# instr_issuer

instr_issuer/detail.png
Region (15, 30) to (65, 80) um. Cells in grey, sequential cells in the stronger grey; small squares are vias.
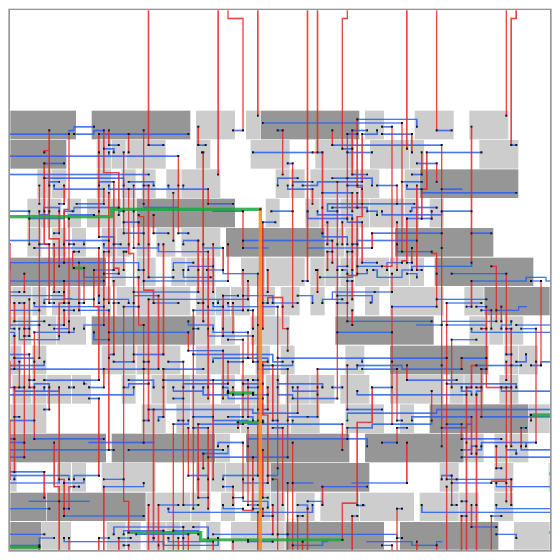

===== config.mk =====
export PLATFORM = sky130hd
export DESIGN_NAME = instr_issuer
export DESIGN_NICKNAME = d
export VERILOG_FILES = /design/src/rtl/instr_issuer.sv
export SDC_FILE = /design/constraint.sdc
export NUM_CORES = 1
export LEC_CHECK = 0
export ABC_AREA = 1
export CORE_MARGIN = 8
export CORE_UTILIZATION = 50
export DETAILED_ROUTE_END_ITERATION = 8
export PLACE_DENSITY = 0.85
export SYNTH_ARGS = -nofsm -noshare
export SYNTH_HDL_FRONTEND = slang
export SYNTH_SLANG_ARGS = --single-unit

===== constraint.sdc =====
create_clock -name clock -period 2 [get_ports clock]
set_input_delay 0.3 -clock clock [delete_from_list [all_inputs] [get_ports clock]]
set_output_delay 0.3 -clock clock [all_outputs]
set_load 0.01 [all_outputs]

===== src/rtl/instr_issuer.sv =====
// instr_issuer: fetches words from a synchronous program ROM, issues mv/mvi/add/sub over run/done.
// Optional watchdog on done is enabled by defining INSTR_ISSUER_WATCHDOG_EN.
module instr_issuer #(
    parameter int ADDR_W  = 5,
    parameter int TIMEOUT = 15
) (
    input  logic              clock,
    input  logic              reset,
    input  logic              start,
    output logic [ADDR_W-1:0] rom_addr,
    input  logic [15:0]       rom_data,
    output logic [8:0]        ir,
    output logic [15:0]       din,
    output logic              run,
    input  logic              done,
    output logic              busy,
    output logic              halted,
    output logic [7:0]        instr_count,
    output logic              wd_error
);

    typedef enum logic [2:0] {
        S_IDLE,
        S_FETCH,
        S_DECODE,
        S_FETCH_IMM,
        S_IMM,
        S_ISSUE,
        S_WAIT_DONE,
        S_HALTED
    } state_t;

    state_t            state_reg, state_next;
    logic [ADDR_W-1:0] pc_reg, pc_next;
    logic [8:0]        ir_reg, ir_next;
    logic [15:0]       din_reg, din_next;
    logic [7:0]        count_reg, count_next;
    logic [2:0]        opcode;

    assign opcode = rom_data[8:6];

    generate
        if (ADDR_W < 1 || TIMEOUT < 1) begin : g_param_check
            $error("instr_issuer: ADDR_W and TIMEOUT must be at least 1");
        end
    endgenerate

`ifdef INSTR_ISSUER_WATCHDOG_EN
    localparam int WD_W = $clog2(TIMEOUT + 1);
    logic [WD_W-1:0] wd_cnt_reg, wd_cnt_next;
    logic            wd_err_reg, wd_err_next;
`endif

    always_ff @(posedge clock or posedge reset) begin
        if (reset) begin
            state_reg  <= S_IDLE;
            pc_reg     <= '0;
            ir_reg     <= '0;
            din_reg    <= '0;
            count_reg  <= '0;
`ifdef INSTR_ISSUER_WATCHDOG_EN
            wd_cnt_reg <= '0;
            wd_err_reg <= 1'b0;
`endif
        end else begin
            state_reg  <= state_next;
            pc_reg     <= pc_next;
            ir_reg     <= ir_next;
            din_reg    <= din_next;
            count_reg  <= count_next;
`ifdef INSTR_ISSUER_WATCHDOG_EN
            wd_cnt_reg <= wd_cnt_next;
            wd_err_reg <= wd_err_next;
`endif
        end
    end

    always_comb begin
        state_next  = state_reg;
        pc_next     = pc_reg;
        ir_next     = ir_reg;
        din_next    = din_reg;
        count_next  = count_reg;
`ifdef INSTR_ISSUER_WATCHDOG_EN
        wd_cnt_next = wd_cnt_reg;
        wd_err_next = wd_err_reg;
`endif
        unique case (state_reg)
            S_IDLE, S_HALTED: begin
                if (start) begin
                    state_next  = S_FETCH;
                    pc_next     = '0;
                    count_next  = '0;
`ifdef INSTR_ISSUER_WATCHDOG_EN
                    wd_err_next = 1'b0;
`endif
                end
            end
            S_FETCH: state_next = S_DECODE;
            S_DECODE: begin
                // pc advances past every decoded word, including HALT and NOP
                pc_next = pc_reg + ADDR_W'(1);
                unique case (opcode)
                    3'b111:                 state_next = S_HALTED;
                    3'b100, 3'b101, 3'b110: state_next = S_FETCH;
                    3'b001: begin
                        ir_next    = rom_data[8:0];
                        state_next = S_FETCH_IMM;
                    end
                    default: begin
                        ir_next    = rom_data[8:0];
                        din_next   = '0;
                        state_next = S_ISSUE;
                    end
                endcase
            end
            S_FETCH_IMM: state_next = S_IMM;
            S_IMM: begin
                din_next   = rom_data;
                pc_next    = pc_reg + ADDR_W'(1);
                state_next = S_ISSUE;
            end
            S_ISSUE: begin
                if (count_reg != 8'hFF) count_next = count_reg + 8'd1;
`ifdef INSTR_ISSUER_WATCHDOG_EN
                wd_cnt_next = '0;
`endif
                state_next = S_WAIT_DONE;
            end
            S_WAIT_DONE: begin
                if (done) begin
                    state_next = S_FETCH;
                end
`ifdef INSTR_ISSUER_WATCHDOG_EN
                else if (wd_cnt_reg == WD_W'(TIMEOUT - 1)) begin
                    wd_err_next = 1'b1;
                    state_next  = S_HALTED;
                end else begin
                    wd_cnt_next = wd_cnt_reg + WD_W'(1);
                end
`endif
            end
            default: state_next = S_IDLE;
        endcase
    end

    assign rom_addr    = pc_reg;
    assign ir          = ir_reg;
    assign din         = din_reg;
    assign instr_count = count_reg;
    assign run         = (state_reg == S_ISSUE);
    assign busy        = (state_reg != S_IDLE) && (state_reg != S_HALTED);
    assign halted      = (state_reg == S_HALTED);
`ifdef INSTR_ISSUER_WATCHDOG_EN
    assign wd_error    = wd_err_reg;
`else
    assign wd_error    = 1'b0;
`endif

endmodule


# modexp_sequencer

## config.mk

```make
export PLATFORM = sky130hd
export DESIGN_NAME = modexp_sequencer
export DESIGN_NICKNAME = d
export VERILOG_FILES = /design/src/rtl/modexp_sequencer.sv
export SDC_FILE = /design/constraint.sdc
export NUM_CORES = 1
export LEC_CHECK = 0
export ABC_AREA = 1
export CAP_MARGIN = 0
export CORE_MARGIN = 8
export CORE_UTILIZATION = 25
export CTS_CLUSTER_SIZE = 25
export DETAILED_ROUTE_END_ITERATION = 8
export DONT_BUFFER_PORTS = 1
export PLACE_DENSITY = 0.41
export SKIP_LAST_GASP = 1
export SLEW_MARGIN = 20
export SYNTH_ARGS = -nofsm -noshare
export SYNTH_HDL_FRONTEND = slang
export SYNTH_SLANG_ARGS = --single-unit
```

## constraint.sdc

```tcl
create_clock -name clk -period 6.7 [get_ports clk]
set_clock_uncertainty 0.15 [all_clocks]
set_input_delay 1.34 -clock clk [delete_from_list [all_inputs] [get_ports clk]]
set_output_delay 1.34 -clock clk [all_outputs]
set_load 0.05 [all_outputs]
```

## src/rtl/modexp_sequencer.sv

```systemverilog
// Square-and-multiply sequencer: result = base^exponent mod modulus.
// Each modular reduction is delegated to an external modulo_divisor through a
// start/done handshake. The exponent is scanned MSB-first over its full width,
// so the number of reductions depends only on the exponent's popcount.
module modexp_sequencer #(
    parameter int unsigned EW = 24,
    parameter int unsigned BW = 15,
    parameter int unsigned MW = 9
) (
    input  logic          clk,
    input  logic          rst,
    input  logic          start,
    input  logic [BW-1:0] base,
    input  logic [EW-1:0] exponent,
    input  logic [MW-1:0] modulus,
    output logic          busy,
    output logic          done,
    output logic          err,
    output logic [MW-1:0] result,
    output logic [31:0]   dividend,
    output logic [31:0]   divisor,
    output logic          start_modulo,
    input  logic [31:0]   modulo_remainder,
    input  logic          modulo_done
);

    localparam int unsigned IW = (EW > 1) ? $clog2(EW) : 1;

    localparam logic [3:0] StIdle   = 4'd0;
    localparam logic [3:0] StReduce = 4'd1;
    localparam logic [3:0] StWRed   = 4'd2;
    localparam logic [3:0] StSq     = 4'd3;
    localparam logic [3:0] StWSq    = 4'd4;
    localparam logic [3:0] StMul    = 4'd5;
    localparam logic [3:0] StWMul   = 4'd6;
    localparam logic [3:0] StNext   = 4'd7;
    localparam logic [3:0] StFin    = 4'd8;

    logic [3:0]      state;
    logic [BW-1:0]   base_q;
    logic [EW-1:0]   exp_q;
    logic [MW-1:0]   modulus_q;
    logic [IW-1:0]   idx;
    logic [MW-1:0]   acc;
    logic [MW-1:0]   b_red;
    logic [2*MW-1:0] prod;
    logic            rem_valid;
    logic            unused_rem_hi;

    // Only the low MW bits of a remainder can be non-zero since it is < modulus.
    assign unused_rem_hi = ^modulo_remainder[31:MW];

    // Squaring in SQ, multiply by the reduced base otherwise; acc, b_red < modulus.
    always_comb begin
        if (state == StSq) begin
            prod = {{MW{1'b0}}, acc} * {{MW{1'b0}}, acc};
        end else begin
            prod = {{MW{1'b0}}, acc} * {{MW{1'b0}}, b_red};
        end
    end

    // A done arriving while our own request pulse is still high is too early.
    assign rem_valid = modulo_done && !start_modulo;

    // Sequencer state, operand registers and registered handshake outputs.
    always_ff @(posedge clk) begin
        if (rst) begin
            state        <= StIdle;
            busy         <= 1'b0;
            done         <= 1'b0;
            err          <= 1'b0;
            start_modulo <= 1'b0;
            result       <= '0;
            dividend     <= '0;
            divisor      <= '0;
            base_q       <= '0;
            exp_q        <= '0;
            modulus_q    <= '0;
            idx          <= '0;
            acc          <= '0;
            b_red        <= '0;
        end else begin
            start_modulo <= 1'b0;
            done         <= 1'b0;
            case (state)
                StIdle: begin
                    if (start) begin
                        base_q    <= base;
                        exp_q     <= exponent;
                        modulus_q <= modulus;
                        divisor   <= 32'(modulus);
                        idx       <= IW'(EW - 1);
                        acc       <= MW'(1);
                        err       <= (modulus == '0);
                        if (modulus <= MW'(1)) begin
                            // Trivial moduli: answer is 0 without any reductions.
                            result <= '0;
                            done   <= 1'b1;
                        end else begin
                            busy  <= 1'b1;
                            state <= StReduce;
                        end
                    end
                end
                StReduce: begin
                    dividend     <= 32'(base_q);
                    start_modulo <= 1'b1;
                    state        <= StWRed;
                end
                StWRed: begin
                    if (rem_valid) begin
                        b_red <= modulo_remainder[MW-1:0];
                        state <= (exp_q == '0) ? StFin : StSq;
                    end
                end
                StSq: begin
                    dividend     <= 32'(prod);
                    start_modulo <= 1'b1;
                    state        <= StWSq;
                end
                StWSq: begin
                    if (rem_valid) begin
                        acc   <= modulo_remainder[MW-1:0];
                        state <= exp_q[idx] ? StMul : StNext;
                    end
                end
                StMul: begin
                    dividend     <= 32'(prod);
                    start_modulo <= 1'b1;
                    state        <= StWMul;
                end
                StWMul: begin
                    if (rem_valid) begin
                        acc   <= modulo_remainder[MW-1:0];
                        state <= StNext;
                    end
                end
                StNext: begin
                    if (idx == '0) begin
                        state <= StFin;
                    end else begin
                        idx   <= idx - IW'(1);
                        state <= StSq;
                    end
                end
                StFin: begin
                    result <= acc;
                    done   <= 1'b1;
                    busy   <= 1'b0;
                    state  <= StIdle;
                end
                default: begin
                    state <= StIdle;
                end
            endcase
        end
    end

endmodule

```

# door_latch_ctrl_flat

**config.mk**
```make
export PLATFORM = sky130hd
export DESIGN_NAME = door_latch_ctrl_flat
export DESIGN_NICKNAME = d
export VERILOG_FILES = /design/src/rtl/door_pkg.sv /design/src/rtl/door_latch_ctrl_if.sv /design/src/rtl/door_latch_ctrl_cycle_timer.sv /design/src/rtl/door_latch_ctrl.sv /design/src/flat_wrapper.sv
export SDC_FILE = /design/constraint.sdc
export NUM_CORES = 1
export LEC_CHECK = 0
export CAP_MARGIN = 25
export CELL_PAD_IN_SITES_DETAIL_PLACEMENT = 1
export CELL_PAD_IN_SITES_GLOBAL_PLACEMENT = 1
export CORE_ASPECT_RATIO = 0.8
export CORE_UTILIZATION = 39
export CTS_BUF_LIST = sky130_fd_sc_hd__clkbuf_16
export CTS_CLUSTER_SIZE = 8
export DETAILED_ROUTE_END_ITERATION = 10
export PLACE_DENSITY_LB_ADDON = 0.1
export SYNTH_ARGS = -nofsm -noshare
export SYNTH_HDL_FRONTEND = slang
export SYNTH_SLANG_ARGS = --single-unit
```
**constraint.sdc**
```tcl
create_clock -name clk -period 5.4 [get_ports clk]
set_input_delay 1.08 -clock clk [delete_from_list [all_inputs] [get_ports clk]]
set_output_delay 1.08 -clock clk [all_outputs]
set_load 0.1 [all_outputs]
```
**src/rtl/door_pkg.sv**
```systemverilog
// Shared definitions for the door latch controller.
//   state_t        : controller state encoding (3 bits; values 6 and 7 are illegal
//                    and recover to LOCKED).
//   counter_width  : width of the down-counter needed to hold the larger of the
//                    actuator pulse length and the open timeout.
package door_pkg;

    typedef enum logic [2:0] {
        LOCKED    = 3'd0,
        RELEASE   = 3'd1,
        OPEN_WAIT = 3'd2,
        DOOR_OPEN = 3'd3,
        ENGAGE    = 3'd4,
        ALARM     = 3'd5
    } state_t;

    // The counter is loaded with (value - 1), so max(a, b) + 1 always fits.
    // The result is at least 1 for any legal parameters.
    function automatic int counter_width(input int a, input int b);
        int m;
        m = (a > b) ? a : b;
        return $clog2(m + 1);
    endfunction

endpackage

```
**src/rtl/door_latch_ctrl_if.sv**
```systemverilog
// Signal bundle between the door latch controller and its surroundings.
//   unlock       : one-cycle strobe from the code-entry FSM.
//   door_open    : synchronised door sensor, 1 = door physically open.
//   bolt_retract : actuator drive to withdraw the bolt.
//   bolt_extend  : actuator drive to throw the bolt.
//   unlocked     : status, bolt withdrawn and door may be opened.
//   alarm        : forced-entry alarm.
//   state        : current controller state, for observation only.
// Modports: master drives the inputs and observes the outputs; slave is the
// controller itself.
//
// There is no valid/ready handshake on this bundle: unlock is a single-cycle
// strobe that is acted upon in the cycle it is sampled or dropped, never held
// or queued; door_open is a level that is sampled every posedge.
interface door_latch_ctrl_if;

    logic              unlock;
    logic              door_open;
    logic              bolt_retract;
    logic              bolt_extend;
    logic              unlocked;
    logic              alarm;
    door_pkg::state_t  state;

    modport master (
        output unlock,
        output door_open,
        input  bolt_retract,
        input  bolt_extend,
        input  unlocked,
        input  alarm,
        input  state
    );

    modport slave (
        input  unlock,
        input  door_open,
        output bolt_retract,
        output bolt_extend,
        output unlocked,
        output alarm,
        output state
    );

endinterface

```
**src/rtl/door_latch_ctrl_cycle_timer.sv**
```systemverilog
// Loadable down-counter that saturates at zero.
//   clk      : system clock.
//   reset    : synchronous active-low reset, clears the count.
//   load     : load load_val this cycle (takes priority over en).
//   load_val : value to load.
//   en       : decrement by one when the count is non-zero.
//   zero     : count is zero.
module cycle_timer #(
    parameter int WIDTH = 4
) (
    input  logic             clk,
    input  logic             reset,
    input  logic             load,
    input  logic [WIDTH-1:0] load_val,
    input  logic             en,
    output logic             zero
);

    logic [WIDTH-1:0] count;

    always_ff @(posedge clk) begin
        if (!reset) begin
            count <= '0;
        end else if (load) begin
            count <= load_val;
        end else if (en && (count != '0)) begin
            count <= count - 1'b1;
        end
    end

    assign zero = (count == '0);

endmodule

```
**src/rtl/door_latch_ctrl.sv**
```systemverilog
// Door bolt controller downstream of the serial-code lock.
// Retracts the bolt for ACT_CYCLES after an unlock strobe, keeps the door
// unlocked for OPEN_TIMEOUT cycles (or while it is open), then throws the bolt
// for ACT_CYCLES. Opening the door while locked latches an alarm that is only
// cleared by an unlock with the door closed.
//   clk   : system clock, all state changes on posedge.
//   reset : synchronous active-low reset.
//   bus   : slave side of door_latch_ctrl_if (unlock/door_open in, actuator
//           drives, status and state out).
// Parameters ACT_CYCLES and OPEN_TIMEOUT must both be >= 1.
module door_latch_ctrl
    import door_pkg::*;
#(
    parameter int ACT_CYCLES   = 4,
    parameter int OPEN_TIMEOUT = 16
) (
    input  logic               clk,
    input  logic               reset,
    door_latch_ctrl_if.slave   bus
);

    localparam int CW = counter_width(ACT_CYCLES, OPEN_TIMEOUT);
    localparam logic [CW-1:0] ACT_LOAD  = CW'(ACT_CYCLES - 1);
    localparam logic [CW-1:0] OPEN_LOAD = CW'(OPEN_TIMEOUT - 1);

    state_t          state_q;
    state_t          state_d;
    logic            tmr_load;
    logic [CW-1:0]   tmr_load_val;
    logic            tmr_en;
    logic            tmr_zero;

    cycle_timer #(
        .WIDTH (CW)
    ) u_timer (
        .clk      (clk),
        .reset    (reset),
        .load     (tmr_load),
        .load_val (tmr_load_val),
        .en       (tmr_en),
        .zero     (tmr_zero)
    );

    always_ff @(posedge clk) begin
        if (!reset) begin
            state_q <= LOCKED;
        end else begin
            state_q <= state_d;
        end
    end

    // Next state and timer control. Every transition reloads the timer; states
    // without a duration load zero. A timed state lasts (load + 1) cycles
    // because it leaves in the cycle the count is seen at zero.
    always_comb begin
        state_d      = state_q;
        tmr_load     = 1'b0;
        tmr_load_val = '0;
        tmr_en       = 1'b0;
        case (state_q)
            LOCKED: begin
                // A door found open while locked wins over a simultaneous unlock.
                if (bus.door_open) begin
                    state_d  = ALARM;
                    tmr_load = 1'b1;
                end else if (bus.unlock) begin
                    state_d      = RELEASE;
                    tmr_load     = 1'b1;
                    tmr_load_val = ACT_LOAD;
                end
            end
            RELEASE: begin
                if (tmr_zero) begin
                    state_d      = OPEN_WAIT;
                    tmr_load     = 1'b1;
                    tmr_load_val = OPEN_LOAD;
                end else begin
                    tmr_en = 1'b1;
                end
            end
            OPEN_WAIT: begin
                if (bus.door_open) begin
                    state_d  = DOOR_OPEN;
                    tmr_load = 1'b1;
                end else if (bus.unlock) begin
                    // A repeated valid code restarts the full open window.
                    tmr_load     = 1'b1;
                    tmr_load_val = OPEN_LOAD;
                end else if (tmr_zero) begin
                    state_d      = ENGAGE;
                    tmr_load     = 1'b1;
                    tmr_load_val = ACT_LOAD;
                end else begin
                    tmr_en = 1'b1;
                end
            end
            DOOR_OPEN: begin
                if (!bus.door_open) begin
                    state_d      = ENGAGE;
                    tmr_load     = 1'b1;
                    tmr_load_val = ACT_LOAD;
                end
            end
            ENGAGE: begin
                // Never throw the bolt into an open door: abort the pulse.
                if (bus.door_open) begin
                    state_d  = DOOR_OPEN;
                    tmr_load = 1'b1;
                end else if (tmr_zero) begin
                    state_d  = LOCKED;
                    tmr_load = 1'b1;
                end else begin
                    tmr_en = 1'b1;
                end
            end
            ALARM: begin
                if (bus.unlock && !bus.door_open) begin
                    state_d  = LOCKED;
                    tmr_load = 1'b1;
                end
            end
            default: begin
                state_d  = LOCKED;
                tmr_load = 1'b1;
            end
        endcase
    end

    // Moore output decode from the state register only.
    always_comb begin
        bus.bolt_retract = 1'b0;
        bus.bolt_extend  = 1'b0;
        bus.unlocked     = 1'b0;
        bus.alarm        = 1'b0;
        case (state_q)
            RELEASE:   bus.bolt_retract = 1'b1;
            OPEN_WAIT: bus.unlocked     = 1'b1;
            DOOR_OPEN: bus.unlocked     = 1'b1;
            ENGAGE:    bus.bolt_extend  = 1'b1;
            ALARM:     bus.alarm        = 1'b1;
            default: begin
            end
        endcase
    end

    assign bus.state = state_q;

endmodule

```
**src/flat_wrapper.sv**
```systemverilog
// flat-port wrapper written by rule: the top's interface ports become plain ports
module door_latch_ctrl_flat import door_pkg::*;
#(
    parameter int ACT_CYCLES   = 4,
    parameter int OPEN_TIMEOUT = 16
)
  (clk, reset, bus_unlock, bus_door_open, bus_bolt_retract, bus_bolt_extend, bus_unlocked, bus_alarm, bus_state);
  door_latch_ctrl_if bus_i ();
  input  logic clk;
  input  logic reset;
  input wire logic [$bits(bus_i.unlock)-1:0] bus_unlock;
  input wire logic [$bits(bus_i.door_open)-1:0] bus_door_open;
  output wire logic [$bits(bus_i.bolt_retract)-1:0] bus_bolt_retract;
  output wire logic [$bits(bus_i.bolt_extend)-1:0] bus_bolt_extend;
  output wire logic [$bits(bus_i.unlocked)-1:0] bus_unlocked;
  output wire logic [$bits(bus_i.alarm)-1:0] bus_alarm;
  output wire logic [$bits(bus_i.state)-1:0] bus_state;
  assign bus_i.unlock = bus_unlock;
  assign bus_i.door_open = bus_door_open;
  assign bus_bolt_retract = bus_i.bolt_retract;
  assign bus_bolt_extend = bus_i.bolt_extend;
  assign bus_unlocked = bus_i.unlocked;
  assign bus_alarm = bus_i.alarm;
  assign bus_state = bus_i.state;
  door_latch_ctrl #(.ACT_CYCLES(ACT_CYCLES), .OPEN_TIMEOUT(OPEN_TIMEOUT)) u_core (.clk(clk), .reset(reset), .bus(bus_i));
endmodule
```
door_latch_ctrl_flat/flops_by_reg.png
(8 px per um) Other cells in grey.
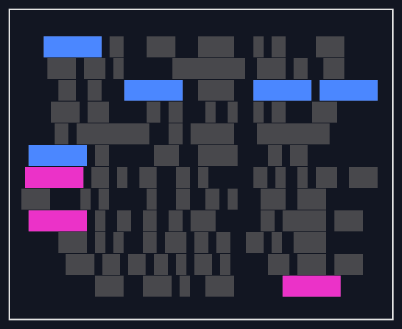
legend:
  u_core.u_timer.count:
    colour: blue
    sequential_cells: 5
  u_core.bus.state:
    colour: magenta
    sequential_cells: 3

==> results.toml, door_latch_ctrl_flat <==
# flow metrics
[outcome]
status = "finished, final reports clean"

[setup_path]
rr_worst_depth = 7

[route]
drcViolationCount = 0
firstDrtPassIters = 4
postRouteAntennaNets = 0
wirelength_met1_um = 938

[floorplan]
die_h_um = 38.6
io_pins = 11

[final_layout]
comb_share = 0.542
fin_nets = 102
ff_latch_area_um2 = 160
layout.cells.non_filler = 115

[logic_synthesis]
yosys.area.top_type = "dfxtp_1"
common_cells = "nor2_1 (9), dfxtp_1 (8), nand2_1 (7)"
ys_async_sr_fraction = 0
ys.flops = 8
top_cell = "nor2_1"
syn_area_um2 = 653

[global_routing]
grt_max_degree = 18
antenna_found_initial = 0

[timing]
layout_setup_ws_ns = 1.97
==> door_latch_ctrl_flat: registers in the layout, indices dropped and copies added, names as in the netlist <==
| name | flops |
|---|---|
| u_core.bus.state | 3 |
| u_core.u_timer.count | 5 |
==> door_latch_ctrl_flat: worst max-delay path, cell delays in order, from the launching register on <==
cell and delay [ns]:
dfxtp_1 0.58, inv_1 0.18, nor2_1 0.20, clkdlybuf4s50_1 1.16
==> door_latch_ctrl_flat: path summary, 6_finish.rpt <==
kind | start | to
hold / removal | u_core.u_timer.count[1] | u_core.u_timer.count[1]
setup / recovery | u_core.bus.state[1] | bus_unlocked
hold reg to reg | u_core.u_timer.count[1] | u_core.u_timer.count[1]
setup reg to reg | u_core.u_timer.count[0] | u_core.u_timer.count[3]
==> door_latch_ctrl_flat: cells in the final DEF, fill, tap and decap left out, drive strengths merged, types with 3 or more instances in the layout <==
cell type	instances
a21oi	6
clkbuf	3
clkdlybuf4s50	10
dfxtp	8
inv	4
nand2	8
nand3	4
nor2	9
nor3	4
o211a	4
o21ai	9
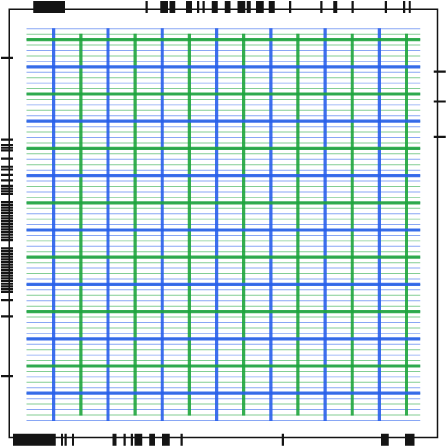
modexp_sequencer/power_grid.png
(2 px per um) Pins as bars on the die edge.
legend:
  VDD:
    colour: green
  VSS:
    colour: blue
met1 rails: 73
rows: 72
met4 straps: 14
Die Wd: 213 um
Die H: 213 um

==> results.toml, modexp_sequencer <==
# flow metrics
[outcome]
status = "finished, final reports clean"

[logic_synthesis]
synth_top_area_share = 0.218
yosys.area.top_type = "dfxtp_1"
syn_area_um2 = 9740
top_cells_by_area = "dfxtp_1 (22%), fa_1 (17%), nand2_1 (14%)"
top_logic_kind = "adder cells"
ff_type = "dfxtp_1"
synthSimpleGateAreaFrac = 0.226
top_cell = "nand2_1"
ys_warn_count = 0
yosys.cell_types.count = 46
mux_share = 0.00103
ys_async_sr_fraction = 0

[route]
wirelength_met1_mm = 12.5
drt_wl_total_mm = 27.9
postRouteAntennaNets = 0

[setup_path]
crit_path_start = "acc[3]"
worstSetupEndpoint = "dividend[13]"
crit_type = "flop to flop"
rr_worst_depth = 17
end_kind = "flop"
required_ns = 6.86
worst_ep_arrival_time_ns = 5.41

[clock_network]
cts_tree = "built"
cts_root_buffer = "clkbuf_16"
cts_setup_buffers = 0
cts.sinks = 106

[floorplan]
tap_cells = 518
die_area_um2 = 45500
core-area_um2 = 38600

[final_layout]
fin_nets = 1595
largest_cell_class = "multi-input combinational cells"
ff_latch_area_um2 = 2120
final-comb-area_um2 = 6090
fin_area_um2 = 10400
mostFrequentLayoutCell = "nand2_1"

[global_routing]
gr-max-usage-layer = "met2"
grt_pass1_vias = 8481
use_met1 = 0.153
grt_overflow = 0

[timing]
finalSetupTns_ns = 0
finalHoldViolCount = 0
period_needed_ns = 5.25

[power_and_ir_drop]
modexp_sequencer: worst max-delay path, cell delays in order (launching register included):
cell and delay [ns]:
dfxtp_1 1.06, nand2_1 0.12, inv_1 0.16, fa_1 0.46, fa_1 0.55, inv_1 0.05
fa_1 0.46, fa_1 0.51, inv_1 0.05, ha_1 0.34, a21oi_1 0.27, o21ai_0 0.17
nand3b_1 0.21, nand2_1 0.07, inv_1 0.04, o21ai_0 0.30, nand3_1 0.14, nand2_1 0.08
modexp_sequencer: cells by family (layout without fill, tap and decap cells):
| family | Yosys count | count (layout) |
|---|---|---|
| other cells | 1 | 37 |
| buf+inv | 390 | 322 |
| xor+xnor | 10 | 10 |
| fa+ha+maj | 154 | 154 |
| compound gates | 209 | 209 |
| mux | 1 | 1 |
| flops | 106 | 106 |
| simple gates | 523 | 523 |
modexp_sequencer: flip-flops by register name (all words and copies together), names as in the netlist:
register      count
base_q           15
state             4
dividend         18
busy              1
start_modulo      1
exp_q            24
acc               9
result            9
err               1
idx               5
done              1
b_red             9
divisor           9
instr_issuer/sizes.png
(3 px per um)
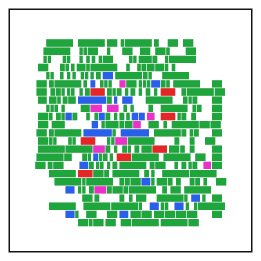
legend:
  _2 cells:
    colour: blue
    cells: 22
    most_used: o21ai_2
  _6 and larger:
    colour: red
    cells: 7
    most_used: clkbuf_8
  _0 and _1 cells:
    colour: green
    cells: 270
    most_used: nand2_1
  _3 and _4 cells:
    colour: magenta
    cells: 9
Plain + repair buffers: 63
final worst slack: 0.103 ns
cell area after layout: 2800 um2
synthesis-to-finish area growth: 35.1%

About instr_issuer/detail.png:
legend:
  metal 3:
    colour: green
  metal 2:
    colour: red
  metal 4:
    colour: orange
  metal 1:
    colour: blue
netlist names of flops here include: din (8), instr_count (7), rom_addr (5)
cells with their middle in the window: 180
most frequent: nand2_1 (46), nand3_1 (28), dfrtp_1 (20)
sequential cells in the window: 23

==> results.toml, instr_issuer <==
# flow metrics
[final_layout]
layout_top_cells = "nand2_1 (65), clkdlybuf4s50_1 (59), nand3_1 (38), dfrtp_1 (38), inv_1 (19)"
fin_nets = 330
final-comb-area_um2 = 897
mostFrequentLayoutCell = "nand2_1"
buf_share = 0.222
largest_reg_flops = 16
drive_gt1_frac = 0.123

[clock_network]
holdBufCountCts = 0
ctsLongestPathBuffers = 2
worstSkewPairLatency_ns = 0.28

[logic_synthesis]
ff_type = "dfrtp_1"
synthAoiAreaFrac = 0.108
syn_area_um2 = 2070
ys_async_sr_fraction = 1.00
ys_area_um2 = 2070
syn-instance-count = 245

[timing]
rsz0062_at_grt = "no"
setup_viol = 0
max_freq_ghz = 0.527

[global_routing]
grt_first_pass_wirelength_mm = 8.07
use_met2 = 0.261

[floorplan]
die_h_um = 80.4
die_area_um2 = 6460

[place]
hpwl_mm = 3.65
place_ws_ns = 0.284

[setup_path]
crit_path_start = "state_reg[0]"
rr_startpoint = "instr_count[0]"

[worst_hold_path]
hold_path.class = "input pin to async pin"

[outcome]
status = "finished, final reports clean"
[instr_issuer: synthesized netlist by cell type (2+ instances only)]
master    count  area [um2]
buf_4         3        22.5
nor2_4        3        33.8
o21ai_2       8        70.1
xnor2_1       2        17.5
inv_1        19        71.3
nand2_1      65         244
o21ai_0      11        55.1
nand2_2       4        25.0
o21bai_1      2        15.0
a21oi_1       4        20.0
inv_2         2        7.51
nand3_2       2        20.0
ha_1          3        37.5
buf_6         3        33.8
nor2_1       15        56.3
o21ai_1       8        40.0
dfrtp_1      41        1030
nand3_1      38         190
nand2_4       2        22.5
[instr_issuer: through the flow]
stage | instances | hold slack, ns | utilization
floorplan | 245 | 0.431 | -
global placement | 350 | 0.465 | 0.673
detailed placement | 350 | 0.466 | 0.673
CTS | 358 | 0.486 | 0.699
global route | 358 | 0.501 | 0.700
finish | 358 | 0.470 | 0.700
[instr_issuer: worst max-delay path: stages, from the launching register on]
cell and delay (ns):
dfrtp_2 0.49, nand2_1 0.11, nand2_1 0.09, nand2_1 0.08
clkdlybuf4s50_1 0.54
[instr_issuer: layer usage]
metal	vias to the layer above	share of wire
met3	2	0.054
met1	847	0.44
met5	-	0
li1	920	-
met2	44	0.50
met4	0	0.0064

# gon_drain_controller_flat

### src/rtl/gon_drain_controller_if.sv
// Bus bundle for one drain controller: the X-bus poll/response pair and
// the valid/ready output stream toward the GLB write port.
interface gon_drain_controller_if #(
  parameter int ID_LEN    = 5,
  parameter int VALUE_LEN = 32
);
  logic [ID_LEN:0]      ready_tag;
  logic [VALUE_LEN:0]   enable_value;
  logic                 out_valid;
  logic                 out_ready;
  logic [VALUE_LEN-1:0] out_data;
  logic [ID_LEN-1:0]    out_tag;

  modport master (
    output ready_tag,
    input  enable_value,
    output out_valid,
    output out_data,
    output out_tag,
    input  out_ready
  );

  modport slave (
    input  ready_tag,
    output enable_value,
    input  out_valid,
    input  out_data,
    input  out_tag,
    output out_ready
  );
endinterface

### src/rtl/gon_drain_controller.sv
// Walks a contiguous tag range on one GON X-bus, capturing each returned value
// into a small FIFO that feeds the GLB write port.
module gon_drain_controller #(
  parameter int ID_LEN     = 5,
  parameter int VALUE_LEN  = 32,
  parameter int FIFO_DEPTH = 4
) (
  input  logic                clk,
  input  logic                rst,
  input  logic                start,
  input  logic [ID_LEN-1:0]   tag_base,
  input  logic [ID_LEN:0]     tag_count,
  output logic                busy,
  output logic                done,
  gon_drain_controller_if.master bus
);
  localparam int PTR_W = $clog2(FIFO_DEPTH);
  localparam int CNT_W = PTR_W + 1;
  localparam logic [CNT_W-1:0] FULL_CNT = CNT_W'(FIFO_DEPTH);

  typedef enum logic [1:0] {IDLE, POLL, DRAIN} state_t;

  state_t                       state_reg, state_next;
  logic [ID_LEN-1:0]            cur_tag_reg, cur_tag_next;
  logic [ID_LEN:0]              remaining_reg, remaining_next;
  logic                         done_reg, done_next;
  logic [PTR_W-1:0]             wr_ptr_reg, rd_ptr_reg;
  logic [CNT_W-1:0]             count_reg;
  logic [ID_LEN+VALUE_LEN-1:0]  mem [FIFO_DEPTH];
  logic [ID_LEN+VALUE_LEN-1:0]  head;
  logic                         poll_ready;
  logic                         capture;
  logic                         pop;
  logic                         fifo_valid;

  // Ready comes only from flops so the bus response can never loop back into it.
  assign poll_ready = (state_reg == POLL) && (count_reg != FULL_CNT);
  assign capture    = poll_ready && bus.enable_value[VALUE_LEN];
  assign fifo_valid = (count_reg != '0);
  assign pop        = fifo_valid && bus.out_ready;
  assign head       = mem[rd_ptr_reg];

  assign bus.ready_tag = (state_reg == POLL) ? {poll_ready, cur_tag_reg} : '0;
  assign bus.out_valid = fifo_valid;
  assign bus.out_data  = fifo_valid ? head[VALUE_LEN-1:0] : '0;
  assign bus.out_tag   = fifo_valid ? head[ID_LEN+VALUE_LEN-1:VALUE_LEN] : '0;
  assign busy          = (state_reg != IDLE);
  assign done          = done_reg;

  always_comb begin
    state_next     = state_reg;
    cur_tag_next   = cur_tag_reg;
    remaining_next = remaining_reg;
    done_next      = 1'b0;
    case (state_reg)
      IDLE: begin
        if (start) begin
          cur_tag_next   = tag_base;
          remaining_next = tag_count;
          state_next     = (tag_count != '0) ? POLL : DRAIN;
        end
      end
      POLL: begin
        if (capture) begin
          cur_tag_next   = cur_tag_reg + ID_LEN'(1);
          remaining_next = remaining_reg - (ID_LEN+1)'(1);
          if (remaining_reg == (ID_LEN+1)'(1)) begin
            state_next = DRAIN;
          end
        end
      end
      DRAIN: begin
        if (!fifo_valid) begin
          done_next  = 1'b1;
          state_next = IDLE;
        end
      end
      default: state_next = IDLE;
    endcase
  end

  always_ff @(posedge clk or negedge rst) begin
    if (!rst) begin
      state_reg     <= IDLE;
      cur_tag_reg   <= '0;
      remaining_reg <= '0;
      done_reg      <= 1'b0;
    end else begin
      state_reg     <= state_next;
      cur_tag_reg   <= cur_tag_next;
      remaining_reg <= remaining_next;
      done_reg      <= done_next;
    end
  end

  always_ff @(posedge clk or negedge rst) begin
    if (!rst) begin
      wr_ptr_reg <= '0;
      rd_ptr_reg <= '0;
      count_reg  <= '0;
    end else begin
      if (capture) wr_ptr_reg <= wr_ptr_reg + PTR_W'(1);
      if (pop)     rd_ptr_reg <= rd_ptr_reg + PTR_W'(1);
      case ({capture, pop})
        2'b10:   count_reg <= count_reg + CNT_W'(1);
        2'b01:   count_reg <= count_reg - CNT_W'(1);
        default: count_reg <= count_reg;
      endcase
    end
  end

  // Storage is not reset; outputs are masked by the occupancy count instead.
  always_ff @(posedge clk) begin
    if (capture) begin
      mem[wr_ptr_reg] <= {cur_tag_reg, bus.enable_value[VALUE_LEN-1:0]};
    end
  end
endmodule

### src/flat_wrapper.sv
// flat-port wrapper written by rule: the top's interface ports become plain ports
module gon_drain_controller_flat 
#(
  parameter int ID_LEN     = 5,
  parameter int VALUE_LEN  = 32,
  parameter int FIFO_DEPTH = 4
)
  (clk, rst, start, tag_base, tag_count, busy, done, bus_ready_tag, bus_enable_value, bus_out_valid, bus_out_data, bus_out_tag, bus_out_ready);
  gon_drain_controller_if #(.ID_LEN(ID_LEN), .VALUE_LEN(VALUE_LEN)) bus_i ();
  input  logic clk;
  input  logic rst;
  input  logic start;
  input  logic [ID_LEN-1:0] tag_base;
  input  logic [ID_LEN:0] tag_count;
  output logic busy;
  output logic done;
  output wire logic [$bits(bus_i.ready_tag)-1:0] bus_ready_tag;
  input wire logic [$bits(bus_i.enable_value)-1:0] bus_enable_value;
  output wire logic [$bits(bus_i.out_valid)-1:0] bus_out_valid;
  output wire logic [$bits(bus_i.out_data)-1:0] bus_out_data;
  output wire logic [$bits(bus_i.out_tag)-1:0] bus_out_tag;
  input wire logic [$bits(bus_i.out_ready)-1:0] bus_out_ready;
  assign bus_ready_tag = bus_i.ready_tag;
  assign bus_i.enable_value = bus_enable_value;
  assign bus_out_valid = bus_i.out_valid;
  assign bus_out_data = bus_i.out_data;
  assign bus_out_tag = bus_i.out_tag;
  assign bus_i.out_ready = bus_out_ready;
  gon_drain_controller #(.ID_LEN(ID_LEN), .VALUE_LEN(VALUE_LEN), .FIFO_DEPTH(FIFO_DEPTH)) u_core (.clk(clk), .rst(rst), .start(start), .tag_base(tag_base), .tag_count(tag_count), .busy(busy), .done(done), .bus(bus_i));
endmodule
### config.mk
export PLATFORM = sky130hd
export DESIGN_NAME = gon_drain_controller_flat
export DESIGN_NICKNAME = d
export VERILOG_FILES = /design/src/rtl/gon_drain_controller_if.sv /design/src/rtl/gon_drain_controller.sv /design/src/flat_wrapper.sv
export SDC_FILE = /design/constraint.sdc
export NUM_CORES = 1
export LEC_CHECK = 0
export ABC_AREA = 1
export CORE_MARGIN = 2
export CORE_UTILIZATION = 26
export DETAILED_ROUTE_END_ITERATION = 6
export SLEW_MARGIN = 0
export SYNTH_ARGS = -nofsm -noshare
export SYNTH_HDL_FRONTEND = slang
export SYNTH_SLANG_ARGS = --single-unit
### constraint.sdc
create_clock -name clk -period 5.8 [get_ports clk]
set_input_delay 0.58 -clock clk [delete_from_list [all_inputs] [get_ports clk]]
set_output_delay 0.58 -clock clk [all_outputs]
set_load 0.005 [all_outputs]
# superh16_ptw_arbiter

`src/rtl/superh16_ptw_arbiter_pkg.sv`:
```
// Shared types and widths for the ITLB/DTLB page-table-walker arbiter.
package superh16_ptw_arbiter_pkg;

    localparam int unsigned VADDR_WIDTH = 48;
    localparam int unsigned PADDR_WIDTH = 40;

    typedef enum logic {
        PTW_SRC_ITLB = 1'b0,
        PTW_SRC_DTLB = 1'b1
    } ptw_src_e;

    typedef enum logic [1:0] {
        IDLE,
        ISSUE,
        WAIT,
        RESP
    } ptw_arb_state_e;

    typedef struct packed {
        logic [PADDR_WIDTH-1:0] paddr;
        logic [1:0]             page_size;
        logic [2:0]             perm;
        logic                   valid;
    } ptw_resp_t;

endpackage

```
`src/rtl/superh16_ptw_arbiter_rr_arb2.sv`:
```
// Two-way round-robin arbiter; index 0 = ITLB, index 1 = DTLB. Reset favours index 0 first.
module superh16_rr_arb2 (
    input  logic       clk,
    input  logic       rst_n,
    input  logic [1:0] i_req,
    input  logic       i_upd,
    output logic [1:0] o_gnt
);

    logic r_last;  // 1 when index 1 won the most recent grant

    always_comb begin
        o_gnt = 2'b00;
        case (i_req)
            2'b01:   o_gnt = 2'b01;
            2'b10:   o_gnt = 2'b10;
            2'b11:   o_gnt = r_last ? 2'b01 : 2'b10;
            default: o_gnt = 2'b00;
        endcase
    end

    always_ff @(posedge clk or negedge rst_n) begin
        if (!rst_n)
            r_last <= 1'b1;
        else if (i_upd && (|o_gnt))
            r_last <= o_gnt[1];
    end

endmodule

```
`src/rtl/superh16_ptw_arbiter.sv`:
```
// Shares one page-table walker between ITLB and DTLB: round-robin grant, one walk at a time, flush kill.
// Optional walk timeout/abort enabled by defining SUPERH16_PTW_TIMEOUT_EN.
module superh16_ptw_arbiter
  import superh16_ptw_arbiter_pkg::*;
#(
  parameter int unsigned TIMEOUT_CYCLES = 256
) (
  input  logic                   clk,
  input  logic                   rst_n,
  input  logic                   itlb_req,
  input  logic [VADDR_WIDTH-1:0] itlb_vaddr,
  output logic                   itlb_ack,
  input  logic                   dtlb_req,
  input  logic [VADDR_WIDTH-1:0] dtlb_vaddr,
  output logic                   dtlb_ack,
  output logic [PADDR_WIDTH-1:0] resp_paddr,
  output logic [1:0]             resp_page_size,
  output logic                   resp_valid,
  output logic [2:0]             resp_perm,
  output logic                   walk_req_valid,
  input  logic                   walk_req_ready,
  output logic [VADDR_WIDTH-1:0] walk_vaddr,
  input  logic                   walk_resp_valid,
  input  logic [PADDR_WIDTH-1:0] walk_paddr,
  input  logic [1:0]             walk_page_size,
  input  logic [2:0]             walk_perm,
  input  logic                   walk_fault,
  output logic                   walk_abort,
  input  logic                   flush_all
);

  ptw_arb_state_e         r_state, w_state_nxt;
  ptw_src_e               r_src, w_src_nxt;
  logic                   r_killed, w_killed_nxt;
  logic [VADDR_WIDTH-1:0] r_walk_vaddr, w_walk_vaddr_nxt;
  logic                   r_walk_req_valid, w_walk_req_valid_nxt;
  ptw_resp_t              r_resp, w_resp_nxt;
  logic                   r_itlb_ack, w_itlb_ack_nxt;
  logic                   r_dtlb_ack, w_dtlb_ack_nxt;
  logic [1:0]             w_req, w_gnt;
  logic                   w_arb_upd;
  logic                   w_kill;
`ifdef SUPERH16_PTW_TIMEOUT_EN
  logic [15:0]            r_timer, w_timer_nxt;
  logic                   r_abort, w_abort_nxt;
`endif

  assign w_req     = {dtlb_req, itlb_req};
  assign w_arb_upd = (r_state == IDLE) && !flush_all && (|w_gnt);
  assign w_kill    = r_killed || flush_all;

  superh16_rr_arb2 u_arb (
    .clk   (clk),
    .rst_n (rst_n),
    .i_req (w_req),
    .i_upd (w_arb_upd),
    .o_gnt (w_gnt)
  );

  always_comb begin
    w_state_nxt          = r_state;
    w_src_nxt            = r_src;
    w_killed_nxt         = r_killed;
    w_walk_vaddr_nxt     = r_walk_vaddr;
    w_walk_req_valid_nxt = r_walk_req_valid;
    w_resp_nxt           = r_resp;
    w_itlb_ack_nxt       = 1'b0;
    w_dtlb_ack_nxt       = 1'b0;
`ifdef SUPERH16_PTW_TIMEOUT_EN
    w_timer_nxt          = r_timer;
    w_abort_nxt          = 1'b0;
`endif
    case (r_state)
      IDLE: begin
        if (w_arb_upd) begin
          w_src_nxt            = w_gnt[1] ? PTW_SRC_DTLB : PTW_SRC_ITLB;
          w_walk_vaddr_nxt     = w_gnt[1] ? dtlb_vaddr : itlb_vaddr;
          w_walk_req_valid_nxt = 1'b1;
          w_state_nxt          = ISSUE;
        end
      end
      ISSUE: begin
        if (flush_all)
          w_killed_nxt = 1'b1;
        if (walk_req_ready) begin
          w_walk_req_valid_nxt = 1'b0;
          w_state_nxt          = WAIT;
`ifdef SUPERH16_PTW_TIMEOUT_EN
          w_timer_nxt          = '0;
`endif
        end
      end
      WAIT: begin
        if (flush_all)
          w_killed_nxt = 1'b1;
        if (walk_resp_valid) begin
          w_resp_nxt.paddr     = walk_paddr;
          w_resp_nxt.page_size = walk_page_size;
          w_resp_nxt.perm      = walk_perm;
          w_resp_nxt.valid     = !walk_fault;
          w_state_nxt          = w_kill ? IDLE : RESP;
          w_itlb_ack_nxt       = !w_kill && (r_src == PTW_SRC_ITLB);
          w_dtlb_ack_nxt       = !w_kill && (r_src == PTW_SRC_DTLB);
        end
`ifdef SUPERH16_PTW_TIMEOUT_EN
        else if (r_timer == 16'(TIMEOUT_CYCLES - 1)) begin
          w_abort_nxt      = 1'b1;
          w_resp_nxt.valid = 1'b0;
          w_state_nxt      = w_kill ? IDLE : RESP;
          w_itlb_ack_nxt   = !w_kill && (r_src == PTW_SRC_ITLB);
          w_dtlb_ack_nxt   = !w_kill && (r_src == PTW_SRC_DTLB);
        end else begin
          w_timer_nxt = r_timer + 16'd1;
        end
`endif
      end
      RESP: begin
        w_state_nxt = IDLE;
      end
      default: w_state_nxt = IDLE;
    endcase
    // killed covers exactly one walk; every path back to IDLE drops it
    if (w_state_nxt == IDLE)
      w_killed_nxt = 1'b0;
  end

  always_ff @(posedge clk or negedge rst_n) begin
    if (!rst_n) begin
      r_state          <= IDLE;
      r_src            <= PTW_SRC_ITLB;
      r_killed         <= 1'b0;
      r_walk_vaddr     <= '0;
      r_walk_req_valid <= 1'b0;
      r_resp           <= '0;
      r_itlb_ack       <= 1'b0;
      r_dtlb_ack       <= 1'b0;
`ifdef SUPERH16_PTW_TIMEOUT_EN
      r_timer          <= '0;
      r_abort          <= 1'b0;
`endif
    end else begin
      r_state          <= w_state_nxt;
      r_src            <= w_src_nxt;
      r_killed         <= w_killed_nxt;
      r_walk_vaddr     <= w_walk_vaddr_nxt;
      r_walk_req_valid <= w_walk_req_valid_nxt;
      r_resp           <= w_resp_nxt;
      r_itlb_ack       <= w_itlb_ack_nxt;
      r_dtlb_ack       <= w_dtlb_ack_nxt;
`ifdef SUPERH16_PTW_TIMEOUT_EN
      r_timer          <= w_timer_nxt;
      r_abort          <= w_abort_nxt;
`endif
    end
  end

  assign itlb_ack       = r_itlb_ack;
  assign dtlb_ack       = r_dtlb_ack;
  assign resp_paddr     = r_resp.paddr;
  assign resp_page_size = r_resp.page_size;
  assign resp_perm      = r_resp.perm;
  assign resp_valid     = r_resp.valid;
  assign walk_req_valid = r_walk_req_valid;
  assign walk_vaddr     = r_walk_vaddr;
`ifdef SUPERH16_PTW_TIMEOUT_EN
  assign walk_abort     = r_abort;
`else
  assign walk_abort     = 1'b0;
`endif

endmodule

```
`config.mk`:
```
export PLATFORM = sky130hd
export DESIGN_NAME = superh16_ptw_arbiter
export DESIGN_NICKNAME = d
export VERILOG_FILES = /design/src/rtl/superh16_ptw_arbiter_pkg.sv /design/src/rtl/superh16_ptw_arbiter_rr_arb2.sv /design/src/rtl/superh16_ptw_arbiter.sv
export SDC_FILE = /design/constraint.sdc
export NUM_CORES = 1
export LEC_CHECK = 0
export CAP_MARGIN = 20
export CORE_ASPECT_RATIO = 0.5
export CORE_MARGIN = 3
export CORE_UTILIZATION = 33
export CTS_BUF_LIST = sky130_fd_sc_hd__clkbuf_4 sky130_fd_sc_hd__clkbuf_8
export DETAILED_ROUTE_END_ITERATION = 6
export PLACE_DENSITY = 0.74
export SLEW_MARGIN = 0
export SYNTH_ARGS = -nofsm -noshare
export SYNTH_HDL_FRONTEND = slang
export SYNTH_SLANG_ARGS = --single-unit
```
`constraint.sdc`:
```
create_clock -name clk -period 1.7 [get_ports clk]
set_clock_uncertainty 0.15 [all_clocks]
set_input_delay 0.34 -clock clk [delete_from_list [all_inputs] [get_ports clk]]
set_output_delay 0.34 -clock clk [all_outputs]
set_load 0.05 [all_outputs]
```
# oam_dma_flat

===== config.mk =====
export PLATFORM = sky130hd
export DESIGN_NAME = oam_dma_flat
export DESIGN_NICKNAME = d
export VERILOG_FILES = /design/src/rtl/oam_dma_if.sv /design/src/rtl/oam_dma.sv /design/src/flat_wrapper.sv
export SDC_FILE = /design/constraint.sdc
export NUM_CORES = 1
export LEC_CHECK = 0
export ABC_AREA = 1
export CORE_MARGIN = 4
export CORE_UTILIZATION = 43
export DETAILED_ROUTE_END_ITERATION = 7
export PLACE_DENSITY = 0.76
export SETUP_SLACK_MARGIN = 0.1
export SLEW_MARGIN = 20
export SYNTH_ARGS = -nofsm -noshare
export SYNTH_HDL_FRONTEND = slang
export SYNTH_SLANG_ARGS = --single-unit

===== constraint.sdc =====
create_clock -name clk -period 1.3 [get_ports clk]
set_input_delay 0.13 -clock clk [delete_from_list [all_inputs] [get_ports clk]]
set_output_delay 0.13 -clock clk [all_outputs]
set_load 0.01 [all_outputs]

===== src/rtl/oam_dma_if.sv =====
// oam_dma_if: CPU-side trigger/handshake and memory-bus signals of the OAM DMA.
// master = system side (CPU + memory), slave = the DMA engine.
interface oam_dma_if #(
  parameter int unsigned WIDTH      = 8,
  parameter int unsigned ADDR_WIDTH = 16
);
  logic                  cpu_we;
  logic [ADDR_WIDTH-1:0] cpu_addr;
  logic [WIDTH-1:0]      cpu_din;
  logic                  cpu_rdy;
  logic                  dma_active;
  logic [ADDR_WIDTH-1:0] bus_addr;
  logic                  bus_we;
  logic [WIDTH-1:0]      bus_dout;
  logic [WIDTH-1:0]      bus_din;
  logic                  dma_done;

  modport master (
    output cpu_we, cpu_addr, cpu_din, bus_din,
    input  cpu_rdy, dma_active, bus_addr, bus_we, bus_dout, dma_done
  );

  modport slave (
    input  cpu_we, cpu_addr, cpu_din, bus_din,
    output cpu_rdy, dma_active, bus_addr, bus_we, bus_dout, dma_done
  );
endinterface


===== src/rtl/oam_dma.sv =====
// oam_dma: sprite-attribute DMA. A CPU write of a page number to TRIGGER_ADDR
// halts the CPU and copies 256 bytes from that page to OAM_ADDR as alternating
// read/write bus cycles.
// Optional feature macro: OAM_DMA_ALIGN_EN -- when defined, an extra idle ALIGN
// cycle follows HALT if the free-running parity bit is 1 in HALT.
//
// state | meaning
// IDLE  | bus belongs to CPU, waiting for a trigger write
// HALT  | CPU halted, first cycle of ownership
// ALIGN | idle bus cycle to land the first read on an even cycle
// READ  | read {page, idx}, capture data into latch
// WRITE | write latch to OAM_ADDR, advance idx
// DONE  | one-cycle completion pulse, bus returned
module oam_dma #(
  parameter int unsigned           WIDTH        = 8,
  parameter int unsigned           ADDR_WIDTH   = 16,
  parameter logic [ADDR_WIDTH-1:0] TRIGGER_ADDR = 16'h4014,
  parameter logic [ADDR_WIDTH-1:0] OAM_ADDR     = 16'h2004
) (
  input logic      clk,
  input logic      reset_n,
  oam_dma_if.slave dma
);

  typedef enum logic [2:0] {
    S_IDLE,
    S_HALT,
    S_ALIGN,
    S_READ,
    S_WRITE,
    S_DONE
  } state_t;

  state_t                state;
  logic [WIDTH-1:0]      page;
  logic [7:0]            idx;
  logic [WIDTH-1:0]      latch;
  logic                  cpu_rdy_q;
  logic                  dma_active_q;
  logic [ADDR_WIDTH-1:0] bus_addr_q;
  logic                  bus_we_q;
  logic                  dma_done_q;
  logic                  trigger;

  assign trigger = dma.cpu_we && (dma.cpu_addr == TRIGGER_ADDR);

`ifdef OAM_DMA_ALIGN_EN
  logic parity;

  // Free-running cycle parity; decides whether the transfer needs an ALIGN cycle.
  always_ff @(posedge clk or negedge reset_n) begin
    if (!reset_n) parity <= 1'b0;
    else          parity <= ~parity;
  end
`endif

  // Transfer sequencer; every output is registered alongside the state it belongs to.
  always_ff @(posedge clk or negedge reset_n) begin
    if (!reset_n) begin
      state        <= S_IDLE;
      page         <= '0;
      idx          <= '0;
      latch        <= '0;
      cpu_rdy_q    <= 1'b1;
      dma_active_q <= 1'b0;
      bus_addr_q   <= '0;
      bus_we_q     <= 1'b0;
      dma_done_q   <= 1'b0;
    end else begin
      dma_done_q <= 1'b0;
      case (state)
        S_IDLE: begin
          if (trigger) begin
            page         <= WIDTH'(dma.cpu_din[7:0]);
            idx          <= 8'h00;
            cpu_rdy_q    <= 1'b0;
            dma_active_q <= 1'b1;
            state        <= S_HALT;
          end
        end
        S_HALT: begin
`ifdef OAM_DMA_ALIGN_EN
          if (parity) begin
            state <= S_ALIGN;
          end else
`endif
          begin
            bus_addr_q <= ADDR_WIDTH'({page, idx});
            state      <= S_READ;
          end
        end
        S_ALIGN: begin
          bus_addr_q <= ADDR_WIDTH'({page, idx});
          state      <= S_READ;
        end
        S_READ: begin
          // Memory read is combinational, so the data is valid in this same cycle.
          latch      <= dma.bus_din;
          bus_addr_q <= OAM_ADDR;
          bus_we_q   <= 1'b1;
          state      <= S_WRITE;
        end
        S_WRITE: begin
          bus_we_q <= 1'b0;
          if (idx == 8'hFF) begin
            bus_addr_q   <= '0;
            cpu_rdy_q    <= 1'b1;
            dma_active_q <= 1'b0;
            dma_done_q   <= 1'b1;
            state        <= S_DONE;
          end else begin
            idx        <= idx + 8'd1;
            bus_addr_q <= ADDR_WIDTH'({page, idx + 8'd1});
            state      <= S_READ;
          end
        end
        S_DONE: begin
          // A trigger seen on this edge is deliberately dropped.
          state <= S_IDLE;
        end
        default: begin
          cpu_rdy_q    <= 1'b1;
          dma_active_q <= 1'b0;
          bus_addr_q   <= '0;
          bus_we_q     <= 1'b0;
          state        <= S_IDLE;
        end
      endcase
    end
  end

  assign dma.cpu_rdy    = cpu_rdy_q;
  assign dma.dma_active = dma_active_q;
  assign dma.bus_addr   = bus_addr_q;
  assign dma.bus_we     = bus_we_q;
  // bus_we_q is high only in WRITE, so write data is zero in every other state.
  assign dma.bus_dout   = bus_we_q ? latch : '0;
  assign dma.dma_done   = dma_done_q;

endmodule


===== src/flat_wrapper.sv =====
// flat-port wrapper written by rule: the top's interface ports become plain ports
module oam_dma_flat 
#(
  parameter int unsigned           WIDTH        = 8,
  parameter int unsigned           ADDR_WIDTH   = 16,
  parameter logic [ADDR_WIDTH-1:0] TRIGGER_ADDR = 16'h4014,
  parameter logic [ADDR_WIDTH-1:0] OAM_ADDR     = 16'h2004
)
  (clk, reset_n, dma_cpu_we, dma_cpu_addr, dma_cpu_din, dma_bus_din, dma_cpu_rdy, dma_dma_active, dma_bus_addr, dma_bus_we, dma_bus_dout, dma_dma_done);
  oam_dma_if #(.WIDTH(WIDTH), .ADDR_WIDTH(ADDR_WIDTH)) dma_i ();
  input logic clk;
  input logic reset_n;
  input wire logic [$bits(dma_i.cpu_we)-1:0] dma_cpu_we;
  input wire logic [$bits(dma_i.cpu_addr)-1:0] dma_cpu_addr;
  input wire logic [$bits(dma_i.cpu_din)-1:0] dma_cpu_din;
  input wire logic [$bits(dma_i.bus_din)-1:0] dma_bus_din;
  output wire logic [$bits(dma_i.cpu_rdy)-1:0] dma_cpu_rdy;
  output wire logic [$bits(dma_i.dma_active)-1:0] dma_dma_active;
  output wire logic [$bits(dma_i.bus_addr)-1:0] dma_bus_addr;
  output wire logic [$bits(dma_i.bus_we)-1:0] dma_bus_we;
  output wire logic [$bits(dma_i.bus_dout)-1:0] dma_bus_dout;
  output wire logic [$bits(dma_i.dma_done)-1:0] dma_dma_done;
  assign dma_i.cpu_we = dma_cpu_we;
  assign dma_i.cpu_addr = dma_cpu_addr;
  assign dma_i.cpu_din = dma_cpu_din;
  assign dma_i.bus_din = dma_bus_din;
  assign dma_cpu_rdy = dma_i.cpu_rdy;
  assign dma_dma_active = dma_i.dma_active;
  assign dma_bus_addr = dma_i.bus_addr;
  assign dma_bus_we = dma_i.bus_we;
  assign dma_bus_dout = dma_i.bus_dout;
  assign dma_dma_done = dma_i.dma_done;
  oam_dma #(.WIDTH(WIDTH), .ADDR_WIDTH(ADDR_WIDTH), .TRIGGER_ADDR(TRIGGER_ADDR), .OAM_ADDR(OAM_ADDR)) u_core (.clk(clk), .reset_n(reset_n), .dma(dma_i));
endmodule

# clkgen_multi_flat

### src/rtl/clkgen_pkg.sv
// Shared constants and types for the multi-channel clock/tone generator.
// Optional duty-cycle mode is selected by the macro CLKGEN_DUTY_EN.
package clkgen_pkg;

  localparam int CLKGEN_N   = 16;
  localparam int CLKGEN_NCH = 4;

  // Channel configuration at the default counter width.
  typedef struct packed {
    logic [CLKGEN_N-1:0] period;
    logic [CLKGEN_N-1:0] duty;
  } clkgen_cfg_t;

endpackage

### src/rtl/clkgen_if.sv
// Configuration write bus for clkgen_multi: one shadow-register write per cycle.
// cfg_duty only matters when CLKGEN_DUTY_EN is defined.
interface clkgen_if
  import clkgen_pkg::*;
#(
  parameter int N   = CLKGEN_N,
  parameter int NCH = CLKGEN_NCH
);
  localparam int CHW = $clog2(NCH);

  logic           cfg_we;
  logic [CHW-1:0] cfg_ch;
  logic [N-1:0]   cfg_period;
  logic [N-1:0]   cfg_duty;

  modport master (output cfg_we, output cfg_ch, output cfg_period, output cfg_duty);
  modport slave  (input  cfg_we, input  cfg_ch, input  cfg_period, input  cfg_duty);

endinterface

### src/rtl/clkgen_chan.sv
// One generator channel: period counter, shadow/active config, registered tone and tick.
// With CLKGEN_DUTY_EN the tone follows a programmable high time, otherwise it toggles per wrap.
module clkgen_chan
  import clkgen_pkg::*;
#(
  parameter int N = CLKGEN_N
) (
  input  logic         clk_i,
  input  logic         reset,
  input  logic         en,
  input  logic         sync,
  input  logic         wr,
  input  logic [N-1:0] wr_period,
`ifdef CLKGEN_DUTY_EN
  input  logic [N-1:0] wr_duty,
`endif
  output logic         pend,
  output logic         tone_p1,
  output logic         tick_p1
);

  logic [N-1:0] ctr;
  logic [N-1:0] per_a;
  logic [N-1:0] per_s;
`ifdef CLKGEN_DUTY_EN
  logic [N-1:0] duty_a;
  logic [N-1:0] duty_s;
`endif

  logic wrap;
  logic restart;
  logic load;

  // Reload happens only at a counter restart, so the active config never changes mid-period.
  always_comb begin
    wrap    = en && (ctr >= per_a);
    restart = sync || !en || wrap;
    load    = pend && restart;
  end

  always_ff @(posedge clk_i) begin
    if (reset) begin
      ctr     <= '0;
      per_a   <= '0;
      per_s   <= '0;
`ifdef CLKGEN_DUTY_EN
      duty_a  <= '0;
      duty_s  <= '0;
`endif
      pend    <= 1'b0;
      tone_p1 <= 1'b0;
      tick_p1 <= 1'b0;
    end else begin
      // Active regs take the shadow as it was before any same-cycle write.
      if (load) begin
        per_a  <= per_s;
`ifdef CLKGEN_DUTY_EN
        duty_a <= duty_s;
`endif
      end
      if (wr) begin
        per_s  <= wr_period;
`ifdef CLKGEN_DUTY_EN
        duty_s <= wr_duty;
`endif
      end
      pend <= wr || (pend && !load);

      if (restart) ctr <= '0;
      else         ctr <= ctr + 1'b1;

      tick_p1 <= wrap && !sync;

`ifdef CLKGEN_DUTY_EN
      tone_p1 <= en && (ctr < duty_a);
`else
      if (sync || !en) tone_p1 <= 1'b0;
      else if (wrap)   tone_p1 <= !tone_p1;
`endif
    end
  end

endmodule

### src/rtl/clkgen_multi.sv
// NCH-channel programmable clock/tone generator with shadowed, period-aligned reconfiguration.
// Define CLKGEN_DUTY_EN for programmable duty; default build gives 50% toggled outputs.
module clkgen_multi
  import clkgen_pkg::*;
#(
  parameter int N   = CLKGEN_N,
  parameter int NCH = CLKGEN_NCH
) (
  input  logic           clk_i,
  input  logic           reset,
  input  logic [NCH-1:0] en_i,
  input  logic           sync_i,
  clkgen_if.slave        cfg,
  output logic [NCH-1:0] pend_o,
  output logic [NCH-1:0] clk_o,
  output logic [NCH-1:0] tick_o
);

  localparam int CHW = $clog2(NCH);

`ifndef CLKGEN_DUTY_EN
  logic unused_duty;
  assign unused_duty = ^cfg.cfg_duty;
`endif

  for (genvar i = 0; i < NCH; i++) begin : g_chan
    logic wr_hit;
    assign wr_hit = cfg.cfg_we && (cfg.cfg_ch == CHW'(i));

    clkgen_chan #(.N(N)) u_chan (
      .clk_i     (clk_i),
      .reset     (reset),
      .en        (en_i[i]),
      .sync      (sync_i),
      .wr        (wr_hit),
      .wr_period (cfg.cfg_period),
`ifdef CLKGEN_DUTY_EN
      .wr_duty   (cfg.cfg_duty),
`endif
      .pend      (pend_o[i]),
      .tone_p1   (clk_o[i]),
      .tick_p1   (tick_o[i])
    );
  end

endmodule
### src/flat_wrapper.sv
// flat-port wrapper written by rule: the top's interface ports become plain ports
module clkgen_multi_flat import clkgen_pkg::*;
#(
  parameter int N   = CLKGEN_N,
  parameter int NCH = CLKGEN_NCH
)
  (clk_i, reset, en_i, sync_i, pend_o, clk_o, tick_o, cfg_cfg_we, cfg_cfg_ch, cfg_cfg_period, cfg_cfg_duty);
  clkgen_if #(.N(N), .NCH(NCH)) cfg_i ();
  input  logic clk_i;
  input  logic reset;
  input  logic [NCH-1:0] en_i;
  input  logic sync_i;
  output logic [NCH-1:0] pend_o;
  output logic [NCH-1:0] clk_o;
  output logic [NCH-1:0] tick_o;
  input wire logic [$bits(cfg_i.cfg_we)-1:0] cfg_cfg_we;
  input wire logic [$bits(cfg_i.cfg_ch)-1:0] cfg_cfg_ch;
  input wire logic [$bits(cfg_i.cfg_period)-1:0] cfg_cfg_period;
  input wire logic [$bits(cfg_i.cfg_duty)-1:0] cfg_cfg_duty;
  assign cfg_i.cfg_we = cfg_cfg_we;
  assign cfg_i.cfg_ch = cfg_cfg_ch;
  assign cfg_i.cfg_period = cfg_cfg_period;
  assign cfg_i.cfg_duty = cfg_cfg_duty;
  clkgen_multi #(.N(N), .NCH(NCH)) u_core (.clk_i(clk_i), .reset(reset), .en_i(en_i), .sync_i(sync_i), .cfg(cfg_i), .pend_o(pend_o), .clk_o(clk_o), .tick_o(tick_o));
endmodule
### config.mk
export PLATFORM = sky130hd
export DESIGN_NAME = clkgen_multi_flat
export DESIGN_NICKNAME = d
export VERILOG_FILES = /design/src/rtl/clkgen_pkg.sv /design/src/rtl/clkgen_if.sv /design/src/rtl/clkgen_chan.sv /design/src/rtl/clkgen_multi.sv /design/src/flat_wrapper.sv
export SDC_FILE = /design/constraint.sdc
export NUM_CORES = 1
export LEC_CHECK = 0
export CORE_MARGIN = 2
export CORE_UTILIZATION = 45
export CTS_BUF_LIST = sky130_fd_sc_hd__clkbuf_4 sky130_fd_sc_hd__clkbuf_8 sky130_fd_sc_hd__clkbuf_16
export CTS_CLUSTER_DIAMETER = 80
export DETAILED_ROUTE_END_ITERATION = 12
export PLACE_DENSITY = 0.7
export SLEW_MARGIN = 0
export SYNTH_ARGS = -nofsm -noshare
export SYNTH_HDL_FRONTEND = slang
export SYNTH_SLANG_ARGS = --single-unit
### constraint.sdc
create_clock -name clk_i -period 3.1 [get_ports clk_i]
set_input_delay 0.62 -clock clk_i [delete_from_list [all_inputs] [get_ports clk_i]]
set_output_delay 0.62 -clock clk_i [all_outputs]
set_load 0.05 [all_outputs]
oam_dma_flat/sizes.png
(3 px per um)
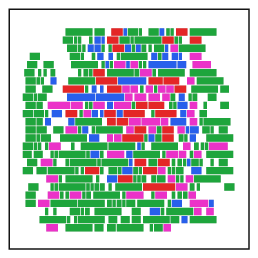
legend:
  _0 and _1 cells:
    colour: green
    cells: 232
    most_used: nand2_1
  _6 and larger:
    colour: red
    cells: 31
    most_used: buf_6
  _2 cells:
    colour: blue
    cells: 54
    most_used: nand2_2
  _3 and _4 cells:
    colour: magenta
    cells: 57
    most_used: buf_4
cell area after layout: 3670 um2
synthesis-to-finish area growth: 67.3%
Plain + repair buffers: 103
final worst slack: -0.0999 ns

==> results.toml, oam_dma_flat <==
# flow metrics
[final_layout]
num-nonclk-inverters = 26
drive_gt1_frac = 0.380
comb_share = 0.328
nFlopsAndLatches = 47

[logic_synthesis]
ys_async_sr_fraction = 1.00
yosys.stat.seqShare = 0.537
yosys.cell_types.count = 30

[outcome]
violations = "setup timing"
status = "complete, but fails checks"

[route]
num_vias = 2169

[timing]
finalSetupTns_ns = -1.21
layout_setup_ws_ns = -0.0999
whs_ns = 0.331
timing.final.crit_share = 1.08
setup_viol = 34

[power_and_ir_drop]
p_leak_nw = 1.85
ir_worst_vdd_mv = 1.07
power.total_mw = 8.19

[clock_network]
clk_pin_slew_ns = 0.10
holdBufCountCts = 1

[place]
place_ws_ns = -0.264

[setup_path]
cp_cell_sequence = "ha_2, nand2_2, nor2_4, nand2_4, buf_4, buf_8, nand3_4, o211ai_1"
slowest_stage = "dfrtp_1"

[floorplan]
tap_cells = 67
-- oam_dma_flat: layer usage --
metal  track usage  up-vias  part of all wire
met5             0        -                 0
met4        0.0756        0             0.026
met3        0.0350       16             0.045
met2         0.338       69              0.52
met1         0.235     1036              0.41
li1              -     1048                 -
-- oam_dma_flat: where the power goes --
group	total [mW]	switching [mW]	internal, mW
clock	1.12	0.541	0.580
combinational	4.70	2.58	2.12
sequential	2.37	0.406	1.97
-- oam_dma_flat: path summary, 6_finish.rpt --
kind / to / slack [ns] / cells past startpoint
setup / recovery: u_core.dma.bus_addr[0] / -0.1 / 8
hold / removal: u_core.dma.bus_addr[14] / 0.33 / 3
setup reg to reg: u_core.dma.bus_addr[0] / -0.1 / 8
hold reg to reg: u_core.dma.cpu_rdy / 0.47 / 2
max in group asynchronous: u_core.state[2] / 0.66 / 3
min in group clk: u_core.latch[0] / 0.36 / 3
-- oam_dma_flat: kinds of logic (layout without fill, tap and decap cells) --
kind of cell,Yosys count,after routing,synth area share
DFF,47,47,0.537
AOI/OAI and AO/OA,17,18,0.0451
adders and majority gates,1,1,0.00571
buffers and inverters,30,137,0.0582
and+or+nand+nor,169,169,0.346
xor gates and xnor gates,2,2,0.00799
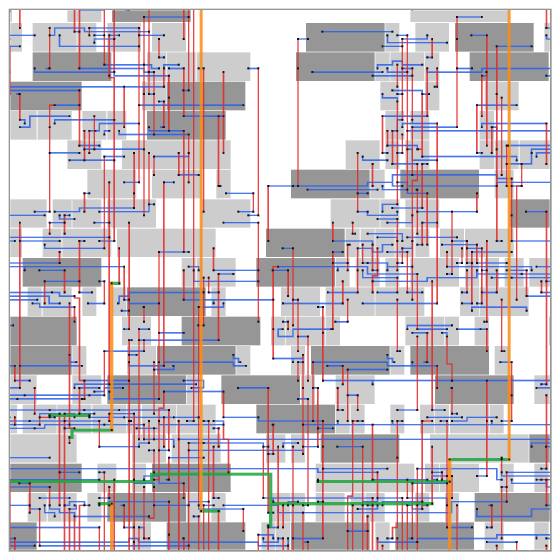
clkgen_multi_flat/detail.png
Region (49, 79) to (99, 129) um. Cells in grey, sequential cells in the stronger grey; small squares are vias.
legend:
  metal 2:
    colour: red
  metal 1:
    colour: blue
  metal 4:
    colour: orange
  metal 3:
    colour: green
netlist names of flops here include: u_core.g_chan.u_chan.per_a (14), u_core.g_chan.u_chan.ctr (10), u_core.g_chan.u_chan.per_s (9)
most frequent: nand2_1 (34), dfxtp_1 (33), inv_1 (15)
sequential cells in the window: 33
cells with their middle in the window: 172

==> results.toml, clkgen_multi_flat <==
# flow metrics
[clock_network]
cts_setup_buffers = 0
cts_buffers = 22
ctsLongestPathBuffers = 3
cts_tree = "built"
holdBufCountCts = 0

[setup_path]
slowest_stage = "a2111o_1"
crit_buf_inv = 2
crit_family = "AND-OR/OR-AND gates"
rr_worst_depth = 9
critPathMaxFanout = 17

[route]
wl_met2_mm = 8.46
drt-wirelength-per-cell_um = 13.5

[job]
warning_count = 44
cap_violations = 0

[logic_synthesis]
synth_stat.cells = 1097
synth_top_area_share = 0.435
ys.flops = 204
yosys.area.top_type = "dfxtp_1"
syn-instance-count = 1097

[timing]
clock_skew_ns = 0.0100
timing.final.crit_share = 0.883
finalSetupTns_ns = 0
finalMaxSlewViolations = 0

[place]
portBuffers = 37
dp_cells = 1356

[floorplan]
tap_cells = 270
die_area_um2 = 22000
io_pins = 54
core-area_um2 = 20400

[final_layout]
mostFrequentLayoutCell = "nand2_1"
fin_area_um2 = 10600
ff_latch_area_um2 = 4080
n_antenna_cell = 0
drive_gt1_frac = 0.0668

[power_and_ir_drop]
p_leak_nw = 3.72

[outcome]
status = "finished, final reports clean"

[global_routing]
grt_max_degree = 101

[worst_hold_path]
min_from = "u_core.g_chan[3].u_chan.per_s[8]"
[clkgen_multi_flat: registers in the layout, indices dropped and copies added (netlist names)]
name and count:
u_core.g_chan.u_chan.per_a 64, u_core.g_chan.u_chan.per_s 64, u_core.g_chan.u_chan.tick_p1 4, u_core.g_chan.u_chan.pend 4, u_core.g_chan.u_chan.tone_p1 4, u_core.g_chan.u_chan.ctr 64
[clkgen_multi_flat: logic make-up after synthesis]
| group | synth area share |
|---|---|
| xor+xnor | 0.0560 |
| simple gates | 0.194 |
| buf+inv | 0.0672 |
| fa+ha+maj | 0.0906 |
| mux | 0.0522 |
| flops | 0.435 |
| compound gates | 0.105 |
[clkgen_multi_flat: power breakdown]
part	internal [mW]	switching, mW
Combinational	0.0922	0.170
Clock	1.50	1.03
Sequential	2.66	0.0192
Total	4.25	1.22
[clkgen_multi_flat: metal layers]
layer  up-vias  global-route usage
met2        99               0.288
li1       3647                   -
met4         0              0.0395
met3        26              0.0322
met5         -                   0
met1      3279               0.238
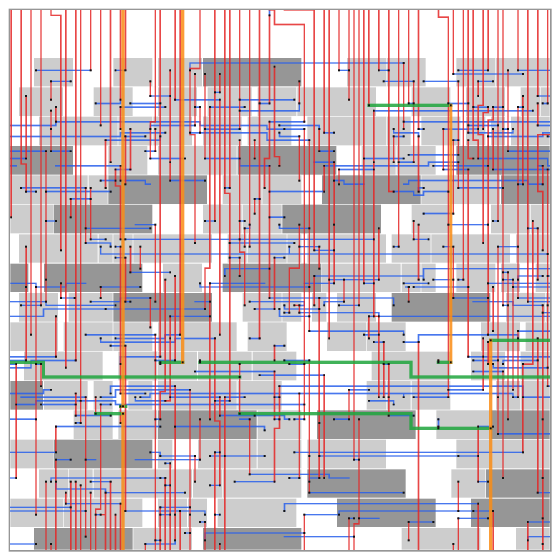
superh16_ptw_arbiter/detail.png
Region (59, 36) to (109, 86) um. Cells in grey, sequential cells in the stronger grey; small squares are vias.
legend:
  metal 4:
    colour: orange
  metal 2:
    colour: red
  metal 1:
    colour: blue
  metal 3:
    colour: green
sequential cells in the window: 22
most frequent: clkdlybuf4s50_1 (30), buf_12 (23), dfrtp_1 (22)
cells with their middle in the window: 133
netlist names of flops here include: walk_vaddr (12), resp_paddr (6), r_state (2)

==> results.toml, superh16_ptw_arbiter <==
# flow metrics
[clock_network]
h-tree-depth = 3
holdBufCountCts = 1
ctsLongestPathBuffers = 2
cts.sinks = 102
worstSkewPairLatency_ns = 0.35
cts-resized-gates = 4

[final_layout]
num-nonclk-inverters = 6
n_antenna_cell = 0
nFlopsAndLatches = 102
layout.cells.non_filler = 794
drive_gt1_frac = 0.377
sh_seq_area = 0.289

[route]
num_vias = 3783
firstDrtPassIters = 4
wirelength_met1_mm = 5.79

[place]
place_area_um2 = 8100
place_ws_ns = -0.255

[floorplan]
tap_cells = 165
io_pins = 247

[global_routing]
use_met2 = 0.329
grt_pass1_vias = 4037

[setup_path]
r2r-end = "walk_vaddr[34]"
crit_buf_inv = 3
worst_ep_arrival_time_ns = 1.84
crit_path_start = "r_state[0]"
crit_type = "flop to flop"

[job]
cap_violations = 0

[outcome]
status = "complete, but fails checks"
violations = "setup timing"

[timing]
finalMaxSlewViolations = 0
setup_viol = 1
layout_setup_ws_ns = -0.000898

[logic_synthesis]
ys_area_um2 = 4360
synthSimpleGateAreaFrac = 0.0568
yosys.area.top_type = "dfrtp_1"
synthXorXnorAreaFrac = 0
top_cell = "dfrtp_1"
ys_sh_adder = 0.0115
top_cells_by_area = "dfrtp_1 (58%), mux2_2 (12%), mux2i_1 (11%)"

[power_and_ir_drop]
p_leak_nw = 3.80
==> superh16_ptw_arbiter: power by group <==
| group | total, mW | leakage, nW | internal [mW] | switching, mW |
|---|---|---|---|---|
| registers | 4.90 | 1.18 | 3.61 | 1.29 |
| clock network | 1.65 | 0.109 | 0.822 | 0.833 |
| logic | 12.3 | 2.51 | 6.19 | 6.07 |
| total | 18.8 | 3.80 | 10.6 | 8.19 |
==> superh16_ptw_arbiter: sequential cells by signal, summed over array words and instances, names as in the netlist, 2 cells and up <==
| signal | count |
|---|---|
| resp_paddr | 40 |
| resp_perm | 3 |
| walk_vaddr | 48 |
| r_state | 2 |
| resp_page_size | 2 |
==> superh16_ptw_arbiter: how the worst max path moves through the flow <==
| stage | end | slack (ns) | depth (start not counted) |
|---|---|---|---|
| final | walk_vaddr[34] | -0.0009 | 8 |
| after detailed placement | walk_vaddr[16] | -0.25 | 5 |
| after global routing | r_killed | -0.1 | 6 |
| after CTS | walk_vaddr[37] | 0.002 | 7 |
| after global placement | walk_vaddr[2] | -0.21 | 5 |
| after floorplan | resp_paddr[11] | -0.04 | 6 |
gon_drain_controller_flat/power_grid.png
(3 px per um) Pins as bars on the die edge.
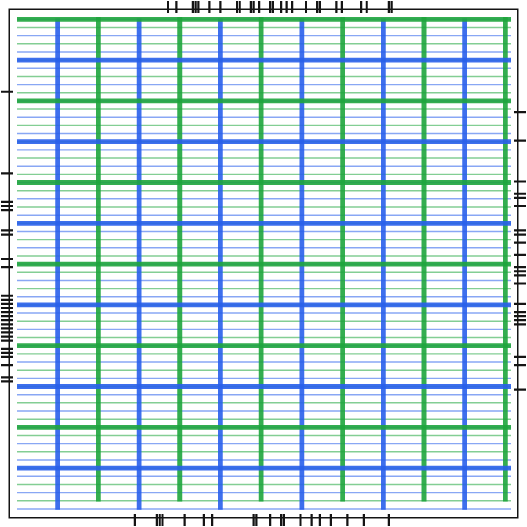
legend:
  VDD:
    colour: green
  VSS:
    colour: blue
met1 rails: 61
rows: 60
met5 straps: 12
signal pins: 94
met4 straps: 12

==> results.toml, gon_drain_controller_flat <==
# flow metrics
[outcome]
status = "finished, final reports clean"

[clock_network]
ctsLongestPathBuffers = 2

[logic_synthesis]
yosys.area.top_type = "edfxtp_1"

[final_layout]
final-comb-area_um2 = 1870
fin_nets = 765

[timing]
max_freq_ghz = 0.310
maxSlewHeadroom = 0.298

[route]
wirelength_met1_mm = 7.69
via_per_inst = 4.41

[setup_path]
reg2reg_slack_ns = 3.13
slowest_stage = "buf_4"
crit_buf_inv = 2

[global_routing]
use_met1 = 0.154
antenna_found_initial = 0

[worst_hold_path]
hold_path.class = "flop to flop"
[gon_drain_controller_flat: report_power, final]
part,switching (mW),leakage (nW),internal [mW]
logic,1.01,1.26,0.797
registers,0.126,1.59,1.52
clock network,0.492,0.287,0.611
total,1.63,3.14,2.93
[gon_drain_controller_flat: logic make-up after synthesis]
kind of cell,Yosys count,share of synthesized area
AND/OR/NAND/NOR,237,0.134
flip-flops,169,0.702
AND-OR/OR-AND,137,0.0984
buffers and inverters,60,0.0382
adder cells (fa/ha/maj),9,0.0170
XOR/XNOR,6,0.00742
multiplexers,2,0.00283
[gon_drain_controller_flat: worst register-to-register path, delay by kind of cell, from the launching register on]
family	cells	cell delay [ns]
buffers and inverters	2	0.78
adders and majority gates	2	0.68
and+or+nand+nor	3	0.56
DFF	1	0.41
AOI/OAI and AO/OA	1	0.16
[gon_drain_controller_flat: per-stage QoR]
stage                     area (um2)  hold slack [ns]  setup slack, ns  instances
after floorplan                 7080            0.284             3.07        620
after global placement          8360            0.496             2.92       1030
after detailed placement        8360            0.502             2.92       1030
after CTS                       8930            0.516             2.43       1062
after global routing            8930            0.534             2.33       1062
final                           8930            0.516             2.57       1062

# jedro_1_boot_loader

$ cat src/rtl/jedro_1_boot_loader.sv
// rtl/jedro_1_boot_loader.sv - streams a length-prefixed little-endian image into RAM, then releases the core
module jedro_1_boot_loader #(
  parameter int                    ADDR_WIDTH = 32,
  parameter int                    DATA_WIDTH = 32,
  parameter logic [ADDR_WIDTH-1:0] BASE_ADDR  = ADDR_WIDTH'(32'h8000_0000),
  parameter int                    MAX_WORDS  = 1024
) (
  input  logic                  clk_i,
  input  logic                  rstn_i,
  input  logic                  s_valid_i,
  input  logic [7:0]            s_data_i,
  output logic                  s_ready_o,
  output logic [3:0]            we_o,
  output logic [ADDR_WIDTH-1:0] addr_o,
  output logic [DATA_WIDTH-1:0] wdata_o,
  output logic                  core_rstn_o,
  output logic                  done_o,
  output logic                  err_o
);

  if (DATA_WIDTH != 32) begin : g_bad_data_width
    $error("jedro_1_boot_loader: DATA_WIDTH must be 32");
  end

  typedef enum logic [1:0] {S_LEN, S_DATA, S_DONE, S_ERR} state_t;

  state_t                state_q, state_d;
  logic [1:0]            cnt_q, cnt_d;
  logic [23:0]           sh_q, sh_d;
  logic [31:0]           len_q, len_d;
  logic [31:0]           idx_q, idx_d;
  logic                  ready_d;
  logic [3:0]            we_d;
  logic [ADDR_WIDTH-1:0] addr_d;
  logic [DATA_WIDTH-1:0] wdata_d;
  logic                  core_rstn_d, done_d, err_d;

  logic        fire;
  logic [31:0] word;
  logic [31:0] byte_off;

  assign fire     = s_valid_i && s_ready_o;
  // Incoming byte completes the word on top of the three bytes already shifted in.
  assign word     = {s_data_i, sh_q};
  assign byte_off = idx_q << 2;

  always_comb begin
    state_d     = state_q;
    cnt_d       = cnt_q;
    sh_d        = sh_q;
    len_d       = len_q;
    idx_d       = idx_q;
    ready_d     = s_ready_o;
    we_d        = 4'h0;
    addr_d      = addr_o;
    wdata_d     = wdata_o;
    done_d      = (state_q == S_DONE);
    core_rstn_d = (state_q == S_DONE);
    err_d       = (state_q == S_ERR);

    case (state_q)
      S_LEN: begin
        if (fire) begin
          sh_d  = word[31:8];
          cnt_d = cnt_q + 2'd1;
          if (cnt_q == 2'd3) begin
            len_d = word;
            idx_d = '0;
            if (word == 32'd0) begin
              state_d = S_DONE;
              ready_d = 1'b0;
            end else if (word > 32'(MAX_WORDS)) begin
              state_d = S_ERR;
              ready_d = 1'b0;
            end else begin
              state_d = S_DATA;
            end
          end
        end
      end
      S_DATA: begin
        if (fire) begin
          sh_d  = word[31:8];
          cnt_d = cnt_q + 2'd1;
          if (cnt_q == 2'd3) begin
            we_d    = 4'hF;
            addr_d  = BASE_ADDR + ADDR_WIDTH'(byte_off);
            wdata_d = word;
            idx_d   = idx_q + 32'd1;
            if (idx_q + 32'd1 == len_q) begin
              state_d = S_DONE;
              ready_d = 1'b0;
            end
          end
        end
      end
      default: ready_d = 1'b0;
    endcase
  end

  always_ff @(posedge clk_i or negedge rstn_i) begin
    if (!rstn_i) begin
      state_q     <= S_LEN;
      cnt_q       <= '0;
      sh_q        <= '0;
      len_q       <= '0;
      idx_q       <= '0;
      s_ready_o   <= 1'b1;
      we_o        <= 4'h0;
      addr_o      <= '0;
      wdata_o     <= '0;
      core_rstn_o <= 1'b0;
      done_o      <= 1'b0;
      err_o       <= 1'b0;
    end else begin
      state_q     <= state_d;
      cnt_q       <= cnt_d;
      sh_q        <= sh_d;
      len_q       <= len_d;
      idx_q       <= idx_d;
      s_ready_o   <= ready_d;
      we_o        <= we_d;
      addr_o      <= addr_d;
      wdata_o     <= wdata_d;
      core_rstn_o <= core_rstn_d;
      done_o      <= done_d;
      err_o       <= err_d;
    end
  end

endmodule
$ cat config.mk
export PLATFORM = sky130hd
export DESIGN_NAME = jedro_1_boot_loader
export DESIGN_NICKNAME = d
export VERILOG_FILES = /design/src/rtl/jedro_1_boot_loader.sv
export SDC_FILE = /design/constraint.sdc
export NUM_CORES = 1
export LEC_CHECK = 0
export CORE_UTILIZATION = 51
export DETAILED_ROUTE_END_ITERATION = 8
export PLACE_DENSITY = 0.8
export SLEW_MARGIN = 20
export SYNTH_ARGS = -nofsm -noshare
export SYNTH_HDL_FRONTEND = slang
export SYNTH_SLANG_ARGS = --single-unit
export TNS_END_PERCENT = 5
$ cat constraint.sdc
create_clock -name clk_i -period 2.8 [get_ports clk_i]
set_input_delay 0.7 -clock clk_i [delete_from_list [all_inputs] [get_ports clk_i]]
set_output_delay 0.7 -clock clk_i [all_outputs]
set_load 0.005 [all_outputs]
# gomoku_cell_step

### src/rtl/gomoku_pkg.sv
// Shared definitions for the Gomoku win checker: cell encodings, scan directions,
// FSM states and default board geometry.
package gomoku_pkg;

  localparam int DEF_BOARD_N = 10;
  localparam int DEF_WIN_LEN = 5;

  localparam logic [1:0] CELL_EMPTY = 2'b00;
  localparam logic [1:0] CELL_BLACK = 2'b10;
  localparam logic [1:0] CELL_WHITE = 2'b11;

  typedef enum logic [1:0] {
    DIR_H  = 2'd0,
    DIR_V  = 2'd1,
    DIR_DR = 2'd2,
    DIR_DL = 2'd3
  } dir_e;

  typedef enum logic [2:0] {
    ST_IDLE     = 3'd0,
    ST_WALK_POS = 3'd1,
    ST_WALK_NEG = 3'd2,
    ST_NEXT_DIR = 3'd3,
    ST_DONE     = 3'd4
  } state_e;

endpackage

### src/rtl/gomoku_cell_step.sv
// Combinational neighbour locator: the cell 'distance' steps from (row, col) along
// dir (negated when sign=1), with an on-board flag; columns never wrap into rows.
module gomoku_cell_step
  import gomoku_pkg::*;
#(
  parameter int BOARD_N = DEF_BOARD_N,
  parameter int POS_W   = 8,
  parameter int RC_W    = 4,
  parameter int CNT_W   = 4
) (
  input  logic [RC_W-1:0]  row,
  input  logic [RC_W-1:0]  col,
  input  dir_e             dir,
  input  logic             sign,
  input  logic [CNT_W-1:0] distance,
  output logic             on_board,
  output logic [POS_W-1:0] nb_idx
);

  int dr_s;
  int dc_s;
  int r_s;
  int c_s;

  // Signed row/col offsets per axis, then bounds check against the board edges
  always_comb begin
    dr_s = 32'sd0;
    dc_s = 32'sd0;
    case (dir)
      DIR_H:   begin dr_s = 32'sd0; dc_s = 32'sd1;  end
      DIR_V:   begin dr_s = 32'sd1; dc_s = 32'sd0;  end
      DIR_DR:  begin dr_s = 32'sd1; dc_s = 32'sd1;  end
      DIR_DL:  begin dr_s = 32'sd1; dc_s = -32'sd1; end
      default: begin dr_s = 32'sd0; dc_s = 32'sd0;  end
    endcase
    dr_s = sign ? -dr_s : dr_s;
    dc_s = sign ? -dc_s : dc_s;
    r_s = int'(row) + dr_s * int'(distance);
    c_s = int'(col) + dc_s * int'(distance);
    on_board = (r_s >= 32'sd0) && (r_s < BOARD_N) && (c_s >= 32'sd0) && (c_s < BOARD_N);
    if (on_board) begin
      nb_idx = POS_W'(r_s * BOARD_N + c_s);
    end else begin
      nb_idx = '0;
    end
  end

endmodule

### config.mk
export PLATFORM = sky130hd
export DESIGN_NAME = gomoku_cell_step
export DESIGN_NICKNAME = d
export VERILOG_FILES = /design/src/rtl/gomoku_pkg.sv /design/src/rtl/gomoku_cell_step.sv
export SDC_FILE = /design/constraint.sdc
export NUM_CORES = 1
export LEC_CHECK = 0
export CORE_MARGIN = 5
export CORE_UTILIZATION = 51
export DETAILED_ROUTE_END_ITERATION = 8
export PLACE_DENSITY = 0.66
export SETUP_SLACK_MARGIN = 0.2
export SYNTH_ARGS = -nofsm -noshare
export SYNTH_HDL_FRONTEND = slang
export SYNTH_SLANG_ARGS = --single-unit
### constraint.sdc
create_clock -name vclk -period 18.6
set_input_delay 3.72 -clock vclk [all_inputs]
set_output_delay 3.72 -clock vclk [all_outputs]
set_load 0.005 [all_outputs]
# stage_sequencer

<file path="src/rtl/stage_sequencer.sv">
// rtl/stage_sequencer.sv - multicycle MIPS stage sequencer with imem/dmem handshakes
// Chooses the per-instruction stage path from the fetched opcode; supports halt/park and counters.
module stage_sequencer #(
  parameter int COUNT_W = 32
) (
  input  logic               clk,
  input  logic               reset,
  input  logic [31:0]        instruction,
  input  logic               imem_ready,
  input  logic               dmem_ready,
  input  logic               halt,
  output logic               imem_req,
  output logic               dmem_req,
  output logic               fetch_enable,
  output logic               decode_enable,
  output logic               execute_enable,
  output logic               memory_enable,
  output logic               writeback_enable,
  output logic               m_or_e,
  output logic               busy,
  output logic [COUNT_W-1:0] cycle_count,
  output logic [COUNT_W-1:0] instret_count
);

  typedef enum logic [2:0] {S_IF, S_ID, S_EX, S_MEM, S_WB, S_HALT} state_t;
  typedef enum logic [2:0] {C_ALU, C_LOAD, C_STORE, C_BR, C_LINK} class_t;

  localparam logic [COUNT_W-1:0] ONE = {{(COUNT_W-1){1'b0}}, 1'b1};

  state_t state, state_next;
  class_t cls, cls_next;
  logic   retire;
  logic   unused_bits;

  assign unused_bits = ^instruction[25:0];

  function automatic class_t classify(input logic [5:0] op);
    case (op)
      6'h23:               return C_LOAD;
      6'h2B:               return C_STORE;
      6'h04, 6'h05, 6'h02: return C_BR;
      6'h03:               return C_LINK;
      default:             return C_ALU;
    endcase
  endfunction

  always_ff @(posedge clk) begin
    if (!reset) begin
      state         <= S_IF;
      cls           <= C_ALU;
      cycle_count   <= '0;
      instret_count <= '0;
    end else begin
      state <= state_next;
      cls   <= cls_next;
      if (state != S_HALT) cycle_count <= cycle_count + ONE;
      if (retire) instret_count <= instret_count + ONE;
    end
  end

  always_comb begin
    state_next       = state;
    cls_next         = cls;
    retire           = 1'b0;
    imem_req         = 1'b0;
    dmem_req         = 1'b0;
    fetch_enable     = 1'b0;
    decode_enable    = 1'b0;
    execute_enable   = 1'b0;
    memory_enable    = 1'b0;
    writeback_enable = 1'b0;
    m_or_e           = 1'b0;
    busy             = (state != S_HALT);
    case (state)
      S_IF: begin
        imem_req = 1'b1;
        if (imem_ready) begin
          fetch_enable = 1'b1;
          cls_next     = classify(instruction[31:26]);
          state_next   = S_ID;
        end
      end
      S_ID: begin
        decode_enable = 1'b1;
        state_next    = S_EX;
      end
      S_EX: begin
        execute_enable = 1'b1;
        case (cls)
          C_LOAD, C_STORE: state_next = S_MEM;
          C_BR:            retire     = 1'b1;
          default:         state_next = S_WB;
        endcase
      end
      S_MEM: begin
        dmem_req = 1'b1;
        if (dmem_ready) begin
          memory_enable = 1'b1;
          if (cls == C_LOAD) state_next = S_WB;
          else               retire     = 1'b1;
        end
      end
      S_WB: begin
        writeback_enable = 1'b1;
        m_or_e           = (cls == C_LOAD);
        retire           = 1'b1;
      end
      S_HALT: begin
        if (!halt) state_next = S_IF;
      end
      default: state_next = S_IF;
    endcase
    // Halt is honoured only at the retire point, so an instruction is never aborted.
    if (retire) state_next = halt ? S_HALT : S_IF;
  end

endmodule

</file>
<file path="config.mk">
export PLATFORM = sky130hd
export DESIGN_NAME = stage_sequencer
export DESIGN_NICKNAME = d
export VERILOG_FILES = /design/src/rtl/stage_sequencer.sv
export SDC_FILE = /design/constraint.sdc
export NUM_CORES = 1
export LEC_CHECK = 0
export CORE_UTILIZATION = 40
export DETAILED_ROUTE_END_ITERATION = 10
export PLACE_DENSITY = 0.73
export SLEW_MARGIN = 25
export SYNTH_ARGS = -nofsm -noshare
export SYNTH_HDL_FRONTEND = slang
export SYNTH_SLANG_ARGS = --single-unit
</file>
<file path="constraint.sdc">
create_clock -name clk -period 1.8 [get_ports clk]
set_input_delay 0.54 -clock clk [delete_from_list [all_inputs] [get_ports clk]]
set_output_delay 0.54 -clock clk [all_outputs]
set_load 0.005 [all_outputs]
</file>
stage_sequencer/placement.png
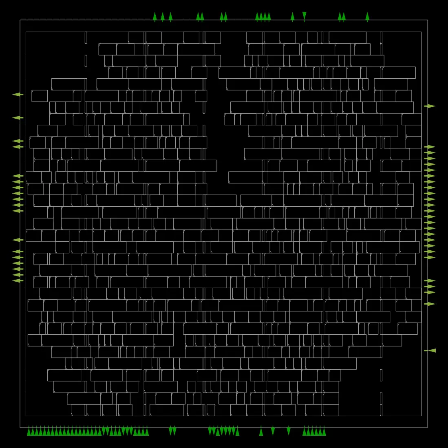
fillers: 613
Core Util, Final: 0.703
core area: 8300 um2
Core Rows: 33
non-filler cells, final: 689

==> results.toml, stage_sequencer <==
# flow metrics
[final_layout]
clkCellAreaFrac = 0.0379
sh_seq_area = 0.262
multi_input_comb_cells = 309
fin_area_um2 = 5840
fin_nets = 618
clock_buffers = 9
largest_cell_class = "multi-input combinational cells"

[logic_synthesis]
ff_type = "dfxtp_1"
yosys.stat.seqShare = 0.403
syn-instance-count = 411
synthSimpleGateAreaFrac = 0.303
ys_async_sr_fraction = 0
ys_warn_count = 0
top_cells_by_area = "dfxtp_1 (40%), xnor2_1 (5.8%), nor2_1 (5.2%)"

[outcome]
violations = "setup timing"
status = "complete, but fails checks"

[timing]
finalSetupTns_ns = -2.11
layout_setup_ws_ns = -0.202
clock_skew_ns = 0.0118
setup_viol = 23
worst_pin_slew_ns = 0.430

[clock_network]
cts_tree = "built"
worstSkewPairLatency_ns = 0.35
cts-resized-gates = 155
clk_pin_slew_ns = 0.08
h-tree-depth = 3
ctsLongestPathBuffers = 2

[global_routing]
use_met1 = 0.272
track_usage = 0.217
grt_pass1_vias = 3463
grt_overflow = 0

[setup_path]
cp_cell_sequence = "buf_12, nor3b_4, buf_6, a41oi_4, a211o_4, or4_4, a21oi_2"
critPathMaxFanout = 6

[route]
dr_wl_met3_um = 556
wirelength_met1_mm = 4.51
postRouteAntennaNets = 0

[floorplan]
die_h_um = 95.3

[power_and_ir_drop]
ir_worst_vdd_mv = 0.466

[job]
warning_count = 54
## stage_sequencer: cells in the final DEF (no fill, tap or decap), types with 10 or more instances in the layout
master           Yosys  final
buf_4                3     73
clkdlybuf4s50_1      0     49
nor2_1              48     47
dfxtp_2              0     38
nand4_1             26     26
nand3_1             23     23
nand2_1             25     23
xnor2_1             23     21
dfxtp_4              0     21
buf_6                2     21
xor2_1              19     19
a21oi_1             29     19
dlygate4sd2_1        0     13
dfxtp_1             70     11
dlymetal6s2s_1       0     11
a21oi_2              0     10
## stage_sequencer: power breakdown
part	switching (mW)	leakage [nW]	internal, mW
sequential	0.0495	0.601	1.59
clock	0.644	0.106	0.785
combinational	0.561	1.66	0.776
total	1.25	2.37	3.15
## stage_sequencer: path summary, 6_finish.rpt
check | slack (ns) | end | cells past startpoint
max | -0.20 | instret_count[21] | 7
min reg2reg | 0.48 | instret_count[22] | 2
max reg2reg | -0.20 | instret_count[21] | 7
min | 0.48 | instret_count[22] | 2
## stage_sequencer: sequential cells by signal, summed over array words and instances, names as in the netlist
| register | cells |
|---|---|
| cycle_count | 32 |
| state | 3 |
| instret_count | 32 |
| cls | 3 |
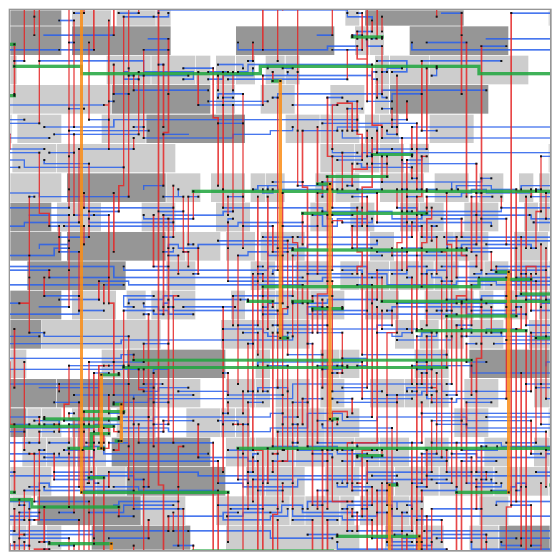
jedro_1_boot_loader/detail.png
Region (38, 63) to (88, 113) um. Cells in grey, sequential cells in the stronger grey; small squares are vias.
legend:
  metal 4:
    colour: orange
  metal 2:
    colour: red
  metal 3:
    colour: green
  metal 1:
    colour: blue
netlist names of flops here include: len_q (10), idx_q (7), state_q (2)
most frequent: dfrtp_1 (21), nand2_1 (14), xnor2_1 (12)
cells with their middle in the window: 187
sequential cells in the window: 22

==> results.toml, jedro_1_boot_loader <==
# flow metrics
[outcome]
status = "finished, final reports clean"

[final_layout]
clock_buffers = 19
sh_seq_area = 0.414
drive_gt1_frac = 0.170
syn_to_final_growth_pct = 22.2

[clock_network]
worstSkewPairLatency_ns = 0.44
cts_buffers = 17
cts.sinks = 158

[floorplan]
rows = 44

[logic_synthesis]
mux_share = 0.0744
synth-edff-count = 0
ys.flops = 158
synth_stat.cells = 806
top_logic_kind = "simple AND/OR/NAND/NOR gates"

[power_and_ir_drop]
p_leak_nw = 4.65
ir_worst_vdd_mv = 0.395

[setup_path]
crit_family = "simple AND/OR/NAND/NOR gates"

[job]
cap_violations = 0

[route]
first_iter_violations = 470
drt-wirelength-per-cell_um = 17.8
drt_wl_total_mm = 19.5

[timing]
maxSlewHeadroom = 0.527
finalMaxSlewViolations = 0
finalHoldViolCount = 0

[place]
dp_cells = 1059
[jedro_1_boot_loader: registers in the layout, summed over array words and instances (netlist names), 2 cells and up]
| name | count |
|---|---|
| cnt_q | 2 |
| sh_q | 24 |
| addr_o | 30 |
| len_q | 32 |
| wdata_o | 32 |
| idx_q | 32 |
| state_q | 2 |
[jedro_1_boot_loader: power breakdown]
group          total, mW  internal [mW]  switching, mW
Clock               2.44           1.45          0.991
Sequential          2.28           2.28              0
Combinational     0.0734         0.0200         0.0534
Total               4.80           3.75           1.04
[jedro_1_boot_loader: worst register-to-register path, delay by kind of cell (launching register included)]
kind	cells	cell delay (ns)
AND-OR/OR-AND	1	0.28
XOR/XNOR	1	0.16
adder cells (fa/ha/maj)	1	0.27
flip-flops	1	0.41
AND/OR/NAND/NOR	5	1.43
[jedro_1_boot_loader: per-layer routing]
| metal | track usage | vias up | part of all wire |
|---|---|---|---|
| met2 | 0.395 | 229 | 0.45 |
| met4 | 0.0950 | 0 | 0.024 |
| met5 | 0 | - | 0 |
| met1 | 0.378 | 3089 | 0.46 |
| li1 | - | 2956 | - |
| met3 | 0.0535 | 40 | 0.065 |
gomoku_cell_step/placement.png
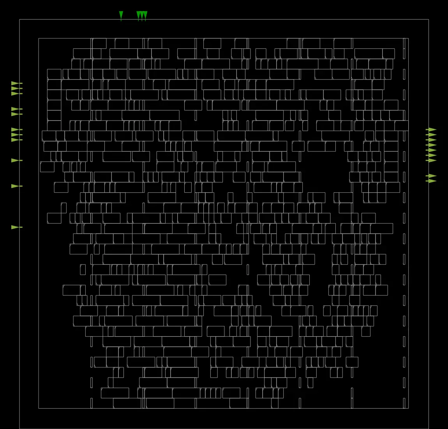
Core Util, Final: 0.543
non-filler cells, final: 746
TAP cells: 133
core area: 9590 um2

gomoku_cell_step/detail.png
Region (29, 51) to (79, 101) um. Cells in grey, sequential cells in the stronger grey; small squares are vias.
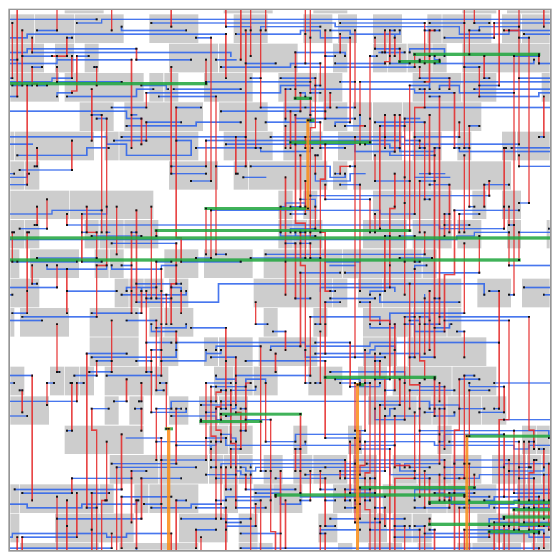
legend:
  metal 4:
    colour: orange
  metal 3:
    colour: green
  metal 2:
    colour: red
  metal 1:
    colour: blue
sequential cells in the window: 0
most frequent: inv_1 (26), ha_1 (22), fa_1 (19)
cells with their middle in the window: 181

==> results.toml, gomoku_cell_step <==
# flow metrics
[outcome]
status = "finished, final reports clean"

[timing]
rsz0062_at_grt = "no"
finalMaxSlewViolations = 0
worst_pin_slew_ns = 0.914
timing.final.crit_share = 0.780
period_needed_ns = 14.50
finalSetupTns_ns = 0
whs_ns = 8.88

[final_layout]
drive_gt1_frac = 0.0489
ff_latch_area_um2 = 0
largest_cell_class = "multi-input combinational cells"
num-nonclk-inverters = 91
fin_area_um2 = 5210
nFlopsAndLatches = 0
fin_nets = 765
clkCellAreaFrac = 0
comb_share = 0.856
buffers = 24

[setup_path]
worstSetupEndpoint = "nb_idx[0]"
cp.depth = 27
crit_path_start = "dir[0]"
critPathMaxFanout = 9
cpPeakStageDelay_ns = 0.56

[power_and_ir_drop]
p_leak_nw = 2.48
power.total_mw = 0.560

[worst_hold_path]
min_from = "col[0]"

[route]
via_per_inst = 5.82
drcViolationCount = 0
num_vias = 4343
drt_wl_total_mm = 12.3

[logic_synthesis]
yosys.area.top_type = "fa_1"
ys_warn_count = 0
synthSimpleGateAreaFrac = 0.185
top_cell = "inv_1"
syn-instance-count = 605
syn_area_um2 = 4940
avgSynthCellArea_um2 = 8.16

[global_routing]
grt_overflow = 0
grt_max_degree = 16

[floorplan]
io_pins = 24
die_h_um = 108

[place]
place_ws_ns = 4.09
hpwl_mm = 10.8

[clock_network]
holdBufCountCts = 0
## gomoku_cell_step: placed cells by master (no fill, tap or decap), types with 8 or more instances in the layout
cell	netlist	layout
nand4_1	13	13
clkdlybuf4s50_1	0	24
nor2_1	32	32
nand2_1	53	53
xnor2_1	16	16
a21o_1	10	10
nor4_1	11	11
o21ai_0	23	23
inv_1	90	90
o21a_1	8	8
ha_1	73	73
fa_1	62	62
and3_1	9	9
and2_1	14	14
nor3_1	11	11
xor2_1	16	16
a21oi_1	48	48
## gomoku_cell_step: per-layer routing
metal / up-vias / part of all wire / GRT usage
li1: 2115 / - / -
met5: - / 0 / 0
met1: 2058 / 0.47 / 0.312
met4: 0 / 0.020 / 0.0415
met3: 22 / 0.064 / 0.0287
met2: 148 / 0.45 / 0.351
## gomoku_cell_step: power by group
part | switching (mW) | internal, mW | total, mW
Clock | 0 | 0 | 0
Combinational | 0.340 | 0.220 | 0.560
Sequential | 0 | 0 | 0
Total | 0.340 | 0.220 | 0.560
## gomoku_cell_step: cells by family after synthesis
group                      count (synthesis)
and+or+nand+nor                          174
adders and majority gates                135
muxes                                      5
buffers and inverters                    107
xor gates and xnor gates                  33
AOI/OAI and AO/OA                        151

# mem_loader

mem_loader/sizes.png
(2 px per um)
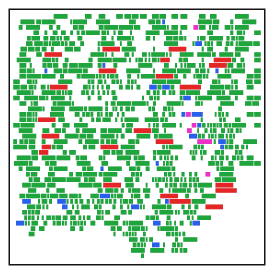

--- src/rtl/mem_loader.sv ---
// ----------------------------------------------------------------------------
// mem_loader
//
// Purpose:
//   Byte-stream program loader. It holds the CPU core in reset, accepts a
//   framed byte stream and writes the payload into mem through mem's write
//   port. It releases the core only after a frame whose checksum is good.
//
//   Frame (little-endian): ADDR_LO, ADDR_HI, LEN_LO, LEN_HI, LEN payload
//   bytes, CSUM. CSUM is the 8-bit sum (mod 256) of the payload bytes only.
//
// Ports:
//   clk           system clock, rising edge
//   reset_n       synchronous active-low reset
//   start         single-cycle pulse that begins a load frame
//   byte_in       stream data
//   byte_valid    byte_in is valid
//   byte_ready    loader accepts a byte this cycle
//   mem_we        mem write enable, one pulse per payload byte
//   mem_addr      mem write address
//   mem_din       mem write data
//   cpu_reset_n   active-low reset to the core
//   busy          frame in progress
//   done          last frame loaded with good checksum (sticky)
//   error         last frame failed (sticky)
//   bytes_written payload bytes written in the current/last frame
// ----------------------------------------------------------------------------
module mem_loader #(
    parameter int ADDR_WIDTH = 16,
    parameter int REG_WIDTH  = 8,
    parameter int MEM_DEPTH  = 2048
) (
    input  logic                  clk,
    input  logic                  reset_n,
    input  logic                  start,
    input  logic [REG_WIDTH-1:0]  byte_in,
    input  logic                  byte_valid,
    output logic                  byte_ready,
    output logic                  mem_we,
    output logic [ADDR_WIDTH-1:0] mem_addr,
    output logic [REG_WIDTH-1:0]  mem_din,
    output logic                  cpu_reset_n,
    output logic                  busy,
    output logic                  done,
    output logic                  error,
    output logic [ADDR_WIDTH-1:0] bytes_written
);

    typedef enum logic [3:0] {
        IDLE,
        A_LO,
        A_HI,
        L_LO,
        L_HI,
        CHECK,
        DATA,
        CSUM,
        DONE,
        ERR
    } state_t;

    localparam logic [ADDR_WIDTH-1:0] LOW_MASK    = ADDR_WIDTH'((1 << REG_WIDTH) - 1);
    localparam logic [ADDR_WIDTH:0]   DEPTH_LIMIT = (ADDR_WIDTH + 1)'(MEM_DEPTH);

    state_t                state;
    logic [ADDR_WIDTH-1:0] base_addr;
    logic [ADDR_WIDTH-1:0] len;
    logic [ADDR_WIDTH-1:0] cur_addr;
    logic [ADDR_WIDTH-1:0] remaining;
    logic [REG_WIDTH-1:0]  sum;
    logic [ADDR_WIDTH:0]   end_addr;
    logic [ADDR_WIDTH-1:0] byte_low;
    logic [ADDR_WIDTH-1:0] byte_high;
    logic                  transfer;

    // The extra bit on end_addr keeps a frame that would run past the top of
    // the address space from aliasing back into a small, legal-looking value.
    assign end_addr  = {1'b0, base_addr} + {1'b0, len};
    assign byte_low  = ADDR_WIDTH'(byte_in);
    assign byte_high = ADDR_WIDTH'(byte_in) << REG_WIDTH;
    assign transfer  = byte_valid && byte_ready;

    // Single-process FSM. byte_ready is registered and updated on every
    // transition so that it always matches the state being entered.
    // mem_we defaults low each cycle, so it only pulses on a payload transfer;
    // mem_addr/mem_din are left untouched otherwise and hold their last value.
    always_ff @(posedge clk) begin
        if (!reset_n) begin
            state         <= IDLE;
            byte_ready    <= 1'b0;
            mem_we        <= 1'b0;
            mem_addr      <= '0;
            mem_din       <= '0;
            cpu_reset_n   <= 1'b0;
            busy          <= 1'b0;
            done          <= 1'b0;
            error         <= 1'b0;
            bytes_written <= '0;
            base_addr     <= '0;
            len           <= '0;
            cur_addr      <= '0;
            remaining     <= '0;
            sum           <= '0;
        end else begin
            mem_we <= 1'b0;
            case (state)
                IDLE, DONE, ERR: begin
                    if (start) begin
                        state         <= A_LO;
                        byte_ready    <= 1'b1;
                        busy          <= 1'b1;
                        done          <= 1'b0;
                        error         <= 1'b0;
                        cpu_reset_n   <= 1'b0;
                        bytes_written <= '0;
                        sum           <= '0;
                    end
                end
                A_LO: begin
                    if (transfer) begin
                        base_addr <= (base_addr & ~LOW_MASK) | byte_low;
                        state     <= A_HI;
                    end
                end
                A_HI: begin
                    if (transfer) begin
                        base_addr <= (base_addr & LOW_MASK) | byte_high;
                        state     <= L_LO;
                    end
                end
                L_LO: begin
                    if (transfer) begin
                        len   <= (len & ~LOW_MASK) | byte_low;
                        state <= L_HI;
                    end
                end
                L_HI: begin
                    if (transfer) begin
                        len        <= (len & LOW_MASK) | byte_high;
                        state      <= CHECK;
                        byte_ready <= 1'b0;
                    end
                end
                CHECK: begin
                    cur_addr  <= base_addr;
                    remaining <= len;
                    if (end_addr > DEPTH_LIMIT) begin
                        state <= ERR;
                        error <= 1'b1;
                        busy  <= 1'b0;
                    end else if (len == '0) begin
                        state      <= CSUM;
                        byte_ready <= 1'b1;
                    end else begin
                        state      <= DATA;
                        byte_ready <= 1'b1;
                    end
                end
                DATA: begin
                    if (transfer) begin
                        mem_we        <= 1'b1;
                        mem_addr      <= cur_addr;
                        mem_din       <= byte_in;
                        cur_addr      <= cur_addr + 1'b1;
                        remaining     <= remaining - 1'b1;
                        sum           <= sum + byte_in;
                        bytes_written <= bytes_written + 1'b1;
                        if (remaining == ADDR_WIDTH'(1)) begin
                            state <= CSUM;
                        end
                    end
                end
                CSUM: begin
                    if (transfer) begin
                        byte_ready <= 1'b0;
                        busy       <= 1'b0;
                        if (byte_in == sum) begin
                            state       <= DONE;
                            done        <= 1'b1;
                            cpu_reset_n <= 1'b1;
                        end else begin
                            state <= ERR;
                            error <= 1'b1;
                        end
                    end
                end
                default: begin
                    state      <= IDLE;
                    byte_ready <= 1'b0;
                    busy       <= 1'b0;
                end
            endcase
        end
    end

endmodule
--- config.mk ---
export PLATFORM = sky130hd
export DESIGN_NAME = mem_loader
export DESIGN_NICKNAME = d
export VERILOG_FILES = /design/src/rtl/mem_loader.sv
export SDC_FILE = /design/constraint.sdc
export NUM_CORES = 1
export LEC_CHECK = 0
export CORE_UTILIZATION = 43
export DETAILED_ROUTE_END_ITERATION = 10
export GPL_ROUTABILITY_DRIVEN = 0
export RECOVER_POWER = 50
export SYNTH_ARGS = -nofsm -noshare
export SYNTH_HDL_FRONTEND = slang
export SYNTH_SLANG_ARGS = --single-unit
--- constraint.sdc ---
create_clock -name clk -period 6.7 [get_ports clk]
set_clock_uncertainty 0.1 [all_clocks]
set_input_delay 1.34 -clock clk [delete_from_list [all_inputs] [get_ports clk]]
set_output_delay 1.34 -clock clk [all_outputs]
set_load 0.005 [all_outputs]
# data_mem_ctrl

==> src/rtl/data_mem_ctrl.sv <==
// Single-port byte memory behind a fixed-latency request/done handshake.
// One access is in flight at a time; Done pulses for one cycle as the block returns to idle.
module data_mem_ctrl #(
    parameter int AW      = 8,
    parameter int DW      = 8,
    parameter int LATENCY = 2
) (
    input  logic          clk,
    input  logic          reset,
    input  logic          req,
    input  logic          write_en,
    input  logic [AW-1:0] addr,
    input  logic [DW-1:0] data_in,
    output logic          busy,
    output logic          done,
    output logic [DW-1:0] data_out
);

    typedef enum logic {IDLE, BUSY} state_t;

    // The counter starts at LATENCY-1 so that completion lands on edge E(LATENCY).
    localparam logic [3:0] COUNT_LOAD = 4'(LATENCY - 1);

    state_t        state_reg;
    logic [3:0]    count_reg;
    logic [AW-1:0] addr_reg;
    logic [DW-1:0] data_reg;
    logic          we_reg;
    logic          busy_reg;
    logic          done_reg;
    logic [DW-1:0] data_out_reg;

    logic [DW-1:0] mem [2**AW];

    logic complete;
    assign complete = (state_reg == BUSY) && (count_reg == 4'd0);

    // Storage is never reset; a reset on the commit edge drops the pending store.
    always_ff @(posedge clk) begin
        if (complete && we_reg && !reset) begin
            mem[addr_reg] <= data_reg;
        end
    end

    always_ff @(posedge clk) begin
        if (reset) begin
            state_reg    <= IDLE;
            count_reg    <= 4'd0;
            addr_reg     <= '0;
            data_reg     <= '0;
            we_reg       <= 1'b0;
            busy_reg     <= 1'b0;
            done_reg     <= 1'b0;
            data_out_reg <= '0;
        end else begin
            done_reg <= 1'b0;
            case (state_reg)
                IDLE: begin
                    // The Done cycle is idle too, which gives the LATENCY+1 issue period.
                    if (req) begin
                        addr_reg  <= addr;
                        data_reg  <= data_in;
                        we_reg    <= write_en;
                        count_reg <= COUNT_LOAD;
                        busy_reg  <= 1'b1;
                        state_reg <= BUSY;
                    end
                end
                BUSY: begin
                    if (count_reg != 4'd0) begin
                        count_reg <= count_reg - 4'd1;
                    end else begin
                        if (!we_reg) begin
                            data_out_reg <= mem[addr_reg];
                        end
                        done_reg  <= 1'b1;
                        busy_reg  <= 1'b0;
                        state_reg <= IDLE;
                    end
                end
                default: state_reg <= IDLE;
            endcase
        end
    end

    assign busy     = busy_reg;
    assign done     = done_reg;
    assign data_out = data_out_reg;

endmodule

==> config.mk <==
export PLATFORM = sky130hd
export DESIGN_NAME = data_mem_ctrl
export DESIGN_NICKNAME = d
export VERILOG_FILES = /design/src/rtl/data_mem_ctrl.sv
export SDC_FILE = /design/constraint.sdc
export NUM_CORES = 2
export LEC_CHECK = 0
export CORE_MARGIN = 1
export CORE_UTILIZATION = 65
export CTS_BUF_LIST = sky130_fd_sc_hd__clkbuf_8 sky130_fd_sc_hd__clkbuf_16
export DETAILED_ROUTE_END_ITERATION = 6
export GPL_TIMING_DRIVEN = 0
export HOLD_SLACK_MARGIN = 0.06
export PLACE_DENSITY = 0.81
export REMOVE_ABC_BUFFERS = 1
export SYNTH_ARGS = -nofsm -noshare
export SYNTH_HDL_FRONTEND = slang
export SYNTH_SLANG_ARGS = --single-unit
==> constraint.sdc <==
create_clock -name clk -period 13 [get_ports clk]
set_input_delay 1.95 -clock clk [delete_from_list [all_inputs] [get_ports clk]]
set_output_delay 1.95 -clock clk [all_outputs]
set_load 0.05 [all_outputs]

## Gallery

Close-up of the layout.
(a)
Region (38, 64) to (88, 114) um. Cells in grey, sequential cells in the stronger grey; small squares are vias.
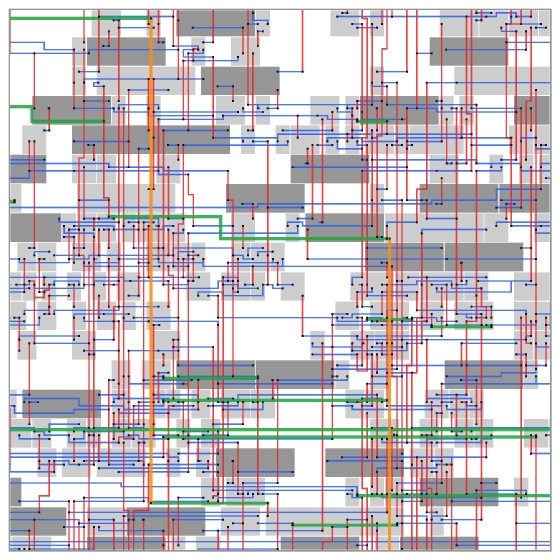
(b)
Region (153, 224) to (203, 274) um. Cells in grey, sequential cells in the stronger grey; small squares are vias.
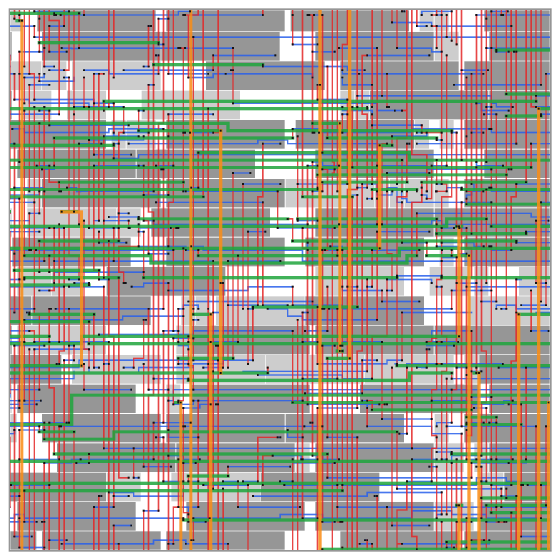
| from | picture |
|---|---|
| data_mem_ctrl | (b) |
| mem_loader | (a) |

mem_loader/power_grid.png
(4 px per um) Pins as bars on the die edge.
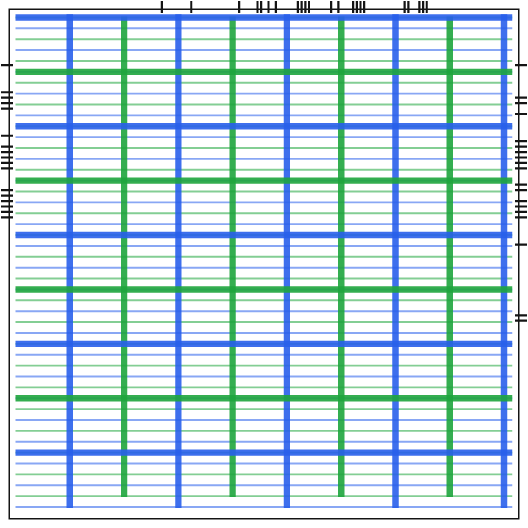
legend:
  VDD:
    colour: green
  VSS:
    colour: blue
met5 straps: 9
met4 straps: 9
met1 rails: 46
rows: 45
signal pins: 58

## Picture notes: mem_loader/sizes.png
legend:
  _0 and _1 cells:
    colour: green
    cells: 819
    most_used: dfxtp_1
  _3 and _4 cells:
    colour: magenta
    cells: 6
    most_used: buf_4
  _6 and larger:
    colour: red
    cells: 23
    most_used: clkbuf_16
  _2 cells:
    colour: blue
    cells: 26
    most_used: o221a_2
synthesis-to-finish area growth: 18.6%
Plain + repair buffers: 62

==> results.toml, mem_loader <==
# flow metrics
[logic_synthesis]
mux_share = 0.0523
syn_nets = 871
yosys.cell_types.count = 65
ys.flops = 121

[route]
dr_wl_met3_um = 935
drt-wirelength-per-cell_um = 16.8
num_vias = 6172
top_layer_used = "met4"

[floorplan]
core-area_um2 = 15200
fp_util = 0.442
fp.dieW_um = 127
die_h_um = 127

[job]
cap_violations = 1

[final_layout]
n_antenna_cell = 0
multi_input_comb_cells = 651
layout.cells.non_filler = 1062
fin_nets = 904
post-route-util = 0.524

[timing]
finalMaxSlewViolations = 38
worst_pin_slew_ns = 1.64
layout_setup_ws_ns = 1.81

[setup_path]
end_kind = "flop"
crit_buf_inv = 2

[outcome]
status = "complete, but fails checks"
violations = "capacitance limit, slew limit"

[global_routing]
antenna_found_initial = 0

[clock_network]
cts_setup_buffers = 0
cts_buffers = 17

[power_and_ir_drop]
p_seq_frac = 0.402
==> mem_loader: synthesized netlist by cell type, types with 5 or more instances <==
master | n | area (um2)
nor2_1 | 79 | 297
dfxtp_1 | 121 | 2420
xnor2_1 | 10 | 87.6
nand2_1 | 96 | 360
a21oi_1 | 55 | 275
nand4_1 | 11 | 68.8
nor3_1 | 16 | 80.1
and2_1 | 19 | 119
inv_1 | 10 | 37.5
a21o_1 | 5 | 37.5
o21ai_0 | 59 | 295
clkbuf_1 | 41 | 154
a22oi_1 | 16 | 120
o221a_2 | 6 | 67.6
mux2i_1 | 34 | 340
ha_1 | 27 | 338
o211ai_1 | 7 | 52.6
o21ai_1 | 5 | 25.0
a21boi_0 | 30 | 225
and3_1 | 10 | 62.6
nand3_1 | 22 | 110
nor4_1 | 9 | 56.3
nor2b_1 | 45 | 282
xor2_1 | 14 | 123
a31oi_1 | 13 | 81.3
nand2b_1 | 5 | 31.3
==> mem_loader: flip-flops by register name (all words and copies together) (netlist names), 4 cells and up <==
signal,cells
base_addr,16
bytes_written,16
cur_addr,16
len,16
mem_addr,16
mem_din,8
remaining,16
state,4
sum,8
data_mem_ctrl/metal_density.png
(1 px per um) The die is cut into 36 by 36 equal tiles; dark purple is low, yellow is high, scaled to the fullest tile. Values are wire area over tile area, all layers added.
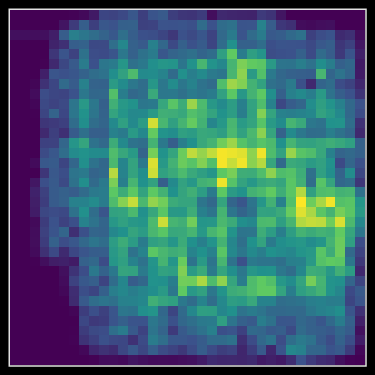
nearly empty tiles: 12%
mean over tiles: 0.29
emptiest ninth of the die: lower left
fullest tile: 0.78
tiles over half the peak: 31%
GRT Overall Usage: 0.335
Via Count: 41526
DRT Wirelength: 208 mm
WL/cell: 36.9 um

data_mem_ctrl/placement.png
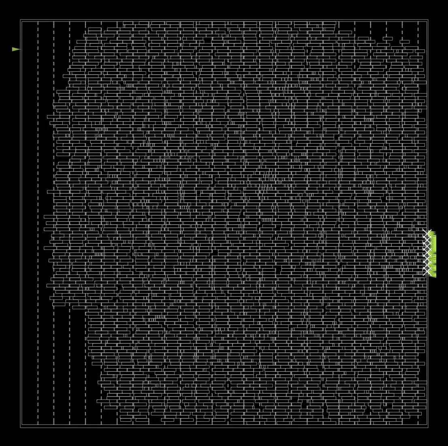
Core Util, Final: 0.724
non-filler cells, final: 5644

==> results.toml, data_mem_ctrl <==
# flow metrics
[logic_synthesis]
yosys.cell_types.count = 69
top_cells_by_area = "edfxtp_1 (76%), mux4_2 (14%), mux2i_1 (1.8%)"
synth_stat.cells = 3783

[timing]
finalHoldViolCount = 0
finalMaxSlewViolations = 23

[route]
firstDrtPassIters = 7
drcViolationCount = 28
top_layer_used = "met5"

[outcome]
status = "complete, but fails checks"
violations = "DRC, capacitance limit, slew limit"

[floorplan]
io_pins = 30

[job]
cap_violations = 1

[setup_path]
crit_family = "simple AND/OR/NAND/NOR gates"
cpPeakStageDelay_ns = 1.07
rr_startpoint = "addr_reg[0]"

[clock_network]
cts_buffers = 191

[final_layout]
nFillCells = 6326
data_mem_ctrl: layout make-up:
cell class	instances	area [um2]	share of cell area
multi-input combinational	1468	17400	0.194
sequential	2080	62200	0.693
inverter	9	33.8	0.000377
timing repair buffer	90	1870	0.0208
clock buffer	198	4920	0.0549
antenna	4	10.0	0.000112
clock inverter	158	1200	0.0134
tap	1637	2050	0.0228
data_mem_ctrl: stage by stage:
| stage | std cells | instance area [um2] |
|---|---|---|
| finish | 5644 | 89700 |
| global route | 5640 | 89700 |
| CTS | 5640 | 89700 |
| detailed placement | 5284 | 83500 |
| global placement | 5223 | 81800 |
| floorplan | 3557 | 79500 |
data_mem_ctrl: placed cells by master (no fill, tap or decap), drive strengths merged, types with 39 or more instances in the layout:
cell type	netlist	routed
a211oi	39	39
a21oi	48	48
a22oi	89	89
buf	172	61
clkbuf	54	198
clkinv	2	82
edfxtp	2048	2048
inv	7	61
mux2i	146	146
mux4	503	503
nand2	90	90
nor2	280	280
data_mem_ctrl: where the power goes:
part           internal [mW]  total, mW  switching [mW]
Sequential              7.38       7.44          0.0613
Combinational          0.285      0.743           0.458
Clock                   3.06       5.55            2.49
Total                   10.7       13.7            3.01


==> gallery <==
Drive-strength map.
shot_01.png
(2 px per um)
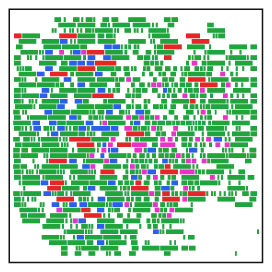
shot_02.png
(2 px per um)
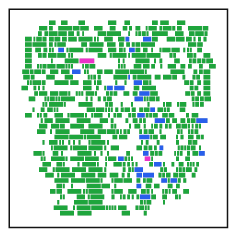
shot_03.png
(6 px per um)
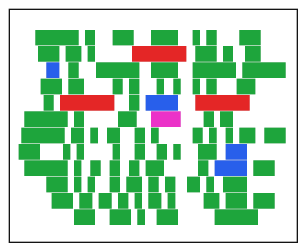
shot_04.png
(1.5 px per um)
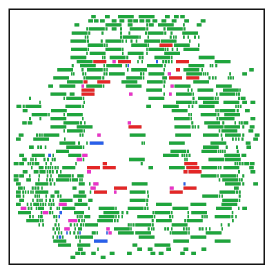
shot_05.png
(2 px per um)
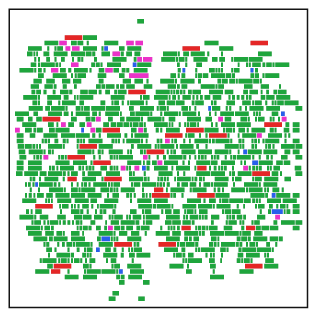
shot_06.png
(2 px per um)
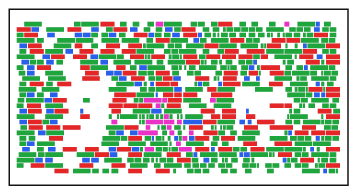
shot_06.png is superh16_ptw_arbiter.
shot_01.png is jedro_1_boot_loader.
shot_05.png is clkgen_multi_flat.
shot_03.png is door_latch_ctrl_flat.
shot_04.png is gon_drain_controller_flat.
shot_02.png is gomoku_cell_step.

Key to shot_01.png:
legend:
  _0 and _1 cells:
    colour: green
    cells: 753
    most_used: nand2_1
  _3 and _4 cells:
    colour: magenta
    cells: 55
    most_used: buf_4
  _2 cells:
    colour: blue
    cells: 67
    most_used: mux2_2
  _6 and larger:
    colour: red
    cells: 32
    most_used: clkbuf_16


==> notes/layouts.md <==
Pictures saved along the way, in no particular order.

Cell outlines without signal wires.
picture 1
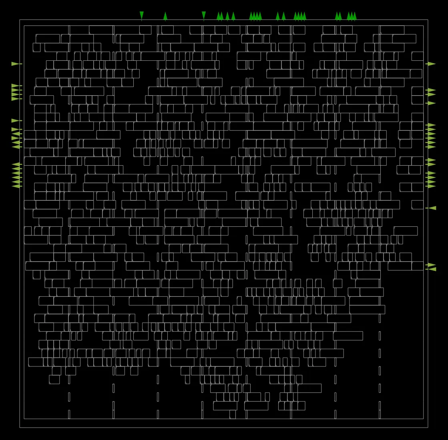
picture 2
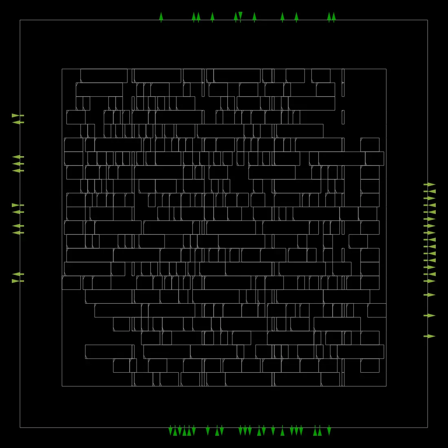
picture 3
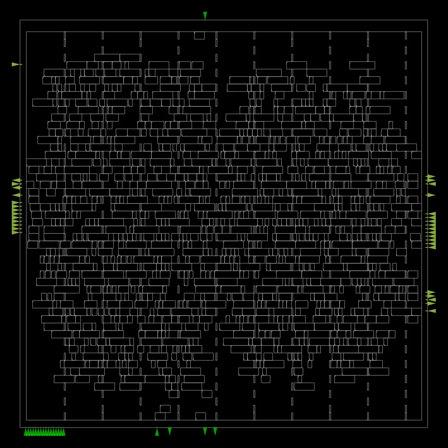
picture 4
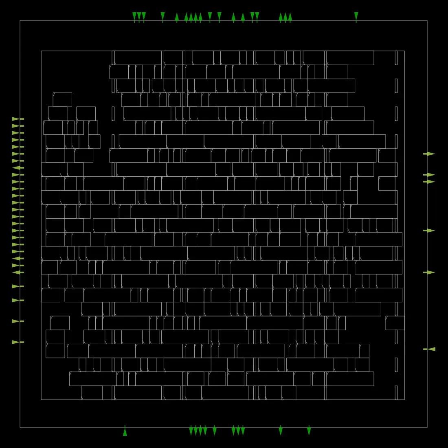
picture 5
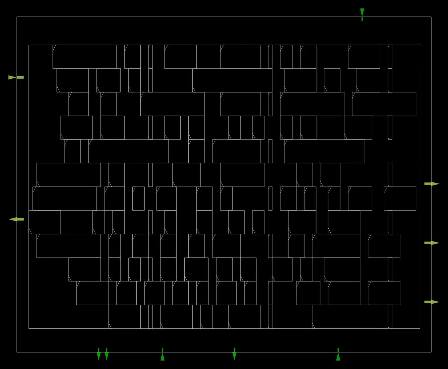
picture 6
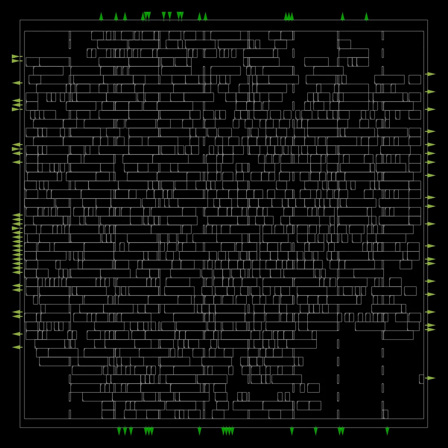
For mem_loader, see picture 1.
For jedro_1_boot_loader, see picture 6.
For instr_issuer, see picture 2.
For oam_dma_flat, see picture 4.
For clkgen_multi_flat, see picture 3.
For door_latch_ctrl_flat, see picture 5.
Of these, most sequential cells: picture 3

Power figures rest on the tool's default switching activity, not on a simulated workload.
